######## srff_stim_gen ########
--- config.mk ---
export PLATFORM = sky130hd
export DESIGN_NAME = srff_stim_gen
export DESIGN_NICKNAME = d
export VERILOG_FILES = /design/src/rtl/srff_stim_gen.sv
export SDC_FILE = /design/constraint.sdc
export NUM_CORES = 1
export LEC_CHECK = 0
export CAP_MARGIN = 20
export CORE_MARGIN = 3
export CORE_UTILIZATION = 54
export DETAILED_ROUTE_END_ITERATION = 10
export GPL_TIMING_DRIVEN = 1
export PLACE_DENSITY = 0.82
export SETUP_SLACK_MARGIN = 0.05
export SKIP_CTS_REPAIR_TIMING = 1
export SLEW_MARGIN = 20
export SYNTH_ARGS = -nofsm -noshare
export SYNTH_HDL_FRONTEND = slang
export SYNTH_SLANG_ARGS = --single-unit
--- constraint.sdc ---
create_clock -name clk -period 4.72 [get_ports clk]
set_clock_uncertainty 0.05 [all_clocks]
set_input_delay 1.416 -clock clk [delete_from_list [all_inputs] [get_ports clk]]
set_output_delay 1.416 -clock clk [all_outputs]
set_load 0.01 [all_outputs]
--- src/rtl/srff_stim_gen.sv ---
// srff_stim_gen: built-in self-test driver and checker for an SR flip-flop.
//
// A run walks the flop through SET, RESET and HOLD phases. Each phase lasts
// HOLD_CYCLES clocks, and the whole round repeats NUM_LOOPS times. On the last
// cycle of every phase the flop's q/qbar are compared against the value that
// phase should have produced. Mismatches are counted in a saturating counter.
//
// Parameters:
//   HOLD_CYCLES  clocks per phase (>= 2)
//   NUM_LOOPS    SET/RESET/HOLD rounds per run (>= 1)
//   CNT_W        width of the error counter
//
// Ports:
//   clk        system clock, rising edge
//   rst        synchronous active-high reset
//   start      one-cycle run request; ignored while busy
//   q_in       q from the flop under test
//   qbar_in    qbar from the flop under test
//   s, r       registered set/reset drives to the flop (never both high)
//   busy       high for the duration of a run
//   done       one-cycle pulse after the final HOLD phase
//   pass       last completed run had no errors; cleared by start
//   err_count  mismatches in the current/last run, saturating
//   phase      0=IDLE, 1=SET, 2=RESET, 3=HOLD
module srff_stim_gen #(
  parameter int HOLD_CYCLES = 5,
  parameter int NUM_LOOPS   = 1,
  parameter int CNT_W       = 8
) (
  input  logic             clk,
  input  logic             rst,
  input  logic             start,
  input  logic             q_in,
  input  logic             qbar_in,
  output logic             s,
  output logic             r,
  output logic             busy,
  output logic             done,
  output logic             pass,
  output logic [CNT_W-1:0] err_count,
  output logic [1:0]       phase
);

  localparam int HW = (HOLD_CYCLES > 1) ? $clog2(HOLD_CYCLES) : 1;
  localparam int LW = (NUM_LOOPS > 1) ? $clog2(NUM_LOOPS) : 1;
  localparam logic [HW-1:0] HOLD_LAST = HW'(HOLD_CYCLES - 1);
  localparam logic [LW-1:0] LOOP_LAST = LW'(NUM_LOOPS - 1);

  typedef enum logic [1:0] {
    ST_IDLE  = 2'd0,
    ST_SET   = 2'd1,
    ST_RESET = 2'd2,
    ST_HOLD  = 2'd3
  } state_t;

  state_t          state;
  logic [HW-1:0]   hold_cnt;
  logic [LW-1:0]   loop_cnt;
  logic            exp_q;
  logic            mismatch;
  logic [CNT_W-1:0] err_next;

  // Saturating increment of the error counter.
  function automatic logic [CNT_W-1:0] sat_inc(input logic [CNT_W-1:0] v,
                                               input logic inc);
    if (inc && (v != {CNT_W{1'b1}}))
      return v + CNT_W'(1);
    return v;
  endfunction

  // Only SET should leave q high; HOLD retains the RESET value of 0.
  assign exp_q    = (state == ST_SET);
  assign mismatch = (q_in != exp_q) || (qbar_in != ~q_in);
  assign err_next = sat_inc(err_count, mismatch);

  // The state register is the phase output, so it moves on the same edge as s/r.
  assign phase = state;

  always_ff @(posedge clk) begin
    if (rst) begin
      state     <= ST_IDLE;
      s         <= 1'b0;
      r         <= 1'b0;
      busy      <= 1'b0;
      done      <= 1'b0;
      pass      <= 1'b0;
      err_count <= '0;
      hold_cnt  <= '0;
      loop_cnt  <= '0;
    end else begin
      done <= 1'b0;
      case (state)
        ST_IDLE: begin
          s <= 1'b0;
          r <= 1'b0;
          if (start) begin
            state     <= ST_SET;
            s         <= 1'b1;
            busy      <= 1'b1;
            pass      <= 1'b0;
            err_count <= '0;
            hold_cnt  <= '0;
            loop_cnt  <= '0;
          end
        end
        default: begin
          if (hold_cnt == HOLD_LAST) begin
            // Check point: q has had HOLD_CYCLES-1 cycles to settle.
            err_count <= err_next;
            hold_cnt  <= '0;
            case (state)
              ST_SET: begin
                state <= ST_RESET;
                s     <= 1'b0;
                r     <= 1'b1;
              end
              ST_RESET: begin
                state <= ST_HOLD;
                s     <= 1'b0;
                r     <= 1'b0;
              end
              default: begin
                s <= 1'b0;
                r <= 1'b0;
                if (loop_cnt == LOOP_LAST) begin
                  state    <= ST_IDLE;
                  busy     <= 1'b0;
                  done     <= 1'b1;
                  pass     <= (err_next == '0);
                  loop_cnt <= '0;
                end else begin
                  state    <= ST_SET;
                  s        <= 1'b1;
                  loop_cnt <= loop_cnt + LW'(1);
                end
              end
            endcase
          end else begin
            hold_cnt <= hold_cnt + HW'(1);
          end
        end
      endcase
    end
  end

endmodule

######## fp32_round_pipe ########
### src/rtl/fp32_round_pipe.sv
// Two-stage FP32 rounding pipeline: S1 classifies the unrounded result and
// computes the round increment, S2 forms the final value and exception flags.
package fp32_round_pkg;

  typedef struct packed {
    logic        sign;
    logic [7:0]  exp;
    logic [22:0] mant;
  } fp32_t;

  // rs = {round, sticky}; exp_cout = {negative, overflow}
  typedef struct packed {
    fp32_t       u_result;
    logic [1:0]  rs;
    logic        round_en;
    logic        invalid;
    logic [1:0]  exp_cout;
  } uround_res_t;

  typedef enum logic [1:0] {
    CAT_PASS = 2'd0,
    CAT_UNF  = 2'd1,
    CAT_OVF  = 2'd2,
    CAT_NORM = 2'd3
  } cat_e;

  localparam logic [2:0] RM_RNE = 3'd0;
  localparam logic [2:0] RM_RTZ = 3'd1;
  localparam logic [2:0] RM_RDN = 3'd2;
  localparam logic [2:0] RM_RUP = 3'd3;
  localparam logic [2:0] RM_RMM = 3'd4;

endpackage

module fp32_round_pipe
  import fp32_round_pkg::*;
(
  input  logic        clk_i,
  input  logic        reset_i,
  input  logic        in_valid_i,
  output logic        in_ready_o,
  input  uround_res_t urnd_result_i,
  input  logic [2:0]  rm_i,
  output logic        out_valid_o,
  input  logic        out_ready_i,
  output logic [31:0] result_o,
  output logic [4:0]  flags_o,
  input  logic        fflags_clr_i,
  output logic [4:0]  fflags_o
);

  // Handshakes: a transfer happens on a rising edge where valid and ready are
  // both high; valid never depends on ready, and in_ready_o never depends on
  // in_valid_i. A stage takes new data when it is empty or its successor moves.

  logic        s1_valid_q,   s1_valid_d;
  logic        s1_sign_q,    s1_sign_d;
  logic [7:0]  s1_exp_q,     s1_exp_d;
  logic [22:0] s1_mant_q,    s1_mant_d;
  logic [2:0]  s1_rm_q,      s1_rm_d;
  logic        s1_invalid_q, s1_invalid_d;
  logic        s1_inc_q,     s1_inc_d;
  logic        s1_nx_q,      s1_nx_d;
  cat_e        s1_cat_q,     s1_cat_d;

  logic        out_valid_q,  out_valid_d;
  logic [31:0] result_q,     result_d;
  logic [4:0]  flags_q,      flags_d;
  logic [4:0]  fflags_q,     fflags_d;

  logic        s2_advance;
  logic        out_fire;
  logic [2:0]  rm_norm;
  logic        g_bit, s_bit, l_bit, in_sign;
  logic        inc_c;
  cat_e        cat_c;

  logic [30:0] sum_c;
  logic        ovf_trunc, unf_min, go_ovf;
  logic [31:0] res_c;
  logic [4:0]  flags_c;

  assign s2_advance = ~out_valid_q | out_ready_i;
  assign in_ready_o = ~s1_valid_q | s2_advance;
  assign out_fire   = out_valid_q & out_ready_i;

  // ---------------- S1: classify and compute the increment ----------------
  always_comb begin
    g_bit   = urnd_result_i.rs[1];
    s_bit   = urnd_result_i.rs[0];
    l_bit   = urnd_result_i.u_result.mant[0];
    in_sign = urnd_result_i.u_result.sign;
    rm_norm = (rm_i > RM_RMM) ? RM_RNE : rm_i;

    case (rm_norm)
      RM_RTZ:  inc_c = 1'b0;
      RM_RDN:  inc_c = in_sign & (g_bit | s_bit);
      RM_RUP:  inc_c = ~in_sign & (g_bit | s_bit);
      RM_RMM:  inc_c = g_bit;
      default: inc_c = g_bit & (s_bit | l_bit);
    endcase

    if (!urnd_result_i.round_en)
      cat_c = CAT_PASS;
    else if (urnd_result_i.exp_cout[1])
      cat_c = CAT_UNF;
    else if (urnd_result_i.exp_cout == 2'b01 || urnd_result_i.u_result.exp == 8'hFF)
      cat_c = CAT_OVF;
    else
      cat_c = CAT_NORM;
  end

  always_comb begin
    s1_valid_d   = s1_valid_q;
    s1_sign_d    = s1_sign_q;
    s1_exp_d     = s1_exp_q;
    s1_mant_d    = s1_mant_q;
    s1_rm_d      = s1_rm_q;
    s1_invalid_d = s1_invalid_q;
    s1_inc_d     = s1_inc_q;
    s1_nx_d      = s1_nx_q;
    s1_cat_d     = s1_cat_q;
    if (in_ready_o) begin
      s1_valid_d = in_valid_i;
      if (in_valid_i) begin
        s1_sign_d    = in_sign;
        s1_exp_d     = urnd_result_i.u_result.exp;
        s1_mant_d    = urnd_result_i.u_result.mant;
        s1_rm_d      = rm_norm;
        s1_invalid_d = urnd_result_i.invalid;
        s1_inc_d     = inc_c;
        s1_nx_d      = g_bit | s_bit;
        s1_cat_d     = cat_c;
      end
    end
  end

  // ---------------- S2: final value and flags ----------------
  always_comb begin
    // Mantissa carry into the exponent falls out of this single add.
    sum_c     = {s1_exp_q, s1_mant_q} + {30'd0, s1_inc_q};
    ovf_trunc = (s1_rm_q == RM_RTZ) | ((s1_rm_q == RM_RDN) & ~s1_sign_q) |
                ((s1_rm_q == RM_RUP) & s1_sign_q);
    unf_min   = ((s1_rm_q == RM_RUP) & ~s1_sign_q) | ((s1_rm_q == RM_RDN) & s1_sign_q);
    go_ovf    = (s1_cat_q == CAT_OVF) | ((s1_cat_q == CAT_NORM) & (sum_c[30:23] == 8'hFF));
    res_c     = {s1_sign_q, s1_exp_q, s1_mant_q};
    flags_c   = 5'b00000;

    if (go_ovf) begin
      res_c   = ovf_trunc ? {s1_sign_q, 8'hFE, 23'h7FFFFF} : {s1_sign_q, 8'hFF, 23'h0};
      flags_c = 5'b00101;
    end else begin
      case (s1_cat_q)
        CAT_PASS: begin
          res_c   = {s1_sign_q, s1_exp_q, s1_mant_q};
          flags_c = {s1_invalid_q, 4'b0000};
        end
        CAT_UNF: begin
          res_c   = {s1_sign_q, 30'd0, unf_min};
          flags_c = 5'b00011;
        end
        default: begin
          res_c   = {s1_sign_q, sum_c};
          flags_c = {4'b0000, s1_nx_q};
        end
      endcase
    end
  end

  always_comb begin
    out_valid_d = out_valid_q;
    result_d    = result_q;
    flags_d     = flags_q;
    if (s2_advance) begin
      out_valid_d = s1_valid_q;
      if (s1_valid_q) begin
        result_d = res_c;
        flags_d  = flags_c;
      end
    end
    // A clear coinciding with a handshake keeps only the new flags.
    fflags_d = (fflags_clr_i ? 5'b00000 : fflags_q) | (out_fire ? flags_q : 5'b00000);
  end

  always_ff @(posedge clk_i) begin
    if (reset_i) begin
      s1_valid_q   <= 1'b0;
      s1_sign_q    <= 1'b0;
      s1_exp_q     <= 8'd0;
      s1_mant_q    <= 23'd0;
      s1_rm_q      <= RM_RNE;
      s1_invalid_q <= 1'b0;
      s1_inc_q     <= 1'b0;
      s1_nx_q      <= 1'b0;
      s1_cat_q     <= CAT_PASS;
      out_valid_q  <= 1'b0;
      result_q     <= 32'd0;
      flags_q      <= 5'd0;
      fflags_q     <= 5'd0;
    end else begin
      s1_valid_q   <= s1_valid_d;
      s1_sign_q    <= s1_sign_d;
      s1_exp_q     <= s1_exp_d;
      s1_mant_q    <= s1_mant_d;
      s1_rm_q      <= s1_rm_d;
      s1_invalid_q <= s1_invalid_d;
      s1_inc_q     <= s1_inc_d;
      s1_nx_q      <= s1_nx_d;
      s1_cat_q     <= s1_cat_d;
      out_valid_q  <= out_valid_d;
      result_q     <= result_d;
      flags_q      <= flags_d;
      fflags_q     <= fflags_d;
    end
  end

  assign out_valid_o = out_valid_q;
  assign result_o    = result_q;
  assign flags_o     = flags_q;
  assign fflags_o    = fflags_q;

endmodule

### config.mk
export PLATFORM = sky130hd
export DESIGN_NAME = fp32_round_pipe
export DESIGN_NICKNAME = d
export VERILOG_FILES = /design/src/rtl/fp32_round_pipe.sv
export SDC_FILE = /design/constraint.sdc
export NUM_CORES = 1
export LEC_CHECK = 0
export CAP_MARGIN = 20
export CELL_PAD_IN_SITES_DETAIL_PLACEMENT = 1
export CELL_PAD_IN_SITES_GLOBAL_PLACEMENT = 1
export CORE_MARGIN = 4
export CORE_UTILIZATION = 37
export CTS_CLUSTER_DIAMETER = 120
export DETAILED_ROUTE_END_ITERATION = 10
export GPL_TIMING_DRIVEN = 1
export HOLD_SLACK_MARGIN = 0.06
export MAX_ROUTING_LAYER = met4
export PLACE_DENSITY = 0.79
export SLEW_MARGIN = 20
export SYNTH_ARGS = -nofsm -noshare
export SYNTH_HDL_FRONTEND = slang
export SYNTH_SLANG_ARGS = --single-unit
### constraint.sdc
create_clock -name clk_i -period 2.7 [get_ports clk_i]
set_input_delay 0.405 -clock clk_i [delete_from_list [all_inputs] [get_ports clk_i]]
set_output_delay 0.405 -clock clk_i [all_outputs]
set_load 0.02 [all_outputs]
######## noc_flit_packetizer_flat ########
==> src/rtl/noc_flit_packetizer_if.sv <==
`default_nettype none
// ============================================================================
// noc_flit_packetizer_if : descriptor, body-word, flit and credit bundle
// Revision 1.0
// ============================================================================
interface noc_flit_packetizer_if #(
   parameter int MESH_X    = 6,
   parameter int MESH_Y    = 6,
   parameter int PAYLOAD_W = 16,
   parameter int VC_NUM    = 4,
   parameter int MAX_LEN   = 8
);
   localparam int XW     = $clog2(MESH_X);
   localparam int YW     = $clog2(MESH_Y);
   localparam int FLIT_W = XW + YW + PAYLOAD_W;
   localparam int VCW    = $clog2(VC_NUM);
   localparam int LENW   = $clog2(MAX_LEN + 1);

   logic                    pkt_valid_i;
   logic                    pkt_ready_o;
   logic [XW-1:0]           pkt_x_dest_i;
   logic [YW-1:0]           pkt_y_dest_i;
   logic [LENW-1:0]         pkt_len_i;
   logic [PAYLOAD_W-1:0]    pkt_payload_i;
   logic                    body_valid_i;
   logic                    body_ready_o;
   logic [FLIT_W-1:0]       body_data_i;
   logic                    flit_valid_o;
   logic [2+VCW+FLIT_W-1:0] flit_o;
   logic [VC_NUM-1:0]       credit_i;
   logic                    busy_o;
   logic                    err_o;

   modport slave (
      input  pkt_valid_i, pkt_x_dest_i, pkt_y_dest_i, pkt_len_i, pkt_payload_i,
      input  body_valid_i, body_data_i, credit_i,
      output pkt_ready_o, body_ready_o, flit_valid_o, flit_o, busy_o, err_o
   );

   modport master (
      output pkt_valid_i, pkt_x_dest_i, pkt_y_dest_i, pkt_len_i, pkt_payload_i,
      output body_valid_i, body_data_i, credit_i,
      input  pkt_ready_o, body_ready_o, flit_valid_o, flit_o, busy_o, err_o
   );
endinterface
`default_nettype wire

==> src/rtl/noc_flit_packetizer.sv <==
`default_nettype none
// ============================================================================
// noc_flit_packetizer : descriptor + body words -> typed flits with per-VC credits
// Revision 1.0
// ============================================================================
module noc_flit_packetizer #(
   parameter int MESH_X    = 6,
   parameter int MESH_Y    = 6,
   parameter int PAYLOAD_W = 16,
   parameter int VC_NUM    = 4,
   parameter int BUF_DEPTH = 4,
   parameter int MAX_LEN   = 8
) (
   input wire clk,
   input wire rst,
   noc_flit_packetizer_if.slave bus
);
   localparam int XW     = $clog2(MESH_X);
   localparam int YW     = $clog2(MESH_Y);
   localparam int FLIT_W = XW + YW + PAYLOAD_W;
   localparam int VCW    = $clog2(VC_NUM);
   localparam int LENW   = $clog2(MAX_LEN + 1);
   localparam int CW     = $clog2(BUF_DEPTH + 1);
   localparam int OUT_W  = 2 + VCW + FLIT_W;

   localparam logic [1:0]      LBL_HEAD     = 2'd0;
   localparam logic [1:0]      LBL_BODY     = 2'd1;
   localparam logic [1:0]      LBL_TAIL     = 2'd2;
   localparam logic [1:0]      LBL_HEADTAIL = 2'd3;
   localparam logic [LENW-1:0] LEN_ONE      = LENW'(1);
   localparam logic [LENW-1:0] LEN_MAX      = LENW'(MAX_LEN);
   localparam logic [CW-1:0]   CRED_FULL    = CW'(BUF_DEPTH);
   localparam logic [CW-1:0]   CRED_ONE     = CW'(1);
   localparam logic [VCW-1:0]  VC_LAST      = VCW'(VC_NUM - 1);

   typedef enum logic [1:0] {
      ST_IDLE  = 2'd0,
      ST_ALLOC = 2'd1,
      ST_BODY  = 2'd2
   } state_t;

   state_t                 state_q, state_d;
   logic [XW-1:0]          x_q, x_d;
   logic [YW-1:0]          y_q, y_d;
   logic [PAYLOAD_W-1:0]   payload_q, payload_d;
   logic [LENW-1:0]        len_q, len_d;
   logic [LENW-1:0]        rem_q, rem_d;
   logic [VCW-1:0]         vc_q, vc_d;
   logic [VCW-1:0]         rr_q, rr_d;
   logic [CW-1:0]          credit_q [VC_NUM];
   logic [CW-1:0]          credit_d [VC_NUM];
   logic                   flit_valid_q, flit_valid_d;
   logic [OUT_W-1:0]       flit_q, flit_d;
   logic                   err_q, err_d;

   logic                   pkt_ready;
   logic                   body_ready;
   logic                   issue;
   logic [VCW-1:0]         issue_vc;
   logic [1:0]             label;
   logic                   pick_found;
   logic [VCW-1:0]         pick_vc;
   logic [VCW-1:0]         cand;

   // Scan offsets high-to-low so the lowest offset from rr_q is the last writer.
   always_comb begin
      pick_found = 1'b0;
      pick_vc    = rr_q;
      cand       = '0;
      for (int i = VC_NUM - 1; i >= 0; i--) begin
         cand = VCW'((int'(rr_q) + i) % VC_NUM);
         if (credit_q[cand] != '0) begin
            pick_found = 1'b1;
            pick_vc    = cand;
         end
      end
   end

   always_comb begin
      state_d      = state_q;
      x_d          = x_q;
      y_d          = y_q;
      payload_d    = payload_q;
      len_d        = len_q;
      rem_d        = rem_q;
      vc_d         = vc_q;
      rr_d         = rr_q;
      err_d        = err_q;
      flit_valid_d = 1'b0;
      flit_d       = flit_q;
      pkt_ready    = 1'b0;
      body_ready   = 1'b0;
      issue        = 1'b0;
      issue_vc     = vc_q;
      label        = LBL_HEAD;

      case (state_q)
         ST_IDLE: begin
            pkt_ready = 1'b1;
            if (bus.pkt_valid_i) begin
               x_d       = bus.pkt_x_dest_i;
               y_d       = bus.pkt_y_dest_i;
               payload_d = bus.pkt_payload_i;
               if (bus.pkt_len_i == '0) begin
                  len_d = LEN_ONE;
               end else if (bus.pkt_len_i > LEN_MAX) begin
                  len_d = LEN_MAX;
                  err_d = 1'b1;
               end else begin
                  len_d = bus.pkt_len_i;
               end
               state_d = ST_ALLOC;
            end
         end
         ST_ALLOC: begin
            if (pick_found) begin
               issue        = 1'b1;
               issue_vc     = pick_vc;
               vc_d         = pick_vc;
               rr_d         = (pick_vc == VC_LAST) ? '0 : pick_vc + VCW'(1);
               rem_d        = len_q - LEN_ONE;
               label        = (len_q == LEN_ONE) ? LBL_HEADTAIL : LBL_HEAD;
               flit_valid_d = 1'b1;
               flit_d       = {label, pick_vc, x_q, y_q, payload_q};
               state_d      = (len_q == LEN_ONE) ? ST_IDLE : ST_BODY;
            end
         end
         ST_BODY: begin
            body_ready = (credit_q[vc_q] != '0);
            if (bus.body_valid_i && body_ready) begin
               issue        = 1'b1;
               label        = (rem_q == LEN_ONE) ? LBL_TAIL : LBL_BODY;
               flit_valid_d = 1'b1;
               flit_d       = {label, vc_q, bus.body_data_i};
               rem_d        = rem_q - LEN_ONE;
               if (rem_q == LEN_ONE) begin
                  state_d = ST_IDLE;
               end
            end
         end
         default: state_d = ST_IDLE;
      endcase

      // A return and an issue on the same VC cancel out; a return to a full counter is an error.
      for (int v = 0; v < VC_NUM; v++) begin
         credit_d[v] = credit_q[v];
         if (bus.credit_i[v] && !(issue && issue_vc == VCW'(v))) begin
            if (credit_q[v] == CRED_FULL) begin
               err_d = 1'b1;
            end else begin
               credit_d[v] = credit_q[v] + CRED_ONE;
            end
         end else if (!bus.credit_i[v] && issue && issue_vc == VCW'(v)) begin
            credit_d[v] = credit_q[v] - CRED_ONE;
         end
      end
   end

   always_ff @(posedge clk) begin
      if (rst) begin
         state_q      <= ST_IDLE;
         x_q          <= '0;
         y_q          <= '0;
         payload_q    <= '0;
         len_q        <= '0;
         rem_q        <= '0;
         vc_q         <= '0;
         rr_q         <= '0;
         err_q        <= 1'b0;
         flit_valid_q <= 1'b0;
         flit_q       <= '0;
         for (int v = 0; v < VC_NUM; v++) begin
            credit_q[v] <= CRED_FULL;
         end
      end else begin
         state_q      <= state_d;
         x_q          <= x_d;
         y_q          <= y_d;
         payload_q    <= payload_d;
         len_q        <= len_d;
         rem_q        <= rem_d;
         vc_q         <= vc_d;
         rr_q         <= rr_d;
         err_q        <= err_d;
         flit_valid_q <= flit_valid_d;
         flit_q       <= flit_d;
         for (int v = 0; v < VC_NUM; v++) begin
            credit_q[v] <= credit_d[v];
         end
      end
   end

   assign bus.pkt_ready_o  = pkt_ready;
   assign bus.body_ready_o = body_ready;
   assign bus.flit_valid_o = flit_valid_q;
   assign bus.flit_o       = flit_q;
   assign bus.busy_o       = (state_q != ST_IDLE);
   assign bus.err_o        = err_q;
endmodule
`default_nettype wire
==> src/flat_wrapper.sv <==
// flat-port wrapper written by rule: the top's interface ports become plain ports
module noc_flit_packetizer_flat 
#(
   parameter int MESH_X    = 6,
   parameter int MESH_Y    = 6,
   parameter int PAYLOAD_W = 16,
   parameter int VC_NUM    = 4,
   parameter int BUF_DEPTH = 4,
   parameter int MAX_LEN   = 8
)
  (clk, rst, bus_pkt_valid_i, bus_pkt_x_dest_i, bus_pkt_y_dest_i, bus_pkt_len_i, bus_pkt_payload_i, bus_body_valid_i, bus_body_data_i, bus_credit_i, bus_pkt_ready_o, bus_body_ready_o, bus_flit_valid_o, bus_flit_o, bus_busy_o, bus_err_o);
  noc_flit_packetizer_if #(.MESH_X(MESH_X), .MESH_Y(MESH_Y), .PAYLOAD_W(PAYLOAD_W), .VC_NUM(VC_NUM), .MAX_LEN(MAX_LEN)) bus_i ();
  input wire clk;
  input wire rst;
  input wire logic [$bits(bus_i.pkt_valid_i)-1:0] bus_pkt_valid_i;
  input wire logic [$bits(bus_i.pkt_x_dest_i)-1:0] bus_pkt_x_dest_i;
  input wire logic [$bits(bus_i.pkt_y_dest_i)-1:0] bus_pkt_y_dest_i;
  input wire logic [$bits(bus_i.pkt_len_i)-1:0] bus_pkt_len_i;
  input wire logic [$bits(bus_i.pkt_payload_i)-1:0] bus_pkt_payload_i;
  input wire logic [$bits(bus_i.body_valid_i)-1:0] bus_body_valid_i;
  input wire logic [$bits(bus_i.body_data_i)-1:0] bus_body_data_i;
  input wire logic [$bits(bus_i.credit_i)-1:0] bus_credit_i;
  output wire logic [$bits(bus_i.pkt_ready_o)-1:0] bus_pkt_ready_o;
  output wire logic [$bits(bus_i.body_ready_o)-1:0] bus_body_ready_o;
  output wire logic [$bits(bus_i.flit_valid_o)-1:0] bus_flit_valid_o;
  output wire logic [$bits(bus_i.flit_o)-1:0] bus_flit_o;
  output wire logic [$bits(bus_i.busy_o)-1:0] bus_busy_o;
  output wire logic [$bits(bus_i.err_o)-1:0] bus_err_o;
  assign bus_i.pkt_valid_i = bus_pkt_valid_i;
  assign bus_i.pkt_x_dest_i = bus_pkt_x_dest_i;
  assign bus_i.pkt_y_dest_i = bus_pkt_y_dest_i;
  assign bus_i.pkt_len_i = bus_pkt_len_i;
  assign bus_i.pkt_payload_i = bus_pkt_payload_i;
  assign bus_i.body_valid_i = bus_body_valid_i;
  assign bus_i.body_data_i = bus_body_data_i;
  assign bus_i.credit_i = bus_credit_i;
  assign bus_pkt_ready_o = bus_i.pkt_ready_o;
  assign bus_body_ready_o = bus_i.body_ready_o;
  assign bus_flit_valid_o = bus_i.flit_valid_o;
  assign bus_flit_o = bus_i.flit_o;
  assign bus_busy_o = bus_i.busy_o;
  assign bus_err_o = bus_i.err_o;
  noc_flit_packetizer #(.MESH_X(MESH_X), .MESH_Y(MESH_Y), .PAYLOAD_W(PAYLOAD_W), .VC_NUM(VC_NUM), .BUF_DEPTH(BUF_DEPTH), .MAX_LEN(MAX_LEN)) u_core (.clk(clk), .rst(rst), .bus(bus_i));
endmodule
==> config.mk <==
export PLATFORM = sky130hd
export DESIGN_NAME = noc_flit_packetizer_flat
export DESIGN_NICKNAME = d
export VERILOG_FILES = /design/src/rtl/noc_flit_packetizer_if.sv /design/src/rtl/noc_flit_packetizer.sv /design/src/flat_wrapper.sv
export SDC_FILE = /design/constraint.sdc
export NUM_CORES = 1
export LEC_CHECK = 0
export ABC_CLOCK_PERIOD_IN_PS = 3500
export CAP_MARGIN = 20
export CORE_ASPECT_RATIO = 0.6
export CORE_MARGIN = 4
export CORE_UTILIZATION = 25
export CTS_CLUSTER_SIZE = 14
export DETAILED_ROUTE_END_ITERATION = 7
export PLACE_DENSITY_LB_ADDON = 0.15
export RECOVER_POWER = 100
export SKIP_CTS_REPAIR_TIMING = 1
export SYNTH_ARGS = -nofsm -noshare
export SYNTH_HDL_FRONTEND = slang
export SYNTH_SLANG_ARGS = --single-unit
==> constraint.sdc <==
create_clock -name clk -period 3.5 [get_ports clk]
set_input_delay 0.7 -clock clk [delete_from_list [all_inputs] [get_ports clk]]
set_output_delay 0.7 -clock clk [all_outputs]
set_load 0.05 [all_outputs]
==> noc_flit_packetizer_flat/port_nets.png <==
Drawn at 4 px/um.
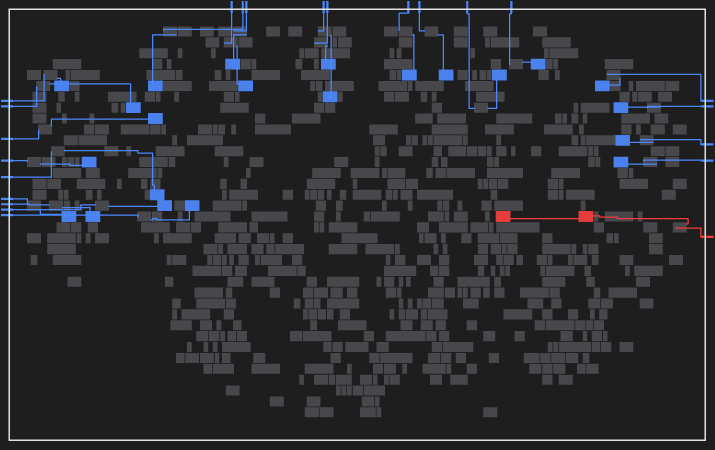
| colour | port | direction | end cells | wire |
|---|---|---|---|---|
| red | `bus_pkt_valid_i` | input | 4 | 60.6 um |
| blue | `bus_body_data_i` | input | 22 | 595 um |

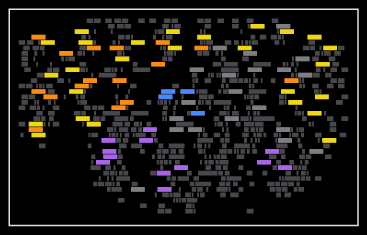
(noc_flit_packetizer_flat/registers.png)
Drawn at 2 px/um. Other sequential cells in the stronger grey, the rest of the logic in the fainter grey.
| colour | netlist name | placed flops |
|---|---|---|
| yellow | `u_core.bus.flit_o` | 26 |
| blue | `u_core.len_q` | 4 |
| orange | `u_core.payload_q` | 16 |
| purple | `u_core.credit_q` | 12 |
not coloured: 20

==> summary.txt, noc_flit_packetizer_flat <==
fresh numbers from the pnr run: status complete, no violations, cells on worst reg2reg path 12, Max Clock Skew 0.009667 ns, Leak 2.244 nW, area fraction in mux cells 12.04%, # rows 36, Detailed Route WL 12310 um, Top-Level Pins 87, Logic area 0.002472 mm^2, Worst-Skew Late Latency 0.33 ns, ys cells 491, met3 usage 4.528%, Setup WS post-layout 0.06457 ns, CP Launch Point u_core.credit_q[3][2]$_SDFFE_PP1P_, Critical R2R Launch u_core.credit_q[3][2]$_SDFFE_PP1P_, Finished Layout Cells 823, Die Y 107.4 um, setup TNS 0 ns, combinational share of cell area 41.76%
noc_flit_packetizer_flat: metrics by stage:
stage | total power, W | hold WS (ns) | util (%)
after floorplan | 0.001989 | 0.4357 | -
after global placement | 0.002468 | 0.4430 | 34.02
after detailed placement | 0.002483 | 0.4475 | 34.02
after CTS | 0.003451 | 0.4564 | 35.87
after global routing | 0.003624 | 0.4739 | 36.61
final | 0.003424 | 0.4542 | 36.61
noc_flit_packetizer_flat: where the power goes:
part | switching, W | internal, W | total (W)
Clock | 0.000388 | 0.000558 | 0.000946
Combinational | 0.000822 | 0.000530 | 0.00135
Sequential | 0.0000953 | 0.00103 | 0.00113
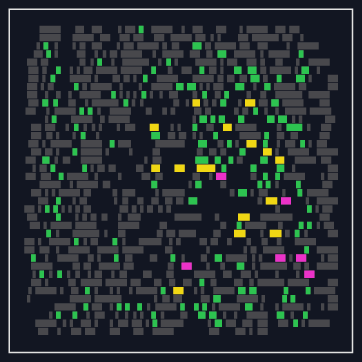
(fp32_round_pipe/gate_families.png)
Drawn at 3 px/um.
| colour | family | cells |
|---|---|---|
| yellow | AND-OR and OR-AND gates | 15 |
| magenta | multiplexers | 6 |
| green | inverting AOI/OAI gates | 126 |

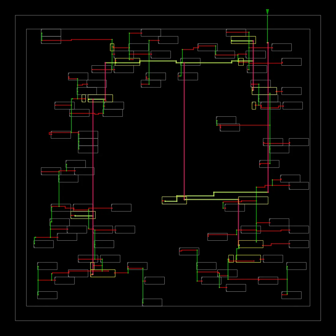
(fp32_round_pipe/final_clocks.png)
final-layout clock buffer total: 13
# clock sinks: 82
P_clk: 0.00120 W

==> summary.txt, fp32_round_pipe <==
fresh numbers from the pnr run: Top non-seq family simple AND/OR/NAND/NOR gates, clock tree cell share of total cell area 4.943%, Sequential Power Share 44.2%, worst path buffer plus inverter count 1, CP Launch Point s1_mant_q[0]$_SDFFE_PP0P_, Area leader share 39.53%, FP Util 37.97%, Max Clock Skew 0.003415 ns, buffering overhead 21.71%, Net Sw Frac 26.43%, Worst Hold Class input pin to flop, Detailed Route WL 15010 um, RSZ-0062 raised after global routing yes, MI comb cells 412, clock tree buffer depth 2, Pwr top sequential cells, # rows 38, routability cong. 0.8890, WHS Endpoint result_o[10]$_SDFFE_PP0P_, Adder Share, Synth 0.6026%, FF+latch count 82, Ant. Diodes 0, largest class logic gates, status complete, no violations, Slew headroom 49.24%, kind of critical path flop to flop, Post-synth EDFFs 0, DRT Pass-1 Iters 4, CTS Hold Buffers Added 0, crit path to result_o[9]$_SDFFE_PP0P_, total grt overflow 0, cell area after placement 0.005369 mm^2, Yosys top cell by instances nand2_1, Comb pwr share 15.4%, final period utilization 95.80%, GRT Total Usage 24.63%, # fillers 1380
-- fp32_round_pipe: routing by layer --
metal / GRT usage [%] / part of all wire [%] / up-vias
met5: - / 0 / -
met4: 8.789 / 1.9 / 0
met3: 3.714 / 4.5 / 18
met2: 35.95 / 45 / 105
met1: 34.61 / 49 / 2071
li1: - / - / 2126
-- fp32_round_pipe: registers in the layout (all words and copies together) (netlist names) --
register,flops
s1_valid_q,1
s1_sign_q,1
s1_nx_q,1
s1_exp_q,8
s1_cat_q,2
s1_inc_q,1
out_valid_o,1
s1_invalid_q,1
fflags_o,4
s1_rm_q,3
s1_mant_q,23
flags_o,4
result_o,32
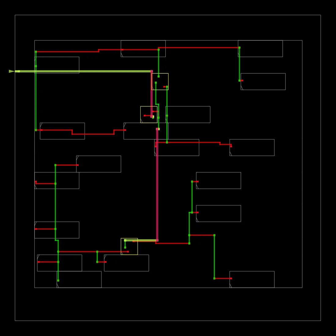
(srff_stim_gen/final_clocks.png)
Worst-Skew Late Latency: 0.29 ns
final-layout clock buffer total: 3

==> summary.txt, srff_stim_gen <==
fresh numbers from the pnr run: via count 968, clock tree cell share of total cell area 1.746%, MI comb cells 102, XORs/XNORs by Area 0%, Top-Level Pins 20, final hold vios 0, RSZ-0062 raised after global routing no, grt met1 use 28.28%, status complete, no violations, R2R Path End pass$_SDFFE_PP0P_, Synth Area in Compound Gates 17.72%, Detailed Route WL 2378 um, Crit path largest cell delay 0.46 ns, Registers, synthesis 18, buffers added on ports 19, Worst Path Required 4.88 ns, Logic area 670.6 um^2, total grt overflow 0, worst path buffer plus inverter count 1, Die Y 50.43 um, Top non-seq family simple AND/OR/NAND/NOR gates, clock tree buffer depth 2, # fillers 160, DP HPWL 1769 um, Top cell excl fill/tap clkdlybuf4s50_1, Pwr top sequential cells, commonest cells in the netlist 18 x dfxtp_1, 15 x nor2_1, 12 x a21oi_1, 11 x nand2_1, 7 x mux2i_1, Combinational Power 0.0000963 W, and+or+nand+nor area frac 31.57%, DRT Pass-1 Iters 4, clock network power share 22.6%, peak supply drop 0.1929 mV, Adder Share, Synth 7.042%, CTS Buf Count 3, Final Core Density 71.60%
srff_stim_gen: cells by family (layout without fill, tap and decap cells):
| group | count (synthesis) | in the layout |
|---|---|---|
| AOI/OAI and AO/OA | 30 | 30 |
| and+or+nand+nor | 59 | 59 |
| buffers and inverters | 9 | 26 |
| adders and majority gates | 6 | 6 |
| muxes | 7 | 7 |
| DFF | 18 | 18 |
srff_stim_gen: sequential cells by signal, indices dropped and copies added (netlist names):
name and count:
done 1, busy 1, hold_cnt 3, pass 1, err_count 8, r 1
s 1, phase 2

######## huff_code_packer ########
==> huff_code_packer/final_clocks.png <==
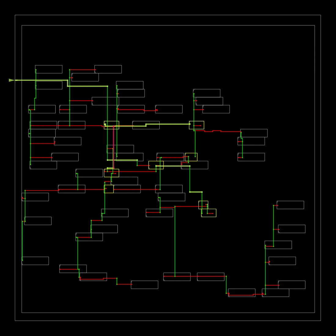

<file path="config.mk">
export PLATFORM = sky130hd
export DESIGN_NAME = huff_code_packer
export DESIGN_NICKNAME = d
export VERILOG_FILES = /design/src/rtl/huff_code_packer.sv
export SDC_FILE = /design/constraint.sdc
export NUM_CORES = 1
export LEC_CHECK = 0
export CAP_MARGIN = 25
export CORE_MARGIN = 2
export CORE_UTILIZATION = 35
export CTS_CLUSTER_SIZE = 12
export DETAILED_ROUTE_END_ITERATION = 8
export PLACE_DENSITY = 0.64
export SLEW_MARGIN = 20
export SYNTH_ARGS = -nofsm -noshare
export SYNTH_HDL_FRONTEND = slang
export SYNTH_SLANG_ARGS = --single-unit
</file>
<file path="constraint.sdc">
create_clock -name clk -period 3.6 [get_ports clk]
set_input_delay 0.54 -clock clk [delete_from_list [all_inputs] [get_ports clk]]
set_output_delay 0.54 -clock clk [all_outputs]
set_load 0.03 [all_outputs]
</file>
<file path="src/rtl/huff_code_packer.sv">
// Packs variable-length Huffman codes (table loaded from huff_encoder beats) MSB-first
// into bytes, with flush padding of the final partial byte.
module huff_code_packer #(
  parameter int unsigned NUM_SYM = 3,
  parameter int unsigned CODE_W  = 3,
  parameter int unsigned OUT_W   = 8
) (
  input  logic             clk,
  input  logic             reset_n,
  input  logic [11:0]      enc_in,
  input  logic             table_clear,
  output logic             table_ready,
  input  logic             sym_valid,
  input  logic [1:0]       sym_idx,
  output logic             sym_ready,
  input  logic             flush,
  output logic             out_valid,
  output logic [OUT_W-1:0] out_data,
  output logic             out_last,
  input  logic             out_ready,
  output logic             flush_done,
  output logic             err_sym
);

  localparam int unsigned ACC_W    = OUT_W + CODE_W - 1;
  localparam int unsigned CNT_W    = $clog2(ACC_W + 1);
  localparam int unsigned LEN_W    = $clog2(CODE_W + 1);
  localparam int unsigned IDX_W    = 2;
  localparam int unsigned TBL_N    = 2 ** IDX_W;
  localparam int unsigned DONE_BIT = 8;

  typedef enum logic [1:0] {S_LOAD, S_RUN, S_FLUSH} state_e;

  state_e             state_q, state_d;
  logic [IDX_W-1:0]   load_idx_q, load_idx_d;
  logic [ACC_W-1:0]   acc_q, acc_d;
  logic [CNT_W-1:0]   cnt_q, cnt_d;
  logic               table_ready_q, table_ready_d;
  logic               out_valid_q, out_valid_d;
  logic [OUT_W-1:0]   out_data_q, out_data_d;
  logic               out_last_q, out_last_d;
  logic               err_sym_q, err_sym_d;
  logic [CODE_W-1:0]  mask_q [TBL_N];
  logic [CODE_W-1:0]  mask_d [TBL_N];
  logic [CODE_W-1:0]  val_q  [TBL_N];
  logic [CODE_W-1:0]  val_d  [TBL_N];

  logic [CODE_W-1:0]  enc_mask, enc_val, sel_mask, sel_val;
  logic [LEN_W-1:0]   sym_len;
  logic               sym_hs, cnt_full, out_free;
  logic [OUT_W-1:0]   full_byte, pad_byte;
  logic               unused_enc;

  assign enc_mask   = enc_in[2*CODE_W-1:CODE_W];
  assign enc_val    = enc_in[CODE_W-1:0];
  assign unused_enc = ^{enc_in[11:9], enc_in[7:6]};

  // Selected table entry and its code length (popcount of the thermometer mask)
  always_comb begin
    sel_mask = mask_q[sym_idx];
    sel_val  = val_q[sym_idx];
    sym_len  = '0;
    for (int i = 0; i < CODE_W; i++) begin
      sym_len = sym_len + LEN_W'(sel_mask[i]);
    end
  end

  assign sym_ready = (state_q == S_RUN) && (cnt_q < CNT_W'(OUT_W));
  assign sym_hs    = sym_valid && sym_ready;
  assign cnt_full  = (cnt_q >= CNT_W'(OUT_W));
  assign out_free  = !out_valid_q || out_ready;
  // Oldest OUT_W valid bits, and the partial remainder left-aligned with zero fill
  assign full_byte = OUT_W'(acc_q >> (cnt_q - CNT_W'(OUT_W)));
  assign pad_byte  = OUT_W'(acc_q << (CNT_W'(OUT_W) - cnt_q));

  always_comb begin
    state_d       = state_q;
    load_idx_d    = load_idx_q;
    acc_d         = acc_q;
    cnt_d         = cnt_q;
    table_ready_d = table_ready_q;
    out_valid_d   = out_valid_q;
    out_data_d    = out_data_q;
    out_last_d    = out_last_q;
    err_sym_d     = err_sym_q;
    mask_d        = mask_q;
    val_d         = val_q;
    flush_done    = 1'b0;

    if (out_valid_q && out_ready) begin
      out_valid_d = 1'b0;
      out_last_d  = 1'b0;
    end

    case (state_q)
      S_LOAD: begin
        if (enc_in[DONE_BIT]) begin
          mask_d[load_idx_q] = enc_mask;
          val_d[load_idx_q]  = enc_val;
          load_idx_d         = load_idx_q + IDX_W'(1);
          if (load_idx_q == IDX_W'(NUM_SYM - 1)) begin
            table_ready_d = 1'b1;
            state_d       = S_RUN;
          end
        end
      end
      S_RUN: begin
        if (sym_hs) begin
          if (sym_idx < IDX_W'(NUM_SYM)) begin
            acc_d = (acc_q << sym_len) | ACC_W'(sel_val & sel_mask);
            cnt_d = cnt_q + CNT_W'(sym_len);
          end else begin
            err_sym_d = 1'b1;
          end
        end else if (cnt_full && out_free) begin
          out_valid_d = 1'b1;
          out_data_d  = full_byte;
          out_last_d  = 1'b0;
          cnt_d       = cnt_q - CNT_W'(OUT_W);
        end
        if (flush) begin
          state_d = S_FLUSH;
        end else if (table_clear && (cnt_q == '0) && !out_valid_q && !sym_hs) begin
          for (int i = 0; i < TBL_N; i++) begin
            mask_d[i] = '0;
            val_d[i]  = '0;
          end
          table_ready_d = 1'b0;
          load_idx_d    = '0;
          state_d       = S_LOAD;
        end
      end
      S_FLUSH: begin
        if (out_free) begin
          if (cnt_full) begin
            out_valid_d = 1'b1;
            out_data_d  = full_byte;
            out_last_d  = 1'b0;
            cnt_d       = cnt_q - CNT_W'(OUT_W);
          end else if (cnt_q != '0) begin
            out_valid_d = 1'b1;
            out_data_d  = pad_byte;
            out_last_d  = 1'b1;
            cnt_d       = '0;
          end else begin
            flush_done = 1'b1;
            state_d    = S_RUN;
          end
        end
      end
      default: state_d = S_LOAD;
    endcase
  end

  always_ff @(posedge clk or negedge reset_n) begin
    if (!reset_n) begin
      state_q       <= S_LOAD;
      load_idx_q    <= '0;
      acc_q         <= '0;
      cnt_q         <= '0;
      table_ready_q <= 1'b0;
      out_valid_q   <= 1'b0;
      out_data_q    <= '0;
      out_last_q    <= 1'b0;
      err_sym_q     <= 1'b0;
      for (int i = 0; i < TBL_N; i++) begin
        mask_q[i] <= '0;
        val_q[i]  <= '0;
      end
    end else begin
      state_q       <= state_d;
      load_idx_q    <= load_idx_d;
      acc_q         <= acc_d;
      cnt_q         <= cnt_d;
      table_ready_q <= table_ready_d;
      out_valid_q   <= out_valid_d;
      out_data_q    <= out_data_d;
      out_last_q    <= out_last_d;
      err_sym_q     <= err_sym_d;
      mask_q        <= mask_d;
      val_q         <= val_d;
    end
  end

  assign table_ready = table_ready_q;
  assign out_valid   = out_valid_q;
  assign out_data    = out_data_q;
  assign out_last    = out_last_q;
  assign err_sym     = err_sym_q;

endmodule

</file>
######## atp_note_validator ########
==> config.mk <==
export PLATFORM = sky130hd
export DESIGN_NAME = atp_note_validator
export DESIGN_NICKNAME = d
export VERILOG_FILES = /design/src/rtl/atp_note_validator.sv
export SDC_FILE = /design/constraint.sdc
export NUM_CORES = 1
export LEC_CHECK = 0
export CORE_ASPECT_RATIO = 1.5
export CORE_MARGIN = 2
export CORE_UTILIZATION = 50
export CTS_CLUSTER_DIAMETER = 80
export DETAILED_ROUTE_END_ITERATION = 6
export GPL_TIMING_DRIVEN = 1
export PLACE_DENSITY_LB_ADDON = 0.3
export SYNTH_ARGS = -nofsm -noshare
export SYNTH_HDL_FRONTEND = slang
export SYNTH_SLANG_ARGS = --single-unit
export TNS_END_PERCENT = 100
==> constraint.sdc <==
create_clock -name clk -period 4.5 [get_ports clk]
set_input_delay 0.45 -clock clk [delete_from_list [all_inputs] [get_ports clk]]
set_output_delay 0.45 -clock clk [all_outputs]
set_load 0.02 [all_outputs]
==> src/rtl/atp_note_validator.sv <==
// atp_note_validator: banknote measurement and classification stage of the ATP cash path.
//
// A note is measured while it passes the acceptor sensor. The stage records its length in clock
// cycles and its peak width, detects tears (the sensor drops out mid-note) and jams, and emits a
// one-cycle classification result.
//
// Ports:
//   clk           system clock, all logic on posedge
//   reset         synchronous, active-low
//   accept_en     1 = a new note may start; a note already in progress always completes
//   note_present  optical sensor, 1 while paper is under it
//   note_width    width sensor reading, meaningful while note_present = 1
//   jam_clear     operator clear, acted on only while jammed and the path is empty
//   cashmethod    denomination code; 3'b111 = no note
//   invalid       rejected note (strobe cycle) or jammed
//   note_strobe   one-cycle pulse marking a valid result
//   jam           1 while jammed
//   accepted_cnt / rejected_cnt  saturating result counters (only with ATP_NOTE_STATS_EN)
//
// Build option: define ATP_NOTE_STATS_EN to add the two saturating 16-bit statistics counters.
module atp_note_validator #(
  parameter int unsigned CNT_W   = 8,
  parameter int unsigned L10     = 120,
  parameter int unsigned L20     = 130,
  parameter int unsigned L50     = 140,
  parameter int unsigned L100    = 150,
  parameter int unsigned L200    = 160,
  parameter int unsigned L500    = 170,
  parameter int unsigned TOL     = 3,
  parameter int unsigned W_MIN   = 40,
  parameter int unsigned W_MAX   = 60,
  parameter int unsigned GAP_MAX = 4,
  parameter int unsigned MAX_LEN = 255
) (
  input  logic        clk,
  input  logic        reset,
  input  logic        accept_en,
  input  logic        note_present,
  input  logic [7:0]  note_width,
  input  logic        jam_clear,
  output logic [2:0]  cashmethod,
  output logic        invalid,
  output logic        note_strobe,
  output logic        jam
`ifdef ATP_NOTE_STATS_EN
  ,
  output logic [15:0] accepted_cnt,
  output logic [15:0] rejected_cnt
`endif
);

  typedef enum logic [2:0] {
    StIdle, StMeasure, StGap, StDecide, StOutput, StJam, StIgnore
  } state_e;

  localparam logic [CNT_W-1:0] MaxLen = CNT_W'(MAX_LEN);
  localparam logic [CNT_W-1:0] GapMax = CNT_W'(GAP_MAX);
  localparam logic [7:0]       WMin   = 8'(W_MIN);
  localparam logic [7:0]       WMax   = 8'(W_MAX);
  localparam int unsigned      Nom [6] = '{L10, L20, L50, L100, L200, L500};

  state_e           state_q, state_d;
  logic [CNT_W-1:0] len_q, len_d, gap_q, gap_d;
  logic [7:0]       wmax_q, wmax_d;
  logic             torn_q, torn_d;
  logic [2:0]       code_q, code_d;
  logic             rej_q, rej_d;

  logic [CNT_W-1:0] len_inc;
  logic [2:0]       match_code;
  logic             match_found;

  // Distance is taken in CNT_W + 1 bits so the subtraction cannot wrap.
  function automatic logic within_tol(input logic [CNT_W-1:0] len, input int unsigned nom);
    logic [CNT_W:0] a, b, d;
    a = {1'b0, len};
    b = (CNT_W+1)'(nom);
    d = (a >= b) ? (a - b) : (b - a);
    return d <= (CNT_W+1)'(TOL);
  endfunction

  // Lowest denomination within tolerance wins, hence the descending scan.
  always_comb begin
    match_found = 1'b0;
    match_code  = 3'b111;
    for (int i = 5; i >= 0; i--) begin
      if (within_tol(len_q, Nom[i])) begin
        match_found = 1'b1;
        match_code  = 3'(i);
      end
    end
  end

  assign len_inc = len_q + 1'b1;

  always_comb begin
    state_d     = state_q;
    len_d       = len_q;
    gap_d       = gap_q;
    wmax_d      = wmax_q;
    torn_d      = torn_q;
    code_d      = code_q;
    rej_d       = rej_q;
    cashmethod  = 3'b111;
    invalid     = 1'b0;
    note_strobe = 1'b0;
    jam         = 1'b0;

    unique case (state_q)
      StIdle: begin
        if (note_present) begin
          if (accept_en) begin
            state_d = StMeasure;
            len_d   = CNT_W'(1);
            wmax_d  = note_width;
            torn_d  = 1'b0;
          end else begin
            state_d = StIgnore;
            gap_d   = '0;
          end
        end
      end
      StMeasure: begin
        if (note_present) begin
          len_d = len_inc;
          if (note_width > wmax_q) wmax_d = note_width;
          if (len_inc == MaxLen) state_d = StJam;
        end else begin
          state_d = StGap;
          gap_d   = CNT_W'(1);
        end
      end
      StGap: begin
        if (note_present) begin
          // Paper returned after a dropout: the note is torn, keep measuring.
          torn_d  = 1'b1;
          len_d   = len_inc;
          if (note_width > wmax_q) wmax_d = note_width;
          state_d = (len_inc == MaxLen) ? StJam : StMeasure;
        end else if (gap_q >= GapMax) begin
          state_d = StDecide;
        end else begin
          gap_d = gap_q + 1'b1;
        end
      end
      StDecide: begin
        code_d  = match_code;
        rej_d   = torn_q | ~match_found | (wmax_q < WMin) | (wmax_q > WMax);
        state_d = StOutput;
      end
      StOutput: begin
        note_strobe = 1'b1;
        invalid     = rej_q;
        cashmethod  = rej_q ? 3'b111 : code_q;
        state_d     = StIdle;
      end
      StJam: begin
        jam     = 1'b1;
        invalid = 1'b1;
        if (jam_clear && !note_present) state_d = StIdle;
      end
      StIgnore: begin
        // Note arrived while acceptance was off: skip it until the path stays empty.
        if (note_present) begin
          gap_d = '0;
        end else if (gap_q >= GapMax) begin
          state_d = StIdle;
        end else begin
          gap_d = gap_q + 1'b1;
        end
      end
      default: state_d = StIdle;
    endcase
  end

  always_ff @(posedge clk) begin
    if (!reset) begin
      state_q <= StIdle;
      len_q   <= '0;
      gap_q   <= '0;
      wmax_q  <= '0;
      torn_q  <= 1'b0;
      code_q  <= 3'b111;
      rej_q   <= 1'b0;
    end else begin
      state_q <= state_d;
      len_q   <= len_d;
      gap_q   <= gap_d;
      wmax_q  <= wmax_d;
      torn_q  <= torn_d;
      code_q  <= code_d;
      rej_q   <= rej_d;
    end
  end

`ifdef ATP_NOTE_STATS_EN
  logic [15:0] acc_cnt_q, acc_cnt_d, rej_cnt_q, rej_cnt_d;

  always_comb begin
    acc_cnt_d = acc_cnt_q;
    rej_cnt_d = rej_cnt_q;
    if (state_q == StOutput) begin
      if (rej_q) begin
        if (rej_cnt_q != 16'hFFFF) rej_cnt_d = rej_cnt_q + 16'd1;
      end else begin
        if (acc_cnt_q != 16'hFFFF) acc_cnt_d = acc_cnt_q + 16'd1;
      end
    end
    // A jam entry counts as a rejected note.
    if (state_q != StJam && state_d == StJam && rej_cnt_q != 16'hFFFF) begin
      rej_cnt_d = rej_cnt_q + 16'd1;
    end
  end

  always_ff @(posedge clk) begin
    if (!reset) begin
      acc_cnt_q <= '0;
      rej_cnt_q <= '0;
    end else begin
      acc_cnt_q <= acc_cnt_d;
      rej_cnt_q <= rej_cnt_d;
    end
  end

  assign accepted_cnt = acc_cnt_q;
  assign rejected_cnt = rej_cnt_q;
`endif

endmodule

######## slave_fifo_port ########
<file path="config.mk">
export PLATFORM = sky130hd
export DESIGN_NAME = slave_fifo_port
export DESIGN_NICKNAME = d
export VERILOG_FILES = /design/src/rtl/slave_fifo_port.sv
export SDC_FILE = /design/constraint.sdc
export NUM_CORES = 1
export LEC_CHECK = 0
export CORE_UTILIZATION = 44
export DETAILED_ROUTE_END_ITERATION = 10
export HOLD_SLACK_MARGIN = 0.1
export PLACE_DENSITY_LB_ADDON = 0.08
export REMOVE_ABC_BUFFERS = 1
export SLEW_MARGIN = 30
export SYNTH_ARGS = -nofsm -noshare
export SYNTH_HDL_FRONTEND = slang
export SYNTH_SLANG_ARGS = --single-unit
</file>
<file path="constraint.sdc">
create_clock -name clk -period 5.3 [get_ports clk]
set_input_delay 1.59 -clock clk [delete_from_list [all_inputs] [get_ports clk]]
set_output_delay 1.59 -clock clk [all_outputs]
set_load 0.1 [all_outputs]
</file>
<file path="src/rtl/slave_fifo_port.sv">
// Slave-end controller for the CPC 40105 FIFO link: SI/SOB/WNR handshaking on a shared sd bus, exposed as tx/rx byte streams.
// Define SLAVE_FIFO_STATS_EN to build the tx_count/rx_count byte counters; otherwise both read as zero.
`timescale 1ns/1ps
module slave_fifo_port #(
    parameter int SETTLE_CYC  = 2,
    parameter int SI_MIN_CYC  = 2,
    parameter int SOB_LOW_CYC = 2,
    parameter int RECOV_CYC   = 3
) (
    input  logic        clk,
    input  logic        reset_b,
    input  logic        fifo_slave_dir,
    input  logic        fifo_slave_dor,
    output logic        slave_fifo_si,
    output logic        slave_fifo_sob,
    output logic        slave_fifo_wnr,
    output logic [7:0]  sd_out,
    output logic        sd_oe,
    input  logic [7:0]  sd_in,
    input  logic [7:0]  tx_data,
    input  logic        tx_valid,
    output logic        tx_ready,
    output logic [7:0]  rx_data,
    output logic        rx_valid,
    input  logic        rx_ready,
    output logic [15:0] tx_count,
    output logic [15:0] rx_count
);
    localparam logic [3:0] SETTLE_LAST = 4'(SETTLE_CYC - 1);
    localparam logic [3:0] SI_MIN_LAST = 4'(SI_MIN_CYC - 1);
    localparam logic [3:0] SOB_LAST    = 4'(SOB_LOW_CYC - 1);
    localparam logic [3:0] RECOV_LAST  = 4'(RECOV_CYC - 1);

    typedef enum logic [2:0] {
        IDLE      = 3'd0,
        WR_TURN   = 3'd1,
        WR_SI     = 3'd2,
        WR_REC    = 3'd3,
        TURN_BACK = 3'd4,
        RD_SO     = 3'd5,
        RD_REC    = 3'd6
    } state_t;

    state_t      state_r;
    logic [3:0]  cnt_r;
    logic        dir_m_r, dir_s, dor_m_r, dor_s;
    logic        last_wr_r;
    logic        si_r, sob_r, wnr_r, tx_ready_r, rx_valid_r;
    logic [7:0]  sd_out_r, rx_data_r;
    logic        wr_ok_s, rd_ok_s, start_wr_s, start_rd_s, si_done_s;
    logic [3:0]  cnt_inc_s;

    // Two-flop synchronisers for the asynchronous FIFO status flags.
    always_ff @(posedge clk or negedge reset_b) begin
        if (!reset_b) begin
            dir_m_r <= 1'b0;
            dir_s   <= 1'b0;
            dor_m_r <= 1'b0;
            dor_s   <= 1'b0;
        end else begin
            dir_m_r <= fifo_slave_dir;
            dir_s   <= dir_m_r;
            dor_m_r <= fifo_slave_dor;
            dor_s   <= dor_m_r;
        end
    end

    // Operation arbitration: on a tie the op opposite to the last completed one wins.
    always_comb begin
        wr_ok_s   = tx_valid & dir_s;
        rd_ok_s   = dor_s & ~rx_valid_r;
        if (state_r != IDLE) begin
            start_wr_s = 1'b0;
            start_rd_s = 1'b0;
        end else if (wr_ok_s && rd_ok_s) begin
            start_wr_s = ~last_wr_r;
            start_rd_s = last_wr_r;
        end else begin
            start_wr_s = wr_ok_s;
            start_rd_s = rd_ok_s;
        end
        si_done_s = (state_r == WR_SI) && (cnt_r >= SI_MIN_LAST) && !dir_s;
        cnt_inc_s = (cnt_r == 4'hF) ? 4'hF : cnt_r + 4'd1;
    end

    // Link sequencer; every pin and stream handshake comes straight from a flop.
    always_ff @(posedge clk or negedge reset_b) begin
        if (!reset_b) begin
            state_r    <= IDLE;
            cnt_r      <= 4'd0;
            last_wr_r  <= 1'b0;
            si_r       <= 1'b0;
            sob_r      <= 1'b1;
            wnr_r      <= 1'b0;
            sd_out_r   <= 8'h00;
            tx_ready_r <= 1'b0;
            rx_valid_r <= 1'b0;
            rx_data_r  <= 8'h00;
        end else begin
            tx_ready_r <= 1'b0;
            if (rx_valid_r && rx_ready) begin
                rx_valid_r <= 1'b0;
            end
            case (state_r)
                IDLE: begin
                    cnt_r <= 4'd0;
                    if (start_wr_s) begin
                        wnr_r      <= 1'b1;
                        sd_out_r   <= tx_data;
                        tx_ready_r <= 1'b1;
                        state_r    <= WR_TURN;
                    end else if (start_rd_s) begin
                        // Byte is already on sd (wnr low), so capture it before SOB moves the FIFO.
                        rx_data_r  <= sd_in;
                        rx_valid_r <= 1'b1;
                        sob_r      <= 1'b0;
                        state_r    <= RD_SO;
                    end
                end
                WR_TURN: begin
                    if (cnt_r == SETTLE_LAST) begin
                        si_r    <= 1'b1;
                        cnt_r   <= 4'd0;
                        state_r <= WR_SI;
                    end else begin
                        cnt_r <= cnt_inc_s;
                    end
                end
                WR_SI: begin
                    if (si_done_s) begin
                        si_r    <= 1'b0;
                        cnt_r   <= 4'd0;
                        state_r <= WR_REC;
                    end else begin
                        cnt_r <= cnt_inc_s;
                    end
                end
                WR_REC: begin
                    if (cnt_r == RECOV_LAST) begin
                        wnr_r   <= 1'b0;
                        cnt_r   <= 4'd0;
                        state_r <= TURN_BACK;
                    end else begin
                        cnt_r <= cnt_inc_s;
                    end
                end
                TURN_BACK: begin
                    if (cnt_r == SETTLE_LAST) begin
                        last_wr_r <= 1'b1;
                        cnt_r     <= 4'd0;
                        state_r   <= IDLE;
                    end else begin
                        cnt_r <= cnt_inc_s;
                    end
                end
                RD_SO: begin
                    if (cnt_r == SOB_LAST) begin
                        sob_r   <= 1'b1;
                        cnt_r   <= 4'd0;
                        state_r <= RD_REC;
                    end else begin
                        cnt_r <= cnt_inc_s;
                    end
                end
                RD_REC: begin
                    if (cnt_r == RECOV_LAST) begin
                        last_wr_r <= 1'b0;
                        cnt_r     <= 4'd0;
                        state_r   <= IDLE;
                    end else begin
                        cnt_r <= cnt_inc_s;
                    end
                end
                default: begin
                    si_r    <= 1'b0;
                    sob_r   <= 1'b1;
                    wnr_r   <= 1'b0;
                    cnt_r   <= 4'd0;
                    state_r <= IDLE;
                end
            endcase
        end
    end

`ifdef SLAVE_FIFO_STATS_EN
    logic [15:0] tx_count_r, rx_count_r;

    // Free-running byte counters, wrapping at 16 bits.
    always_ff @(posedge clk or negedge reset_b) begin
        if (!reset_b) begin
            tx_count_r <= 16'h0000;
            rx_count_r <= 16'h0000;
        end else begin
            if (si_done_s) begin
                tx_count_r <= tx_count_r + 16'd1;
            end
            if (start_rd_s) begin
                rx_count_r <= rx_count_r + 16'd1;
            end
        end
    end

    assign tx_count = tx_count_r;
    assign rx_count = rx_count_r;
`else
    assign tx_count = 16'h0000;
    assign rx_count = 16'h0000;
`endif

    assign slave_fifo_si  = si_r;
    assign slave_fifo_sob = sob_r;
    assign slave_fifo_wnr = wnr_r;
    assign sd_oe          = wnr_r;
    assign sd_out         = sd_out_r;
    assign tx_ready       = tx_ready_r;
    assign rx_valid       = rx_valid_r;
    assign rx_data        = rx_data_r;
endmodule
</file>

==> notes/layouts.md <==
Pictures saved along the way, in no particular order.

Metal layers overlaid.
(a)
Drawn at 6 px/um.
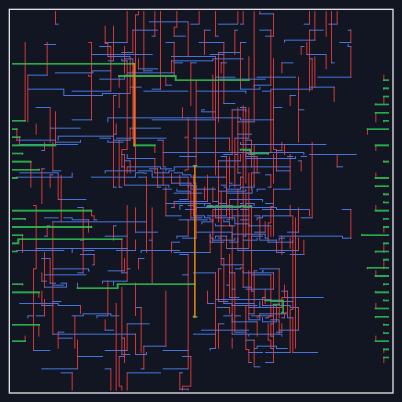
(b)
Drawn at 3 px/um.
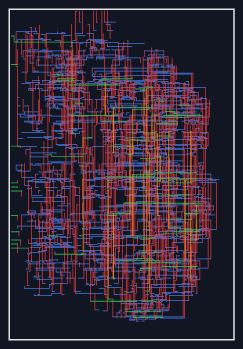
(c)
Drawn at 4 px/um.
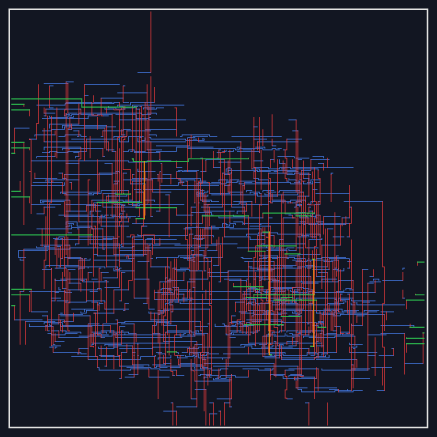
(c): huff_code_packer
(a): slave_fifo_port
(b): atp_note_validator

==> atp_note_validator/registers.png <==
Drawn at 2 px/um. Other sequential cells in the stronger grey, the rest of the logic in the fainter grey.
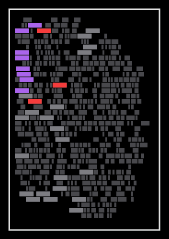
| colour | netlist name | placed flops |
|---|---|---|
| purple | `gap_q` | 8 |
| red | `state_q` | 3 |

==> summary.txt, atp_note_validator <==
fresh numbers from the pnr run: status complete, no violations, total grt overflow 0, GRT Total Usage 26.46%, RSZ-0062 raised after global routing no, MI comb cells 419, crit path to code_q[1]$_SDFFE_PN1P_, combinational share of cell area 69.88%, Clock transition at path regs 0.08 ns, final hold vios 0, Final setup viols 0, CTS Hold Buffers Added 0, Critical R2R Launch len_q[5]$_SDFFE_PN0P_, DP HPWL 7559 um, Final Core Density 55.47%, tool warnings 47, Crit path largest cell delay 0.54 ns, final period utilization 78.49%, slowest CP cell ha_1, register area 640.6 um^2, Iter 0 DRT Violations 336, M1 wire length 3985 um, DRT Pass-1 Iters 5, NumNets Final 560, DR WL met3 508 um, Tap Count 100, FF+latch count 32, asr flop ratio synth 0%
atp_note_validator: per-stage QoR:
step / cell area, um^2 / hold WS (ns)
2_1_floorplan: 3720 / 0.4302
3_3_place_gp: 3916 / 0.4428
3_5_place_dp: 3916 / 0.4440
4_1_cts: 4009 / 0.4632
5_1_grt: 4009 / 0.4950
6_report: 4009 / 0.4588
atp_note_validator: kinds of logic after synthesis:
logic type,after synthesis,synth area share (%)
flip-flops,32,17.22
buffers and inverters,64,7.467
AND/OR/NAND/NOR,195,26.34
multiplexers,18,4.877
AND-OR/OR-AND,153,28.09
XOR/XNOR,18,4.238
adder cells (fa/ha/maj),35,11.77
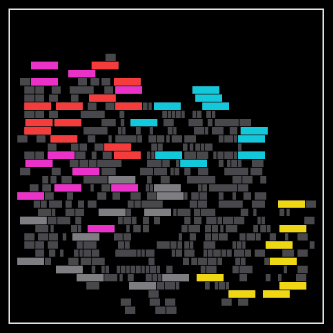
(huff_code_packer/registers.png)
Drawn at 3 px/um. Other sequential cells in the stronger grey, the rest of the logic in the fainter grey.
| colour | netlist name | placed flops |
|---|---|---|
| cyan | `acc_q` | 10 |
| red | `mask_q` | 12 |
| magenta | `val_q` | 11 |
| yellow | `out_data` | 8 |
not coloured: 12

## Picture notes: huff_code_packer/final_clocks.png
# clock sinks: 53
CTS Buf Count: 5
Max Clock Skew: 0.007478 ns

==> summary.txt, huff_code_packer <==
fresh numbers from the pnr run: Critical R2R Launch mask_q[4]$_DFFE_PN0P_, status complete, no violations, Logic area 0.001976 mm^2, area fraction in mux cells 13.54%, via count 2750, and+or+nand+nor area frac 14.78%, Max Freq 297.2 MHz, clock tree cell share of total cell area 2.450%, MI comb cells 257, Detailed Route WL 7858 um, CTS Hold Buffers Added 0, Critical Path, Cell by Cell clkdlybuf4s50_1, mux4_2, inv_1, fa_1, inv_1, ha_1, inv_1, fa_1, o32a_1, o21ai_0, o31ai_1, Synth Warn # 0, average routed wire per standard cell 15.47 um, Setup WS post-layout 0.2357 ns, flop share of the area 33.29%, buffers added on ports 28, final period utilization 93.45%, Die Y 104.2 um, commonest cells in the netlist 53 x dfrtp_1, 29 x nand2_1, 25 x a22o_1, 21 x nor2_1, Iter 0 DRT Violations 181, Synth Cell Area 0.003512 mm^2, total of max-cap violations 0, register area 0.001326 mm^2, Critical Path Start Type input pin, final hold vios 0, Worst Hold Class input pin to asynchronous set/reset pin, YS chip area 0.003512 mm^2, setup TNS 0 ns, kind of critical path input pin to flop, total grt overflow 0, Adder Share, Synth 5.059%, Tap Count 133, Slew headroom 46.83%, DP Worst Slack -0.1129 ns, XORs/XNORs by Area 0%, most frequent CP cell inv_1, # fillers 981
huff_code_packer: metal layers:
layer / vias up / GRT usage (%) / part of all wire, %
met1: 1334 / 20.58 / 47
li1: 1343 / - / -
met3: 6 / 2.945 / 3.4
met2: 67 / 24.62 / 48
met5: - / 0 / 0
met4: 0 / 3.861 / 0.84
huff_code_packer: critical path, delay by kind of cell:
family,cells,cell delay (ns)
compound gates,3,0.59
fa+ha+maj,3,0.98
mux,1,0.56
buf+inv,4,0.87
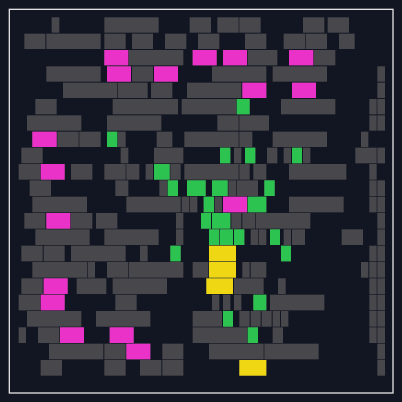
(slave_fifo_port/gate_families.png)
Drawn at 6 px/um.
| colour | family | cells |
|---|---|---|
| green | inverting AOI/OAI gates | 23 |
| yellow | adder and majority cells | 4 |
| magenta | multiplexers | 17 |

==> summary.txt, slave_fifo_port <==
fresh numbers from the pnr run: cells on worst reg2reg path 6, clock tree buffer depth 2, Top cell excl fill/tap clkdlybuf4s50_1, R2R Path End cnt_r[2]$_DFF_PN0_, Max Clock Skew 0.005005 ns, cell type with the largest total area dfrtp_1, RSZ-0062 raised after global routing no, Die Y 63.71 um, asr flop ratio synth 100.0%, Max Slew Vio Count 0, status complete, no violations, top cells by area, synth dfrtp_1 48%, buf_4 15%, mux2_2 11%, nand2_1 3.1%, ha_1 3.0%, Top Layout Cells 43 x clkdlybuf4s50_1, 32 x conb_1, 32 x dfrtp_1, Vias/cell 4.734, YS chip area 0.001675 mm^2, NumNets Final 229, final period utilization 66.52%, die area 0.004058 mm^2, met3 usage 5.978%, Top-Level Pins 76, worst path buffer plus inverter count 1, routability cong. 0.8166, Worst-Skew Late Latency 0.29 ns, grt met1 use 16.88%, DR WL met3 215 um, Primary FF master, synth dfrtp_1, Synth Warn # 0, Seq share, synth 49.37%, slowest CP cell clkdlybuf4s50_1, ys cells 157, Avg Inst Size Synth 10.67 um^2
-- slave_fifo_port: layout make-up --
type	count	area [um^2]	area share [%]
Clock inverter	2	37.54	1.744
Sequential cell	33	827.0	38.43
Timing Repair Buffer	45	445.4	20.70
Tap cell	48	60.06	2.791
Inverter	6	22.52	1.047
Multi-Input combinational cell	112	676.9	31.45
Clock buffer	6	82.58	3.837
-- slave_fifo_port: per-stage QoR --
stage               cells
floorplan             151
global placement      243
detailed placement    243
CTS                   251
global route          252
finish                252

######## serial_word_comparator ########
==> serial_word_comparator/port_nets.png <==
Drawn at 10 px/um.
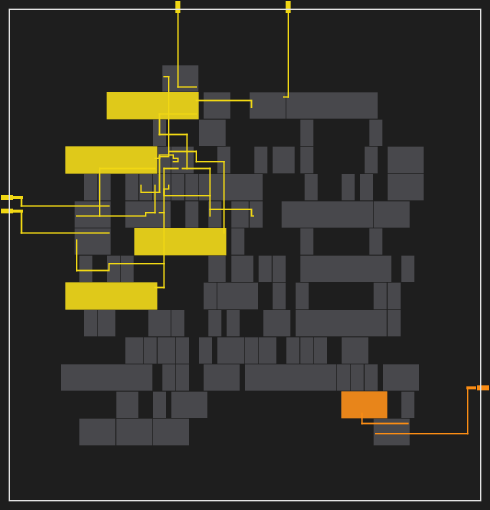

### config.mk
export PLATFORM = sky130hd
export DESIGN_NAME = serial_word_comparator
export DESIGN_NICKNAME = d
export VERILOG_FILES = /design/src/rtl/lab_pkg.sv /design/src/rtl/cmp_bit_cell.sv /design/src/rtl/serial_word_comparator.sv
export SDC_FILE = /design/constraint.sdc
export NUM_CORES = 1
export LEC_CHECK = 0
export ABC_AREA = 1
export CORE_AREA = 5 5 42 44
export CTS_CLUSTER_SIZE = 8
export DETAILED_ROUTE_END_ITERATION = 6
export DIE_AREA = 0 0 47 49
export PLACE_DENSITY_LB_ADDON = 0.05
export SYNTH_ARGS = -nofsm -noshare
export SYNTH_HDL_FRONTEND = slang
export SYNTH_SLANG_ARGS = --single-unit
### constraint.sdc
create_clock -name clk -period 3.2 [get_ports clk]
set_clock_uncertainty 0.1 [all_clocks]
set_input_delay 0.64 -clock clk [delete_from_list [all_inputs] [get_ports clk]]
set_output_delay 0.64 -clock clk [all_outputs]
set_load 0.005 [all_outputs]
### src/rtl/lab_pkg.sv
// Shared encodings for the serial word comparator: FSM states and the
// three-way comparison decision.
package lab_pkg;

  typedef enum logic [1:0] {
    ST_IDLE  = 2'd0,
    ST_SHIFT = 2'd1,
    ST_DONE  = 2'd2
  } state_e;

  typedef enum logic [1:0] {
    CMP_EQ = 2'd0,
    CMP_GT = 2'd1,
    CMP_LT = 2'd2
  } cmp_e;

endpackage

### src/rtl/cmp_bit_cell.sv
// One-bit comparison step: folds a single (x, y) bit pair into the running
// X-vs-Y decision, honouring stream order and two's-complement sign bit.
module cmp_bit_cell
  import lab_pkg::*;
#(
  parameter int MSB_FIRST = 1,
  parameter int SIGNED    = 0
) (
  input  logic [1:0] dec_i,
  input  logic       x,
  input  logic       y,
  input  logic       is_sign_bit,
  output logic [1:0] dec_o
);

  cmp_e sense;

  always_comb begin
    sense = (x & ~y) ? CMP_GT : CMP_LT;
    // A set sign bit makes the operand smaller, so the sense flips.
    if (SIGNED != 0 && is_sign_bit)
      sense = (sense == CMP_GT) ? CMP_LT : CMP_GT;

    dec_o = dec_i;
    // MSB-first: first difference is final. LSB-first: later bits are more
    // significant, so every difference overwrites.
    if (x != y) begin
      if (MSB_FIRST == 0 || dec_i == CMP_EQ)
        dec_o = sense;
    end
  end

endmodule

### src/rtl/serial_word_comparator.sv
// Serial WIDTH-bit comparator: collects one (x, y) bit pair per valid cycle
// and publishes registered gt/eq/lt flags with a done pulse at word end.
module serial_word_comparator
  import lab_pkg::*;
#(
  parameter int WIDTH     = 8,
  parameter int MSB_FIRST = 1,
  parameter int SIGNED    = 0
) (
  input  logic                       clk,
  input  logic                       rst_n,
  input  logic                       start,
  input  logic                       bit_valid,
  input  logic                       x,
  input  logic                       y,
  output logic                       busy,
  output logic                       done,
  output logic                       z,
  output logic                       eq,
  output logic                       lt,
  output logic [$clog2(WIDTH+1)-1:0] bit_cnt
);

  localparam int CW = $clog2(WIDTH + 1);
  localparam logic [CW-1:0] LAST = CW'(WIDTH - 1);
  localparam logic [CW-1:0] FULL = CW'(WIDTH);

  state_e        state_q, state_d;
  logic [CW-1:0] cnt_q, cnt_d;
  cmp_e          dec_q, dec_d;
  cmp_e          res_q, res_d;
  logic [1:0]    dec_nxt;
  logic          sign_bit;

  // The sign bit is the first bit of the stream MSB-first, the last one LSB-first.
  assign sign_bit = (MSB_FIRST != 0) ? (cnt_q == '0) : (cnt_q == LAST);

  cmp_bit_cell #(
    .MSB_FIRST (MSB_FIRST),
    .SIGNED    (SIGNED)
  ) u_cell (
    .dec_i       (dec_q),
    .x           (x),
    .y           (y),
    .is_sign_bit (sign_bit),
    .dec_o       (dec_nxt)
  );

  always_comb begin
    state_d = state_q;
    cnt_d   = cnt_q;
    dec_d   = dec_q;
    res_d   = res_q;
    if (start) begin
      // Start from any state (re)opens a word; a bit in this cycle is dropped.
      state_d = ST_SHIFT;
      cnt_d   = '0;
      dec_d   = CMP_EQ;
    end else begin
      case (state_q)
        ST_IDLE: ;
        ST_SHIFT: begin
          if (bit_valid) begin
            dec_d = cmp_e'(dec_nxt);
            if (cnt_q == LAST) begin
              cnt_d   = FULL;
              res_d   = cmp_e'(dec_nxt);
              state_d = ST_DONE;
            end else begin
              cnt_d = cnt_q + CW'(1);
            end
          end
        end
        ST_DONE: begin
          state_d = ST_IDLE;
          cnt_d   = '0;
        end
        default: begin
          state_d = ST_IDLE;
          cnt_d   = '0;
        end
      endcase
    end
  end

  always_ff @(posedge clk or negedge rst_n) begin
    if (!rst_n) begin
      state_q <= ST_IDLE;
      cnt_q   <= '0;
      dec_q   <= CMP_EQ;
      res_q   <= CMP_EQ;
    end else begin
      state_q <= state_d;
      cnt_q   <= cnt_d;
      dec_q   <= dec_d;
      res_q   <= res_d;
    end
  end

  assign busy    = (state_q == ST_SHIFT);
  assign done    = (state_q == ST_DONE);
  assign z       = (res_q == CMP_GT);
  assign eq      = (res_q == CMP_EQ);
  assign lt      = (res_q == CMP_LT);
  assign bit_cnt = cnt_q;

endmodule

######## mult_div_unit ########
### config.mk
export PLATFORM = sky130hd
export DESIGN_NAME = mult_div_unit
export DESIGN_NICKNAME = d
export VERILOG_FILES = /design/src/rtl/muldiv_pkg.sv /design/src/rtl/muldiv_step.sv /design/src/rtl/mult_div_unit.sv
export SDC_FILE = /design/constraint.sdc
export NUM_CORES = 1
export LEC_CHECK = 0
export CORE_UTILIZATION = 50
export DETAILED_ROUTE_END_ITERATION = 10
export GPL_TIMING_DRIVEN = 0
export PLACE_DENSITY = 0.84
export SYNTH_ARGS = -nofsm -noshare
export SYNTH_HDL_FRONTEND = slang
export SYNTH_HIERARCHICAL = 1
export SYNTH_SLANG_ARGS = --single-unit
### constraint.sdc
create_clock -name Clk -period 3.3 [get_ports Clk]
set_clock_uncertainty 0.1 [all_clocks]
set_input_delay 0.99 -clock Clk [delete_from_list [all_inputs] [get_ports Clk]]
set_output_delay 0.99 -clock Clk [all_outputs]
set_load 0.01 [all_outputs]
### src/rtl/muldiv_pkg.sv
// Shared encodings and helpers for the iterative multiply/divide unit.
package muldiv_pkg;

    // Widest operand the magnitude helper handles (WIDTH must stay below this).
    localparam int MAX_W = 128;

    typedef enum logic [1:0] {
        OP_MULT  = 2'b00,
        OP_MULTU = 2'b01,
        OP_DIV   = 2'b10,
        OP_DIVU  = 2'b11
    } op_e;

    typedef enum logic [1:0] {
        IDLE,
        RUN,
        FIX,
        DONE
    } state_e;

    function automatic logic [MAX_W-1:0] abs_twos(input logic [MAX_W-1:0] val,
                                                  input logic             is_neg);
        return is_neg ? (~val + MAX_W'(1)) : val;
    endfunction

endpackage

### src/rtl/muldiv_step.sv
// One iteration of shift-add multiply or restoring shift-subtract divide.
module muldiv_step #(
    parameter int WIDTH = 32
) (
    input  logic               i_div,
    input  logic [2*WIDTH-1:0] i_acc,
    input  logic [WIDTH:0]     i_rem,
    input  logic [WIDTH-1:0]   i_opnd,
    output logic [2*WIDTH-1:0] o_acc,
    output logic [WIDTH:0]     o_rem
);

    localparam int AW = 2 * WIDTH;
    localparam int RW = WIDTH + 1;
    localparam int SW = WIDTH + 2;

    logic [RW-1:0] w_sum;
    logic [SW-1:0] w_shift;
    logic          w_ge;

    assign w_sum   = {1'b0, i_acc[AW-1:WIDTH]} + (i_acc[0] ? {1'b0, i_opnd} : '0);
    // Dividend bits leave the top of the low half and enter the remainder.
    assign w_shift = {i_rem, i_acc[WIDTH-1]};
    assign w_ge    = (w_shift >= SW'(i_opnd));

    always_comb begin
        o_acc = i_acc;
        o_rem = i_rem;
        if (i_div) begin
            o_acc = {i_acc[AW-1:WIDTH], i_acc[WIDTH-2:0], w_ge};
            o_rem = w_ge ? RW'(w_shift - SW'(i_opnd)) : w_shift[RW-1:0];
        end else begin
            o_acc = {w_sum, i_acc[WIDTH-1:1]};
        end
    end

endmodule

### src/rtl/mult_div_unit.sv
// Iterative MULT/MULTU/DIV/DIVU with HI/LO registers and MTHI/MTLO writes.
// States: IDLE wait for start | RUN one step per cycle | FIX sign-correct, write HI/LO | DONE pulse done
module mult_div_unit
    import muldiv_pkg::*;
#(
    parameter int WIDTH = 32
) (
    input  logic             Clk,
    input  logic             reset,
    input  logic             start,
    input  logic [1:0]       op,
    input  logic [WIDTH-1:0] lhs,
    input  logic [WIDTH-1:0] rhs,
    input  logic             hi_we,
    input  logic             lo_we,
    input  logic [WIDTH-1:0] wdata,
    output logic             busy,
    output logic             done,
    output logic             div_zero,
    output logic [WIDTH-1:0] hi,
    output logic [WIDTH-1:0] lo
);

    localparam int CNT_W = $clog2(WIDTH + 1);
    localparam int AW    = 2 * WIDTH;
    localparam int RW    = WIDTH + 1;

    state_e           r_state;
    logic             r_is_div;
    logic             r_neg_res;
    logic             r_neg_rem;
    logic [CNT_W-1:0] r_cnt;
    logic [AW-1:0]    r_acc;
    logic [RW-1:0]    r_rem;
    logic [WIDTH-1:0] r_opnd;
    logic [WIDTH-1:0] r_hi;
    logic [WIDTH-1:0] r_lo;
    logic             r_busy;
    logic             r_done;
    logic             r_div_zero;

    logic                   w_signed;
    logic                   w_lhs_neg;
    logic                   w_rhs_neg;
    logic [WIDTH-1:0]       w_lhs_mag;
    logic [WIDTH-1:0]       w_rhs_mag;
    logic [MAX_W-WIDTH-1:0] w_unused_lhs;
    logic [MAX_W-WIDTH-1:0] w_unused_rhs;
    logic                   w_rhs_zero;
    logic [AW-1:0]          w_acc_nxt;
    logic [RW-1:0]          w_rem_nxt;
    logic [AW-1:0]          w_prod;
    logic [WIDTH-1:0]       w_quo;
    logic [WIDTH-1:0]       w_rem_fix;

    // MULT and DIV are the signed encodings (op[0] clear).
    assign w_signed   = ~op[0];
    assign w_lhs_neg  = w_signed & lhs[WIDTH-1];
    assign w_rhs_neg  = w_signed & rhs[WIDTH-1];
    assign {w_unused_lhs, w_lhs_mag} = abs_twos(MAX_W'(lhs), w_lhs_neg);
    assign {w_unused_rhs, w_rhs_mag} = abs_twos(MAX_W'(rhs), w_rhs_neg);
    assign w_rhs_zero = (rhs == '0);

    muldiv_step #(.WIDTH(WIDTH)) u_step (
        .i_div  (r_is_div),
        .i_acc  (r_acc),
        .i_rem  (r_rem),
        .i_opnd (r_opnd),
        .o_acc  (w_acc_nxt),
        .o_rem  (w_rem_nxt)
    );

    assign w_prod    = r_neg_res ? (~r_acc + AW'(1)) : r_acc;
    assign w_quo     = r_neg_res ? (~r_acc[WIDTH-1:0] + WIDTH'(1)) : r_acc[WIDTH-1:0];
    assign w_rem_fix = r_neg_rem ? (~r_rem[WIDTH-1:0] + WIDTH'(1)) : r_rem[WIDTH-1:0];

    always_ff @(posedge Clk) begin
        if (reset) begin
            r_state    <= IDLE;
            r_is_div   <= 1'b0;
            r_neg_res  <= 1'b0;
            r_neg_rem  <= 1'b0;
            r_cnt      <= '0;
            r_acc      <= '0;
            r_rem      <= '0;
            r_opnd     <= '0;
            r_hi       <= '0;
            r_lo       <= '0;
            r_busy     <= 1'b0;
            r_done     <= 1'b0;
            r_div_zero <= 1'b0;
        end else begin
            r_done <= 1'b0;
            case (r_state)
                IDLE: begin
                    if (hi_we) r_hi <= wdata;
                    if (lo_we) r_lo <= wdata;
                    if (start) begin
                        r_is_div   <= op[1];
                        r_neg_res  <= w_lhs_neg ^ w_rhs_neg;
                        r_neg_rem  <= w_lhs_neg;
                        r_div_zero <= 1'b0;
                        r_busy     <= 1'b1;
                        r_rem      <= '0;
                        if (op[1]) begin
                            r_acc  <= {{WIDTH{1'b0}}, w_lhs_mag};
                            r_opnd <= w_rhs_mag;
                        end else begin
                            r_acc  <= {{WIDTH{1'b0}}, w_rhs_mag};
                            r_opnd <= w_lhs_mag;
                        end
                        if (op[1] && w_rhs_zero) begin
                            r_div_zero <= 1'b1;
                            r_done     <= 1'b1;
                            r_state    <= DONE;
                        end else begin
                            r_cnt   <= CNT_W'(WIDTH);
                            r_state <= RUN;
                        end
                    end
                end
                RUN: begin
                    r_acc <= w_acc_nxt;
                    r_rem <= w_rem_nxt;
                    r_cnt <= r_cnt - CNT_W'(1);
                    if (r_cnt == CNT_W'(1)) r_state <= FIX;
                end
                FIX: begin
                    if (r_is_div) begin
                        r_hi <= w_rem_fix;
                        r_lo <= w_quo;
                    end else begin
                        r_hi <= w_prod[AW-1:WIDTH];
                        r_lo <= w_prod[WIDTH-1:0];
                    end
                    r_done  <= 1'b1;
                    r_state <= DONE;
                end
                DONE: begin
                    r_busy  <= 1'b0;
                    r_state <= IDLE;
                end
                default: r_state <= IDLE;
            endcase
        end
    end

    assign busy     = r_busy;
    assign done     = r_done;
    assign div_zero = r_div_zero;
    assign hi       = r_hi;
    assign lo       = r_lo;

endmodule

######## branch_hazard_unit_flat ########
## config.mk

```make
export PLATFORM = sky130hd
export DESIGN_NAME = branch_hazard_unit_flat
export DESIGN_NICKNAME = d
export VERILOG_FILES = /design/src/rtl/branch_hazard_unit_if.sv /design/src/rtl/branch_hazard_unit.sv /design/src/flat_wrapper.sv
export SDC_FILE = /design/constraint.sdc
export NUM_CORES = 1
export LEC_CHECK = 0
export ABC_AREA = 1
export CAP_MARGIN = 5
export CORE_UTILIZATION = 45
export DETAILED_ROUTE_END_ITERATION = 6
export PLACE_DENSITY = 0.74
export SYNTH_ARGS = -nofsm -noshare
export SYNTH_HDL_FRONTEND = slang
export SYNTH_SLANG_ARGS = --single-unit
```

## constraint.sdc

```tcl
create_clock -name clk -period 2.6 [get_ports clk]
set_clock_uncertainty 0.15 [all_clocks]
set_input_delay 0.26 -clock clk [delete_from_list [all_inputs] [get_ports clk]]
set_output_delay 0.26 -clock clk [all_outputs]
set_load 0.05 [all_outputs]
```

## src/rtl/branch_hazard_unit_if.sv

```systemverilog
// rtl/branch_hazard_unit_if.sv - pipeline-side bundle for the branch hazard unit
interface branch_hazard_unit_if #(
  parameter int REG_W = 5,
  parameter int CNT_W = 32
);
  logic             ID_Branch;
  logic             ID_UsesRs;
  logic             ID_UsesRt;
  logic             ID_BranchTaken;
  logic [REG_W-1:0] IDRs;
  logic [REG_W-1:0] IDRt;
  logic             IDEX_RegWrite;
  logic             IDEX_MemRead;
  logic [REG_W-1:0] IDEXRd;
  logic             EXMEM_MemRead;
  logic [REG_W-1:0] EXMEMRd;
  logic             PCWrite;
  logic             IFIDWrite;
  logic             IDEX_Bubble;
  logic             IFID_Flush;
  logic             Stalling;
  logic [CNT_W-1:0] StallCount;

  modport master (
    output ID_Branch, ID_UsesRs, ID_UsesRt, ID_BranchTaken, IDRs, IDRt,
           IDEX_RegWrite, IDEX_MemRead, IDEXRd, EXMEM_MemRead, EXMEMRd,
    input  PCWrite, IFIDWrite, IDEX_Bubble, IFID_Flush, Stalling, StallCount
  );

  modport slave (
    input  ID_Branch, ID_UsesRs, ID_UsesRt, ID_BranchTaken, IDRs, IDRt,
           IDEX_RegWrite, IDEX_MemRead, IDEXRd, EXMEM_MemRead, EXMEMRd,
    output PCWrite, IFIDWrite, IDEX_Bubble, IFID_Flush, Stalling, StallCount
  );
endinterface

```

## src/rtl/branch_hazard_unit.sv

```systemverilog
// rtl/branch_hazard_unit.sv - ID-stage stall/flush control for hazards forwarding cannot cover
module branch_hazard_unit #(
  parameter int REG_W              = 5,
  parameter int LOAD_BRANCH_STALLS = 2,
  parameter int CNT_W              = 32
) (
  input logic                 clk,
  input logic                 reset,
  branch_hazard_unit_if.slave hz
);

  typedef enum logic {
    RUN  = 1'b0,
    HOLD = 1'b1
  } state_t;

  localparam logic [1:0]       LB_NEED = 2'(LOAD_BRANCH_STALLS);
  localparam logic [CNT_W-1:0] CNT_MAX = '1;
  localparam logic [CNT_W-1:0] CNT_ONE = CNT_W'(1);

  state_t           state_q, state_d;
  logic [1:0]       remaining_q, remaining_d;
  logic [CNT_W-1:0] count_q, count_d;

  logic       rs_used, rt_used;
  logic       ex_match, mem_match;
  logic [1:0] need;
  logic       stall;

  always_comb begin
    // Branches compare both operands, so both count as read.
    rs_used   = hz.ID_Branch | hz.ID_UsesRs;
    rt_used   = hz.ID_Branch | hz.ID_UsesRt;
    ex_match  = (hz.IDEXRd != '0) &&
                ((rs_used && (hz.IDEXRd == hz.IDRs)) || (rt_used && (hz.IDEXRd == hz.IDRt)));
    mem_match = (hz.EXMEMRd != '0) &&
                ((rs_used && (hz.EXMEMRd == hz.IDRs)) || (rt_used && (hz.EXMEMRd == hz.IDRt)));

    need = 2'd0;
    if (hz.ID_Branch && hz.IDEX_MemRead && ex_match) begin
      need = LB_NEED;
    end else if (hz.ID_Branch && hz.IDEX_RegWrite && !hz.IDEX_MemRead && ex_match) begin
      need = 2'd1;
    end else if (hz.ID_Branch && hz.EXMEM_MemRead && mem_match) begin
      need = 2'd1;
    end else if (!hz.ID_Branch && hz.IDEX_MemRead && ex_match) begin
      need = 2'd1;
    end

    stall = !reset && ((state_q == HOLD) || (need != 2'd0));

    state_d     = state_q;
    remaining_d = remaining_q;
    case (state_q)
      RUN: begin
        if (need > 2'd1) begin
          state_d     = HOLD;
          remaining_d = need - 2'd1;
        end
      end
      HOLD: begin
        if (remaining_q <= 2'd1) begin
          state_d     = RUN;
          remaining_d = 2'd0;
        end else begin
          remaining_d = remaining_q - 2'd1;
        end
      end
      default: begin
        state_d     = RUN;
        remaining_d = 2'd0;
      end
    endcase

    count_d = count_q;
    if (stall && (count_q != CNT_MAX)) begin
      count_d = count_q + CNT_ONE;
    end
  end

  always_ff @(posedge clk) begin
    if (reset) begin
      state_q     <= RUN;
      remaining_q <= 2'd0;
      count_q     <= '0;
    end else begin
      state_q     <= state_d;
      remaining_q <= remaining_d;
      count_q     <= count_d;
    end
  end

  assign hz.PCWrite     = !stall;
  assign hz.IFIDWrite   = !stall;
  assign hz.IDEX_Bubble = stall;
  assign hz.Stalling    = stall;
  assign hz.IFID_Flush  = !reset && !stall && hz.ID_Branch && hz.ID_BranchTaken;
  assign hz.StallCount  = count_q;

endmodule

```

## src/flat_wrapper.sv

```systemverilog
// flat-port wrapper written by rule: the top's interface ports become plain ports
module branch_hazard_unit_flat 
#(
  parameter int REG_W              = 5,
  parameter int LOAD_BRANCH_STALLS = 2,
  parameter int CNT_W              = 32
)
  (clk, reset, hz_ID_Branch, hz_ID_UsesRs, hz_ID_UsesRt, hz_ID_BranchTaken, hz_IDRs, hz_IDRt, hz_IDEX_RegWrite, hz_IDEX_MemRead, hz_IDEXRd, hz_EXMEM_MemRead, hz_EXMEMRd, hz_PCWrite, hz_IFIDWrite, hz_IDEX_Bubble, hz_IFID_Flush, hz_Stalling, hz_StallCount);
  branch_hazard_unit_if #(.REG_W(REG_W), .CNT_W(CNT_W)) hz_i ();
  input logic clk;
  input logic reset;
  input wire logic [$bits(hz_i.ID_Branch)-1:0] hz_ID_Branch;
  input wire logic [$bits(hz_i.ID_UsesRs)-1:0] hz_ID_UsesRs;
  input wire logic [$bits(hz_i.ID_UsesRt)-1:0] hz_ID_UsesRt;
  input wire logic [$bits(hz_i.ID_BranchTaken)-1:0] hz_ID_BranchTaken;
  input wire logic [$bits(hz_i.IDRs)-1:0] hz_IDRs;
  input wire logic [$bits(hz_i.IDRt)-1:0] hz_IDRt;
  input wire logic [$bits(hz_i.IDEX_RegWrite)-1:0] hz_IDEX_RegWrite;
  input wire logic [$bits(hz_i.IDEX_MemRead)-1:0] hz_IDEX_MemRead;
  input wire logic [$bits(hz_i.IDEXRd)-1:0] hz_IDEXRd;
  input wire logic [$bits(hz_i.EXMEM_MemRead)-1:0] hz_EXMEM_MemRead;
  input wire logic [$bits(hz_i.EXMEMRd)-1:0] hz_EXMEMRd;
  output wire logic [$bits(hz_i.PCWrite)-1:0] hz_PCWrite;
  output wire logic [$bits(hz_i.IFIDWrite)-1:0] hz_IFIDWrite;
  output wire logic [$bits(hz_i.IDEX_Bubble)-1:0] hz_IDEX_Bubble;
  output wire logic [$bits(hz_i.IFID_Flush)-1:0] hz_IFID_Flush;
  output wire logic [$bits(hz_i.Stalling)-1:0] hz_Stalling;
  output wire logic [$bits(hz_i.StallCount)-1:0] hz_StallCount;
  assign hz_i.ID_Branch = hz_ID_Branch;
  assign hz_i.ID_UsesRs = hz_ID_UsesRs;
  assign hz_i.ID_UsesRt = hz_ID_UsesRt;
  assign hz_i.ID_BranchTaken = hz_ID_BranchTaken;
  assign hz_i.IDRs = hz_IDRs;
  assign hz_i.IDRt = hz_IDRt;
  assign hz_i.IDEX_RegWrite = hz_IDEX_RegWrite;
  assign hz_i.IDEX_MemRead = hz_IDEX_MemRead;
  assign hz_i.IDEXRd = hz_IDEXRd;
  assign hz_i.EXMEM_MemRead = hz_EXMEM_MemRead;
  assign hz_i.EXMEMRd = hz_EXMEMRd;
  assign hz_PCWrite = hz_i.PCWrite;
  assign hz_IFIDWrite = hz_i.IFIDWrite;
  assign hz_IDEX_Bubble = hz_i.IDEX_Bubble;
  assign hz_IFID_Flush = hz_i.IFID_Flush;
  assign hz_Stalling = hz_i.Stalling;
  assign hz_StallCount = hz_i.StallCount;
  branch_hazard_unit #(.REG_W(REG_W), .LOAD_BRANCH_STALLS(LOAD_BRANCH_STALLS), .CNT_W(CNT_W)) u_core (.clk(clk), .reset(reset), .hz(hz_i));
endmodule
```

######## w_arb ########
<file path="config.mk">
export PLATFORM = sky130hd
export DESIGN_NAME = w_arb
export DESIGN_NICKNAME = d
export VERILOG_FILES = /design/src/rtl/fifo_pkg.sv /design/src/rtl/w_arb_rr_pick.sv /design/src/rtl/w_arb.sv
export SDC_FILE = /design/constraint.sdc
export NUM_CORES = 1
export LEC_CHECK = 0
export ABC_AREA = 1
export CAP_MARGIN = 10
export CORE_ASPECT_RATIO = 0.5
export CORE_MARGIN = 5
export CORE_UTILIZATION = 35
export DETAILED_ROUTE_END_ITERATION = 10
export PLACE_DENSITY = 0.75
export SYNTH_ARGS = -nofsm -noshare
export SYNTH_HDL_FRONTEND = slang
export SYNTH_SLANG_ARGS = --single-unit
</file>
<file path="constraint.sdc">
create_clock -name w_clk -period 1.4 [get_ports w_clk]
set_input_delay 0.14 -clock w_clk [delete_from_list [all_inputs] [get_ports w_clk]]
set_output_delay 0.14 -clock w_clk [all_outputs]
set_load 0.05 [all_outputs]
</file>
<file path="src/rtl/fifo_pkg.sv">
// Shared write/read-domain FIFO definitions: arbiter FSM encoding, default sizing and width helpers.
// Pure declarations; no timing or flow-control behaviour lives here.
package fifo_pkg;

  typedef enum logic {
    W_ARB_IDLE = 1'b0,
    W_ARB_OWN  = 1'b1
  } w_arb_state_t;

  localparam int W_ARB_N_REQ_DEF     = 4;
  localparam int W_ARB_BURST_LEN_DEF = 4;

  // Index width for an N-entry vector, never narrower than one bit.
  function automatic int idx_bits(input int n);
    return (n > 1) ? $clog2(n) : 1;
  endfunction

  // Counter width able to hold 0..max inclusive.
  function automatic int cnt_bits(input int max);
    return (max > 0) ? $clog2(max + 1) : 1;
  endfunction

  localparam int W_ARB_OWNER_BITS_DEF = idx_bits(W_ARB_N_REQ_DEF);
  localparam int W_ARB_CNT_BITS_DEF   = cnt_bits(W_ARB_BURST_LEN_DEF);

endpackage

</file>
<file path="src/rtl/w_arb_rr_pick.sv">
// Round-robin first-one finder: searches req starting at last+1, wrapping; purely combinational,
// zero latency, no backpressure of its own.
module rr_pick
  import fifo_pkg::*;
#(
  parameter  int N_REQ    = W_ARB_N_REQ_DEF,
  localparam int IDX_BITS = idx_bits(N_REQ)
) (
  input  logic [N_REQ-1:0]    req,
  input  logic [IDX_BITS-1:0] last,
  output logic                found,
  output logic [IDX_BITS-1:0] idx
);

  logic [N_REQ-1:0] rot;

  // Rotate so bit 0 is the requester just after the previous owner.
  assign rot = N_REQ'({req, req} >> (int'(last) + 1));

  always_comb begin
    found = 1'b0;
    idx   = '0;
    for (int k = N_REQ - 1; k >= 0; k--) begin
      if (rot[k]) begin
        found = 1'b1;
        idx   = IDX_BITS'((int'(last) + 1 + k) % N_REQ);
      end
    end
  end

endmodule

</file>
<file path="src/rtl/w_arb.sv">
// Round-robin owner of the FIFO write port, bursts of up to BURST_LEN words per grant.
// Grant one cycle after req in IDLE; w_full stalls the write without dropping the grant.
module w_arb
  import fifo_pkg::*;
#(
  parameter  int N_REQ      = W_ARB_N_REQ_DEF,
  parameter  int DATA_BITS  = 8,
  parameter  int BURST_LEN  = W_ARB_BURST_LEN_DEF,
  localparam int OWNER_BITS = idx_bits(N_REQ),
  localparam int CNT_BITS   = cnt_bits(BURST_LEN)
) (
  input  logic                       w_clk,
  input  logic                       w_rst,
  input  logic [N_REQ-1:0]           req,
  input  logic [N_REQ*DATA_BITS-1:0] req_data,
  output logic [N_REQ-1:0]           grant,
  input  logic                       w_full,
  output logic                       w_inc,
  output logic [DATA_BITS-1:0]       w_data,
  output logic [OWNER_BITS-1:0]      owner,
  output logic                       busy
);

  w_arb_state_t          state_q, state_d;
  logic [OWNER_BITS-1:0] owner_d;
  logic [OWNER_BITS-1:0] last_q, last_d;
  logic [CNT_BITS-1:0]   cnt_q, cnt_d, cnt_inc;
  logic [N_REQ-1:0]      grant_d;
  logic                  pick_vld;
  logic [OWNER_BITS-1:0] pick_idx;

  rr_pick #(.N_REQ(N_REQ)) u_pick (
    .req   (req),
    .last  (last_q),
    .found (pick_vld),
    .idx   (pick_idx)
  );

  assign busy    = (state_q == W_ARB_OWN);
  // A word accepted in the reset cycle would be lost with the abandoned burst, so suppress it.
  assign w_inc   = busy & req[owner] & ~w_full & ~w_rst;
  assign w_data  = busy ? req_data[int'(owner)*DATA_BITS +: DATA_BITS] : '0;
  assign cnt_inc = cnt_q + CNT_BITS'(1);

  always_comb begin
    state_d = state_q;
    owner_d = owner;
    last_d  = last_q;
    cnt_d   = cnt_q;
    grant_d = grant;
    unique case (state_q)
      W_ARB_IDLE: begin
        if (pick_vld) begin
          state_d = W_ARB_OWN;
          owner_d = pick_idx;
          last_d  = pick_idx;
          cnt_d   = '0;
          grant_d = N_REQ'(1) << pick_idx;
        end
      end
      W_ARB_OWN: begin
        if (!req[owner]) begin
          state_d = W_ARB_IDLE;
          grant_d = '0;
        end else if (w_inc) begin
          cnt_d = cnt_inc;
          if (cnt_inc == CNT_BITS'(BURST_LEN)) begin
            state_d = W_ARB_IDLE;
            grant_d = '0;
          end
        end
      end
      default: begin
        state_d = W_ARB_IDLE;
        grant_d = '0;
      end
    endcase
  end

  always_ff @(posedge w_clk) begin
    if (w_rst) begin
      state_q <= W_ARB_IDLE;
      owner   <= '0;
      last_q  <= OWNER_BITS'(N_REQ - 1);
      cnt_q   <= '0;
      grant   <= '0;
    end else begin
      state_q <= state_d;
      owner   <= owner_d;
      last_q  <= last_d;
      cnt_q   <= cnt_d;
      grant   <= grant_d;
    end
  end

endmodule

</file>
==> mult_div_unit/registers.png <==
Drawn at 1.5 px/um. Other sequential cells in the stronger grey, the rest of the logic in the fainter grey.
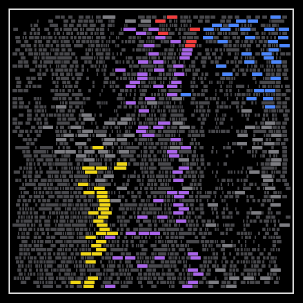
| colour | netlist name | placed flops |
|---|---|---|
| blue | `lo` | 32 |
| yellow | `r_rem` | 33 |
| red | `r_cnt` | 6 |
| purple | `r_acc` | 64 |

==> summary.txt, mult_div_unit <==
fresh numbers from the pnr run: Top non-seq family AND-OR/OR-AND gates, first-pass GRT wire length 116800 um, min cycle time layout 3.509 ns, CTS tree yes, Yosys cell types 83, Final Core Density 65.59%, die area 0.03548 mm^2, # rows 67, Pwr Density 710.2 mW/mm^2, Residual DRC 0, Iter 0 DRT Violations 3328, Setup WS post-layout -0.2087 ns, failing checks setup timing, Synth Area in Compound Gates 29.71%, status finished, violations left, Syn Inst Count 2358, Worst-Skew Late Latency 0.55 ns, share of layout cells above drive strength 1 15.31%, Final setup viols 45, most frequent CP cell clkbuf_1
mult_div_unit: flip-flops by register name (all words and copies together) (netlist names):
signal,count
r_neg_rem,1
r_acc,64
r_is_div,1
r_opnd,32
r_rem,33
lo,32
r_cnt,6
r_state,2
busy,1
r_neg_res,1
hi,32
done,1
div_zero,1
mult_div_unit: metal layers:
layer,up-vias,share of wire (%)
met1,9746,41
li1,9197,-
met5,-,0
met4,0,5.7
met3,291,11
met2,1643,43
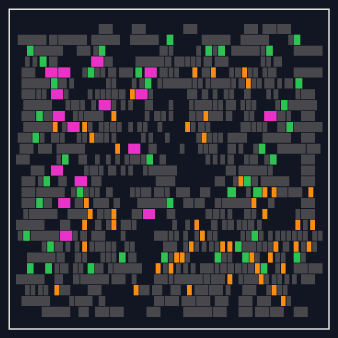
(branch_hazard_unit_flat/gate_families.png)
Drawn at 4 px/um.
| colour | family | cells |
|---|---|---|
| magenta | XOR/XNOR gates | 16 |
| orange | inverters | 50 |
| green | inverting AOI/OAI gates | 41 |

==> summary.txt, branch_hazard_unit_flat <==
fresh numbers from the pnr run: status complete, no violations, postcts setup bufs 0, Yosys cell types 24, Final Core Density 62.76%, initial antenna violation count 0, Detailed Route WL 8725 um, Top-Level Pins 66, R2R setup slack 0.43 ns, M1 wire length 4069 um, clock network power share 35.6%, met2 WL post-DR 3903 um, Combinational Power 0.000181 W, CTS Hold Buffers Added 0, final hold vios 0, P_clk 0.000398 W, Critical R2R Launch u_core.hz.StallCount[0]$_SDFFE_PP0P_, Int Pwr 0.0008014 W, Worst Path Required 2.19 ns, Post-synth EDFFs 0, Clock transition at path regs 0.07 ns, peak supply drop 0.3115 mV, crit path to hz_IFIDWrite, Max Freq 412.3 MHz, Primary FF master, synth dfxtp_1, kind of critical path input pin to primary output, Syn Inst Count 470, share of layout cells above drive strength 1 5.390%, Top Layout Cells 172 x nand2_1, 60 x clkdlybuf4s50_1, 50 x nor2_1, number of global-route vias before repair 2770, CP Launch Point hz_ID_Branch, Psw 0.0003158 W, NumNets Final 567, final period utilization 93.29%, tool warnings 26
-- branch_hazard_unit_flat: flip-flops by register name, summed over array words and instances (netlist names) --
name,flops
u_core.hz.StallCount,32
u_core.remaining_q,2
u_core.state_q,1
-- branch_hazard_unit_flat: layout make-up --
cell class / count / area [um^2]
Clock buffer: 7 / 76.32
Clock inverter: 1 / 5.005
Fill cell: 558 / 2101
Inverter: 50 / 187.7
Multi-Input combinational cell: 367 / 1720
Sequential cell: 35 / 700.7
Tap cell: 72 / 90.09
Timing Repair Buffer: 78 / 760.7
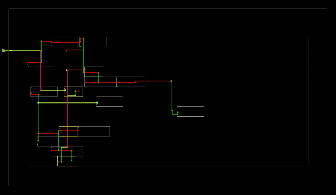
(w_arb/final_clocks.png)
Max Clock Skew: 0.003028 ns
FF+latch count: 12

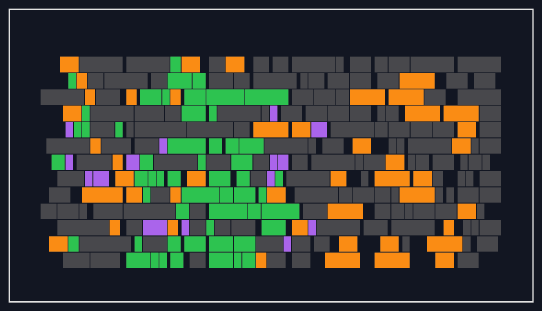
(w_arb/gate_families.png)
Drawn at 6 px/um.
| colour | family | cells |
|---|---|---|
| green | NAND gates | 54 |
| purple | inverters | 15 |
| orange | inverting AOI/OAI gates | 45 |

==> summary.txt, w_arb <==
fresh numbers from the pnr run: Finished Layout Cells 288, commonest cells in the netlist 34 x nor2_1, 31 x nand2_1, 19 x o21ai_0, 18 x a21oi_1, 13 x inv_1, die area 0.004223 mm^2, Setup WS post-layout -0.2373 ns, antenna violation net count after detailed routing 0, CP Launch Point owner[0]$_SDFFE_PP0P_, Pwr Density 2446 mW/mm^2, core area 0.002716 mm^2, combinational share of cell area 45.92%, CTS Buf Count 3, # rows 13, GRT Total Usage 20.70%, cell area after layout 0.002425 mm^2, Critical Path, Cell by Cell clkinvlp_4, buf_4, o21ai_2, a21oi_4, buf_12, Detailed Route WL 5435 um, Arr. time, crit path 1.50 ns, final period utilization 116.9%, Yosys top cell by instances nor2_1, Residual DRC 0, status finished, violations left, Pwr top combinational logic, RSZ-0062 raised after global routing yes, CTS H-tree lvls 1, Worst Hold Class flop to flop, Synth Area in Compound Gates 23.73%, # fillers 115, Registers, synthesis 12, MI comb cells 141, Crit path largest cell delay 0.43 ns, failing checks setup timing, Adder Share, Synth 2.410%, Final setup viols 20, WHS Endpoint grant[0]$_SDFFE_PP0P_
[w_arb: worst max-delay path, delay by kind of cell, from the launching register on]
family	cells	cell delay [ns]
flops	1	0.43
compound gates	2	0.28
buf+inv	3	0.53
[w_arb: flip-flops by register name, summed over array words and instances, names as in the netlist]
register and count:
owner 2, cnt_q 3, grant 4, busy 1, last_q 2
[w_arb: layer usage]
| metal | wire length (um) | share of wire (%) |
|---|---|---|
| met3 | 420 | 7.7 |
| met2 | 2744 | 50 |
| met4 | 186 | 3.4 |
| met5 | 0 | 0 |
| met1 | 2084 | 38 |
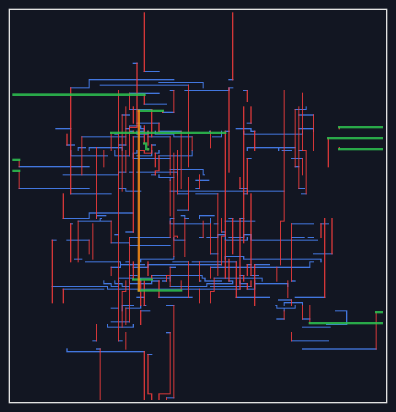
(serial_word_comparator/metal_stack.png)
Drawn at 8 px/um.
| colour | layer | wire length |
|---|---|---|
| orange | met4 | 22.4 um |
| red | met2 | 556 um |
| green | met3 | 70.6 um |
| blue | met1 | 515 um |

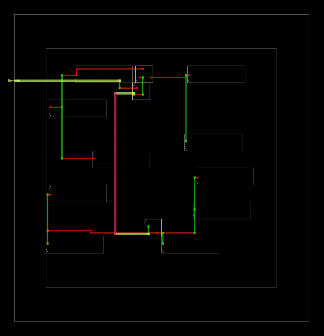
(serial_word_comparator/final_clocks.png)
P_clk: 0.0000875 W
# clock sinks: 10
FF+latch count: 10

Notes on serial_word_comparator/port_nets.png above:
| colour | port | direction | end cells | wire |
|---|---|---|---|---|
| orange | `x` | input | 1 | 20.1 um |
| yellow | `bit_cnt` | output | 4 | 158 um |

==> summary.txt, serial_word_comparator <==
fresh numbers from the pnr run: DR WL met3 70 um, Adder Share, Synth 4.283%, FP Util 41.70%, combinational share of cell area 36.70%, R2R setup slack 1.94 ns, ys cells 81, Finished Layout Cells 114, placed insts 111, Slew headroom 69.58%, largest class logic gates, Crit. path cell count 4, Setup WS post-layout 1.039 ns, CP Launch Point state_q[1]$_DFFE_PN0P_, status complete, no violations, Synth Area in Compound Gates 7.709%, Int Pwr 0.0002018 W
-- serial_word_comparator: cells in the final DEF (no fill, tap or decap) --
master,Yosys,final
nand2_1,29,29
clkdlybuf4s50_1,0,14
inv_1,13,13
nor2_1,10,10
dfrtp_1,10,10
a21oi_1,4,4
nand2_2,3,3
clkbuf_4,0,3
o21ai_0,2,2
ha_1,2,2
nand3_4,1,1
inv_2,1,1
o21bai_1,1,1
nor2_4,1,1
nor2_2,1,1
nand4_1,1,1
nand3_1,1,1
o211ai_1,1,1
-- serial_word_comparator: registers in the layout (all words and copies together), names as in the netlist --
signal	count
bit_cnt	4
dec_q	2
res_q	2
state_q	2


==> screenshots <==
Logic cells by family.
shot_01.png
Drawn at 3 px/um.
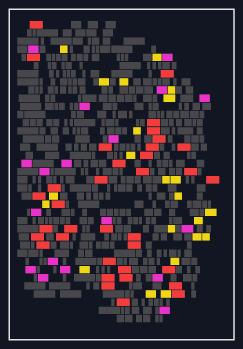
shot_02.png
Drawn at 4 px/um.
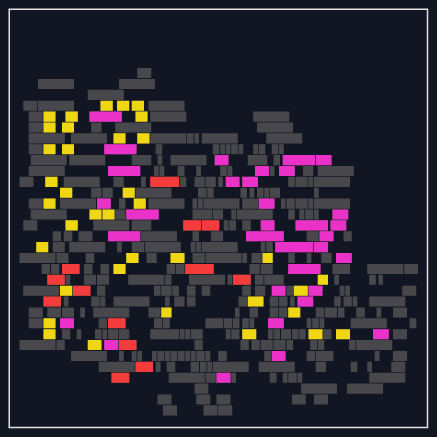
shot_03.png
Drawn at 2 px/um.
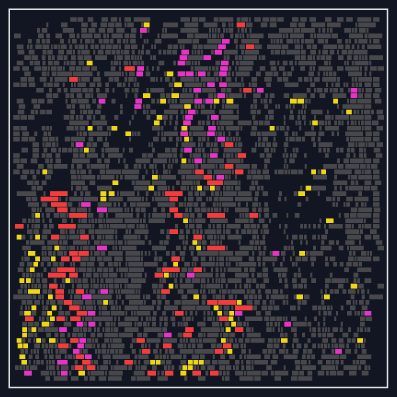
shot_04.png
Drawn at 8 px/um.
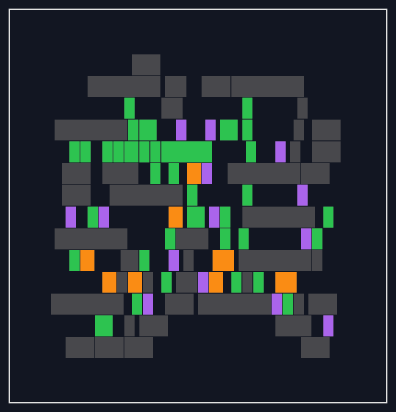
shot_05.png
Drawn at 8 px/um.
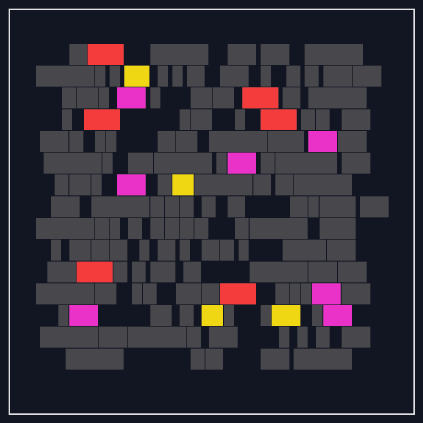
shot_06.png
Drawn at 3 px/um.
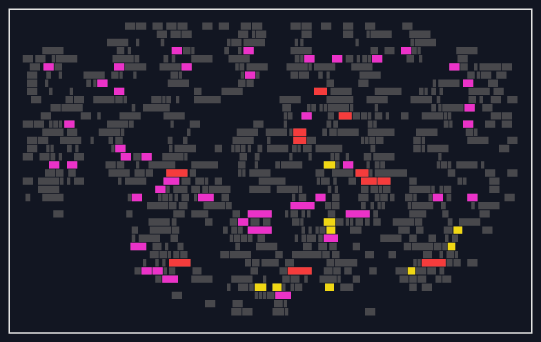
For atp_note_validator, see shot_01.png.
For mult_div_unit, see shot_03.png.
For huff_code_packer, see shot_02.png.
For noc_flit_packetizer_flat, see shot_06.png.
For srff_stim_gen, see shot_05.png.
For serial_word_comparator, see shot_04.png.
- fewest cells: shot_04.png

Key to shot_01.png:
| colour | family | cells |
|---|---|---|
| red | adder and majority cells | 35 |
| yellow | AND-OR and OR-AND gates | 22 |
| magenta | multiplexers | 18 |


==> layout pictures side by side <==
Wires at chosen ports, followed through buffers.
Plate I
Drawn at 10 px/um.
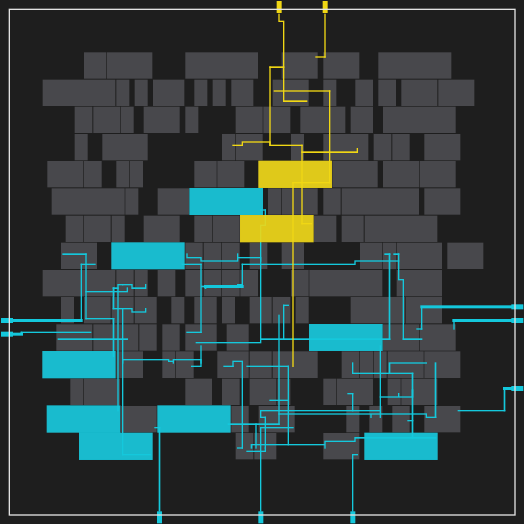
Plate II
Drawn at 8 px/um.
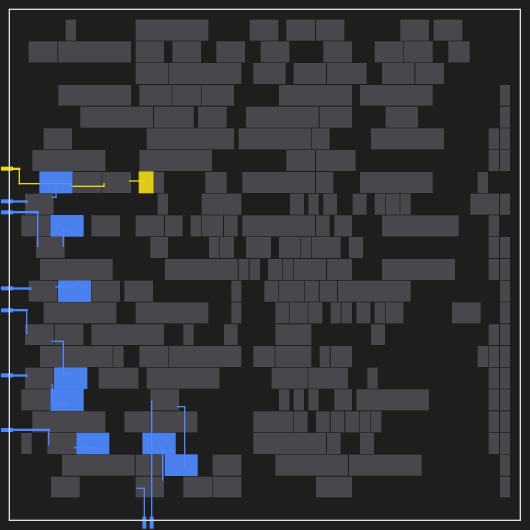
Plate III
Drawn at 4 px/um.
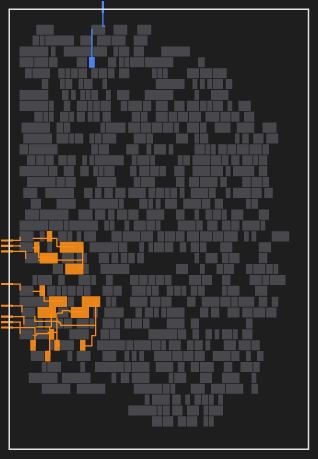
Plate IV
Drawn at 6 px/um.
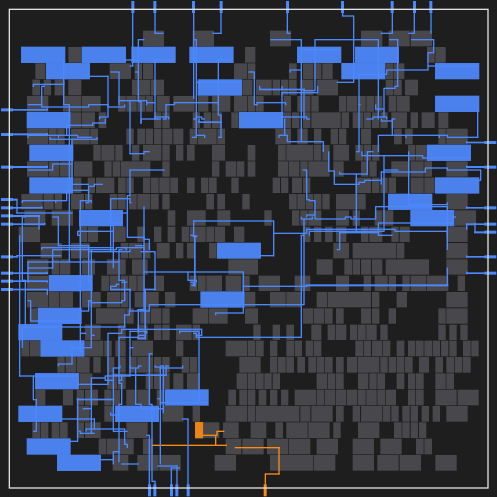
Plate V
Drawn at 2 px/um.
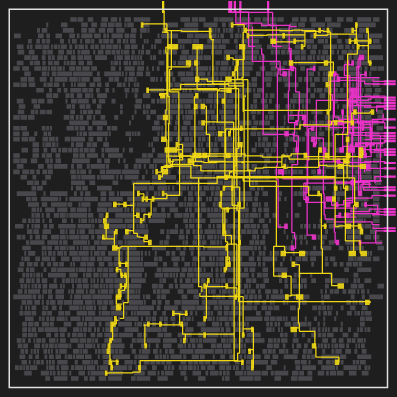
Plate VI
Drawn at 8 px/um.
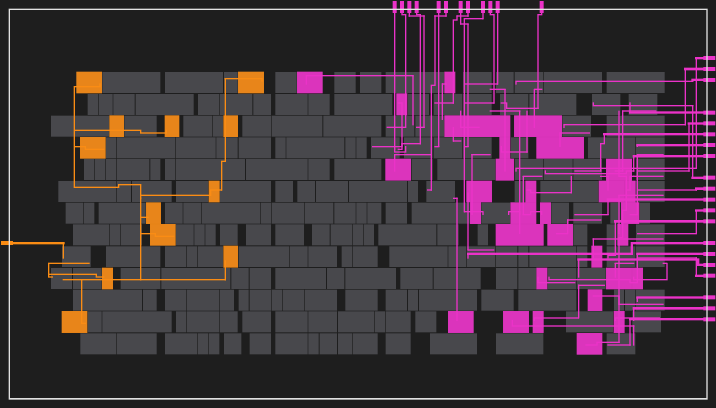
The one with the most cells is Plate V.
The one with the fewest cells is Plate I.
Plate V comes from mult_div_unit.
Plate II comes from slave_fifo_port.
Plate I comes from srff_stim_gen.
Plate III comes from atp_note_validator.
Plate IV comes from branch_hazard_unit_flat.
Plate VI comes from w_arb.

Key to Plate V:
| colour | port | direction | end cells | wire |
|---|---|---|---|---|
| magenta | `wdata` | input | 53 | 2090 um |
| yellow | `reset` | input | 185 | 3630 um |

Power figures rest on the tool's default switching activity, not on a simulated workload.
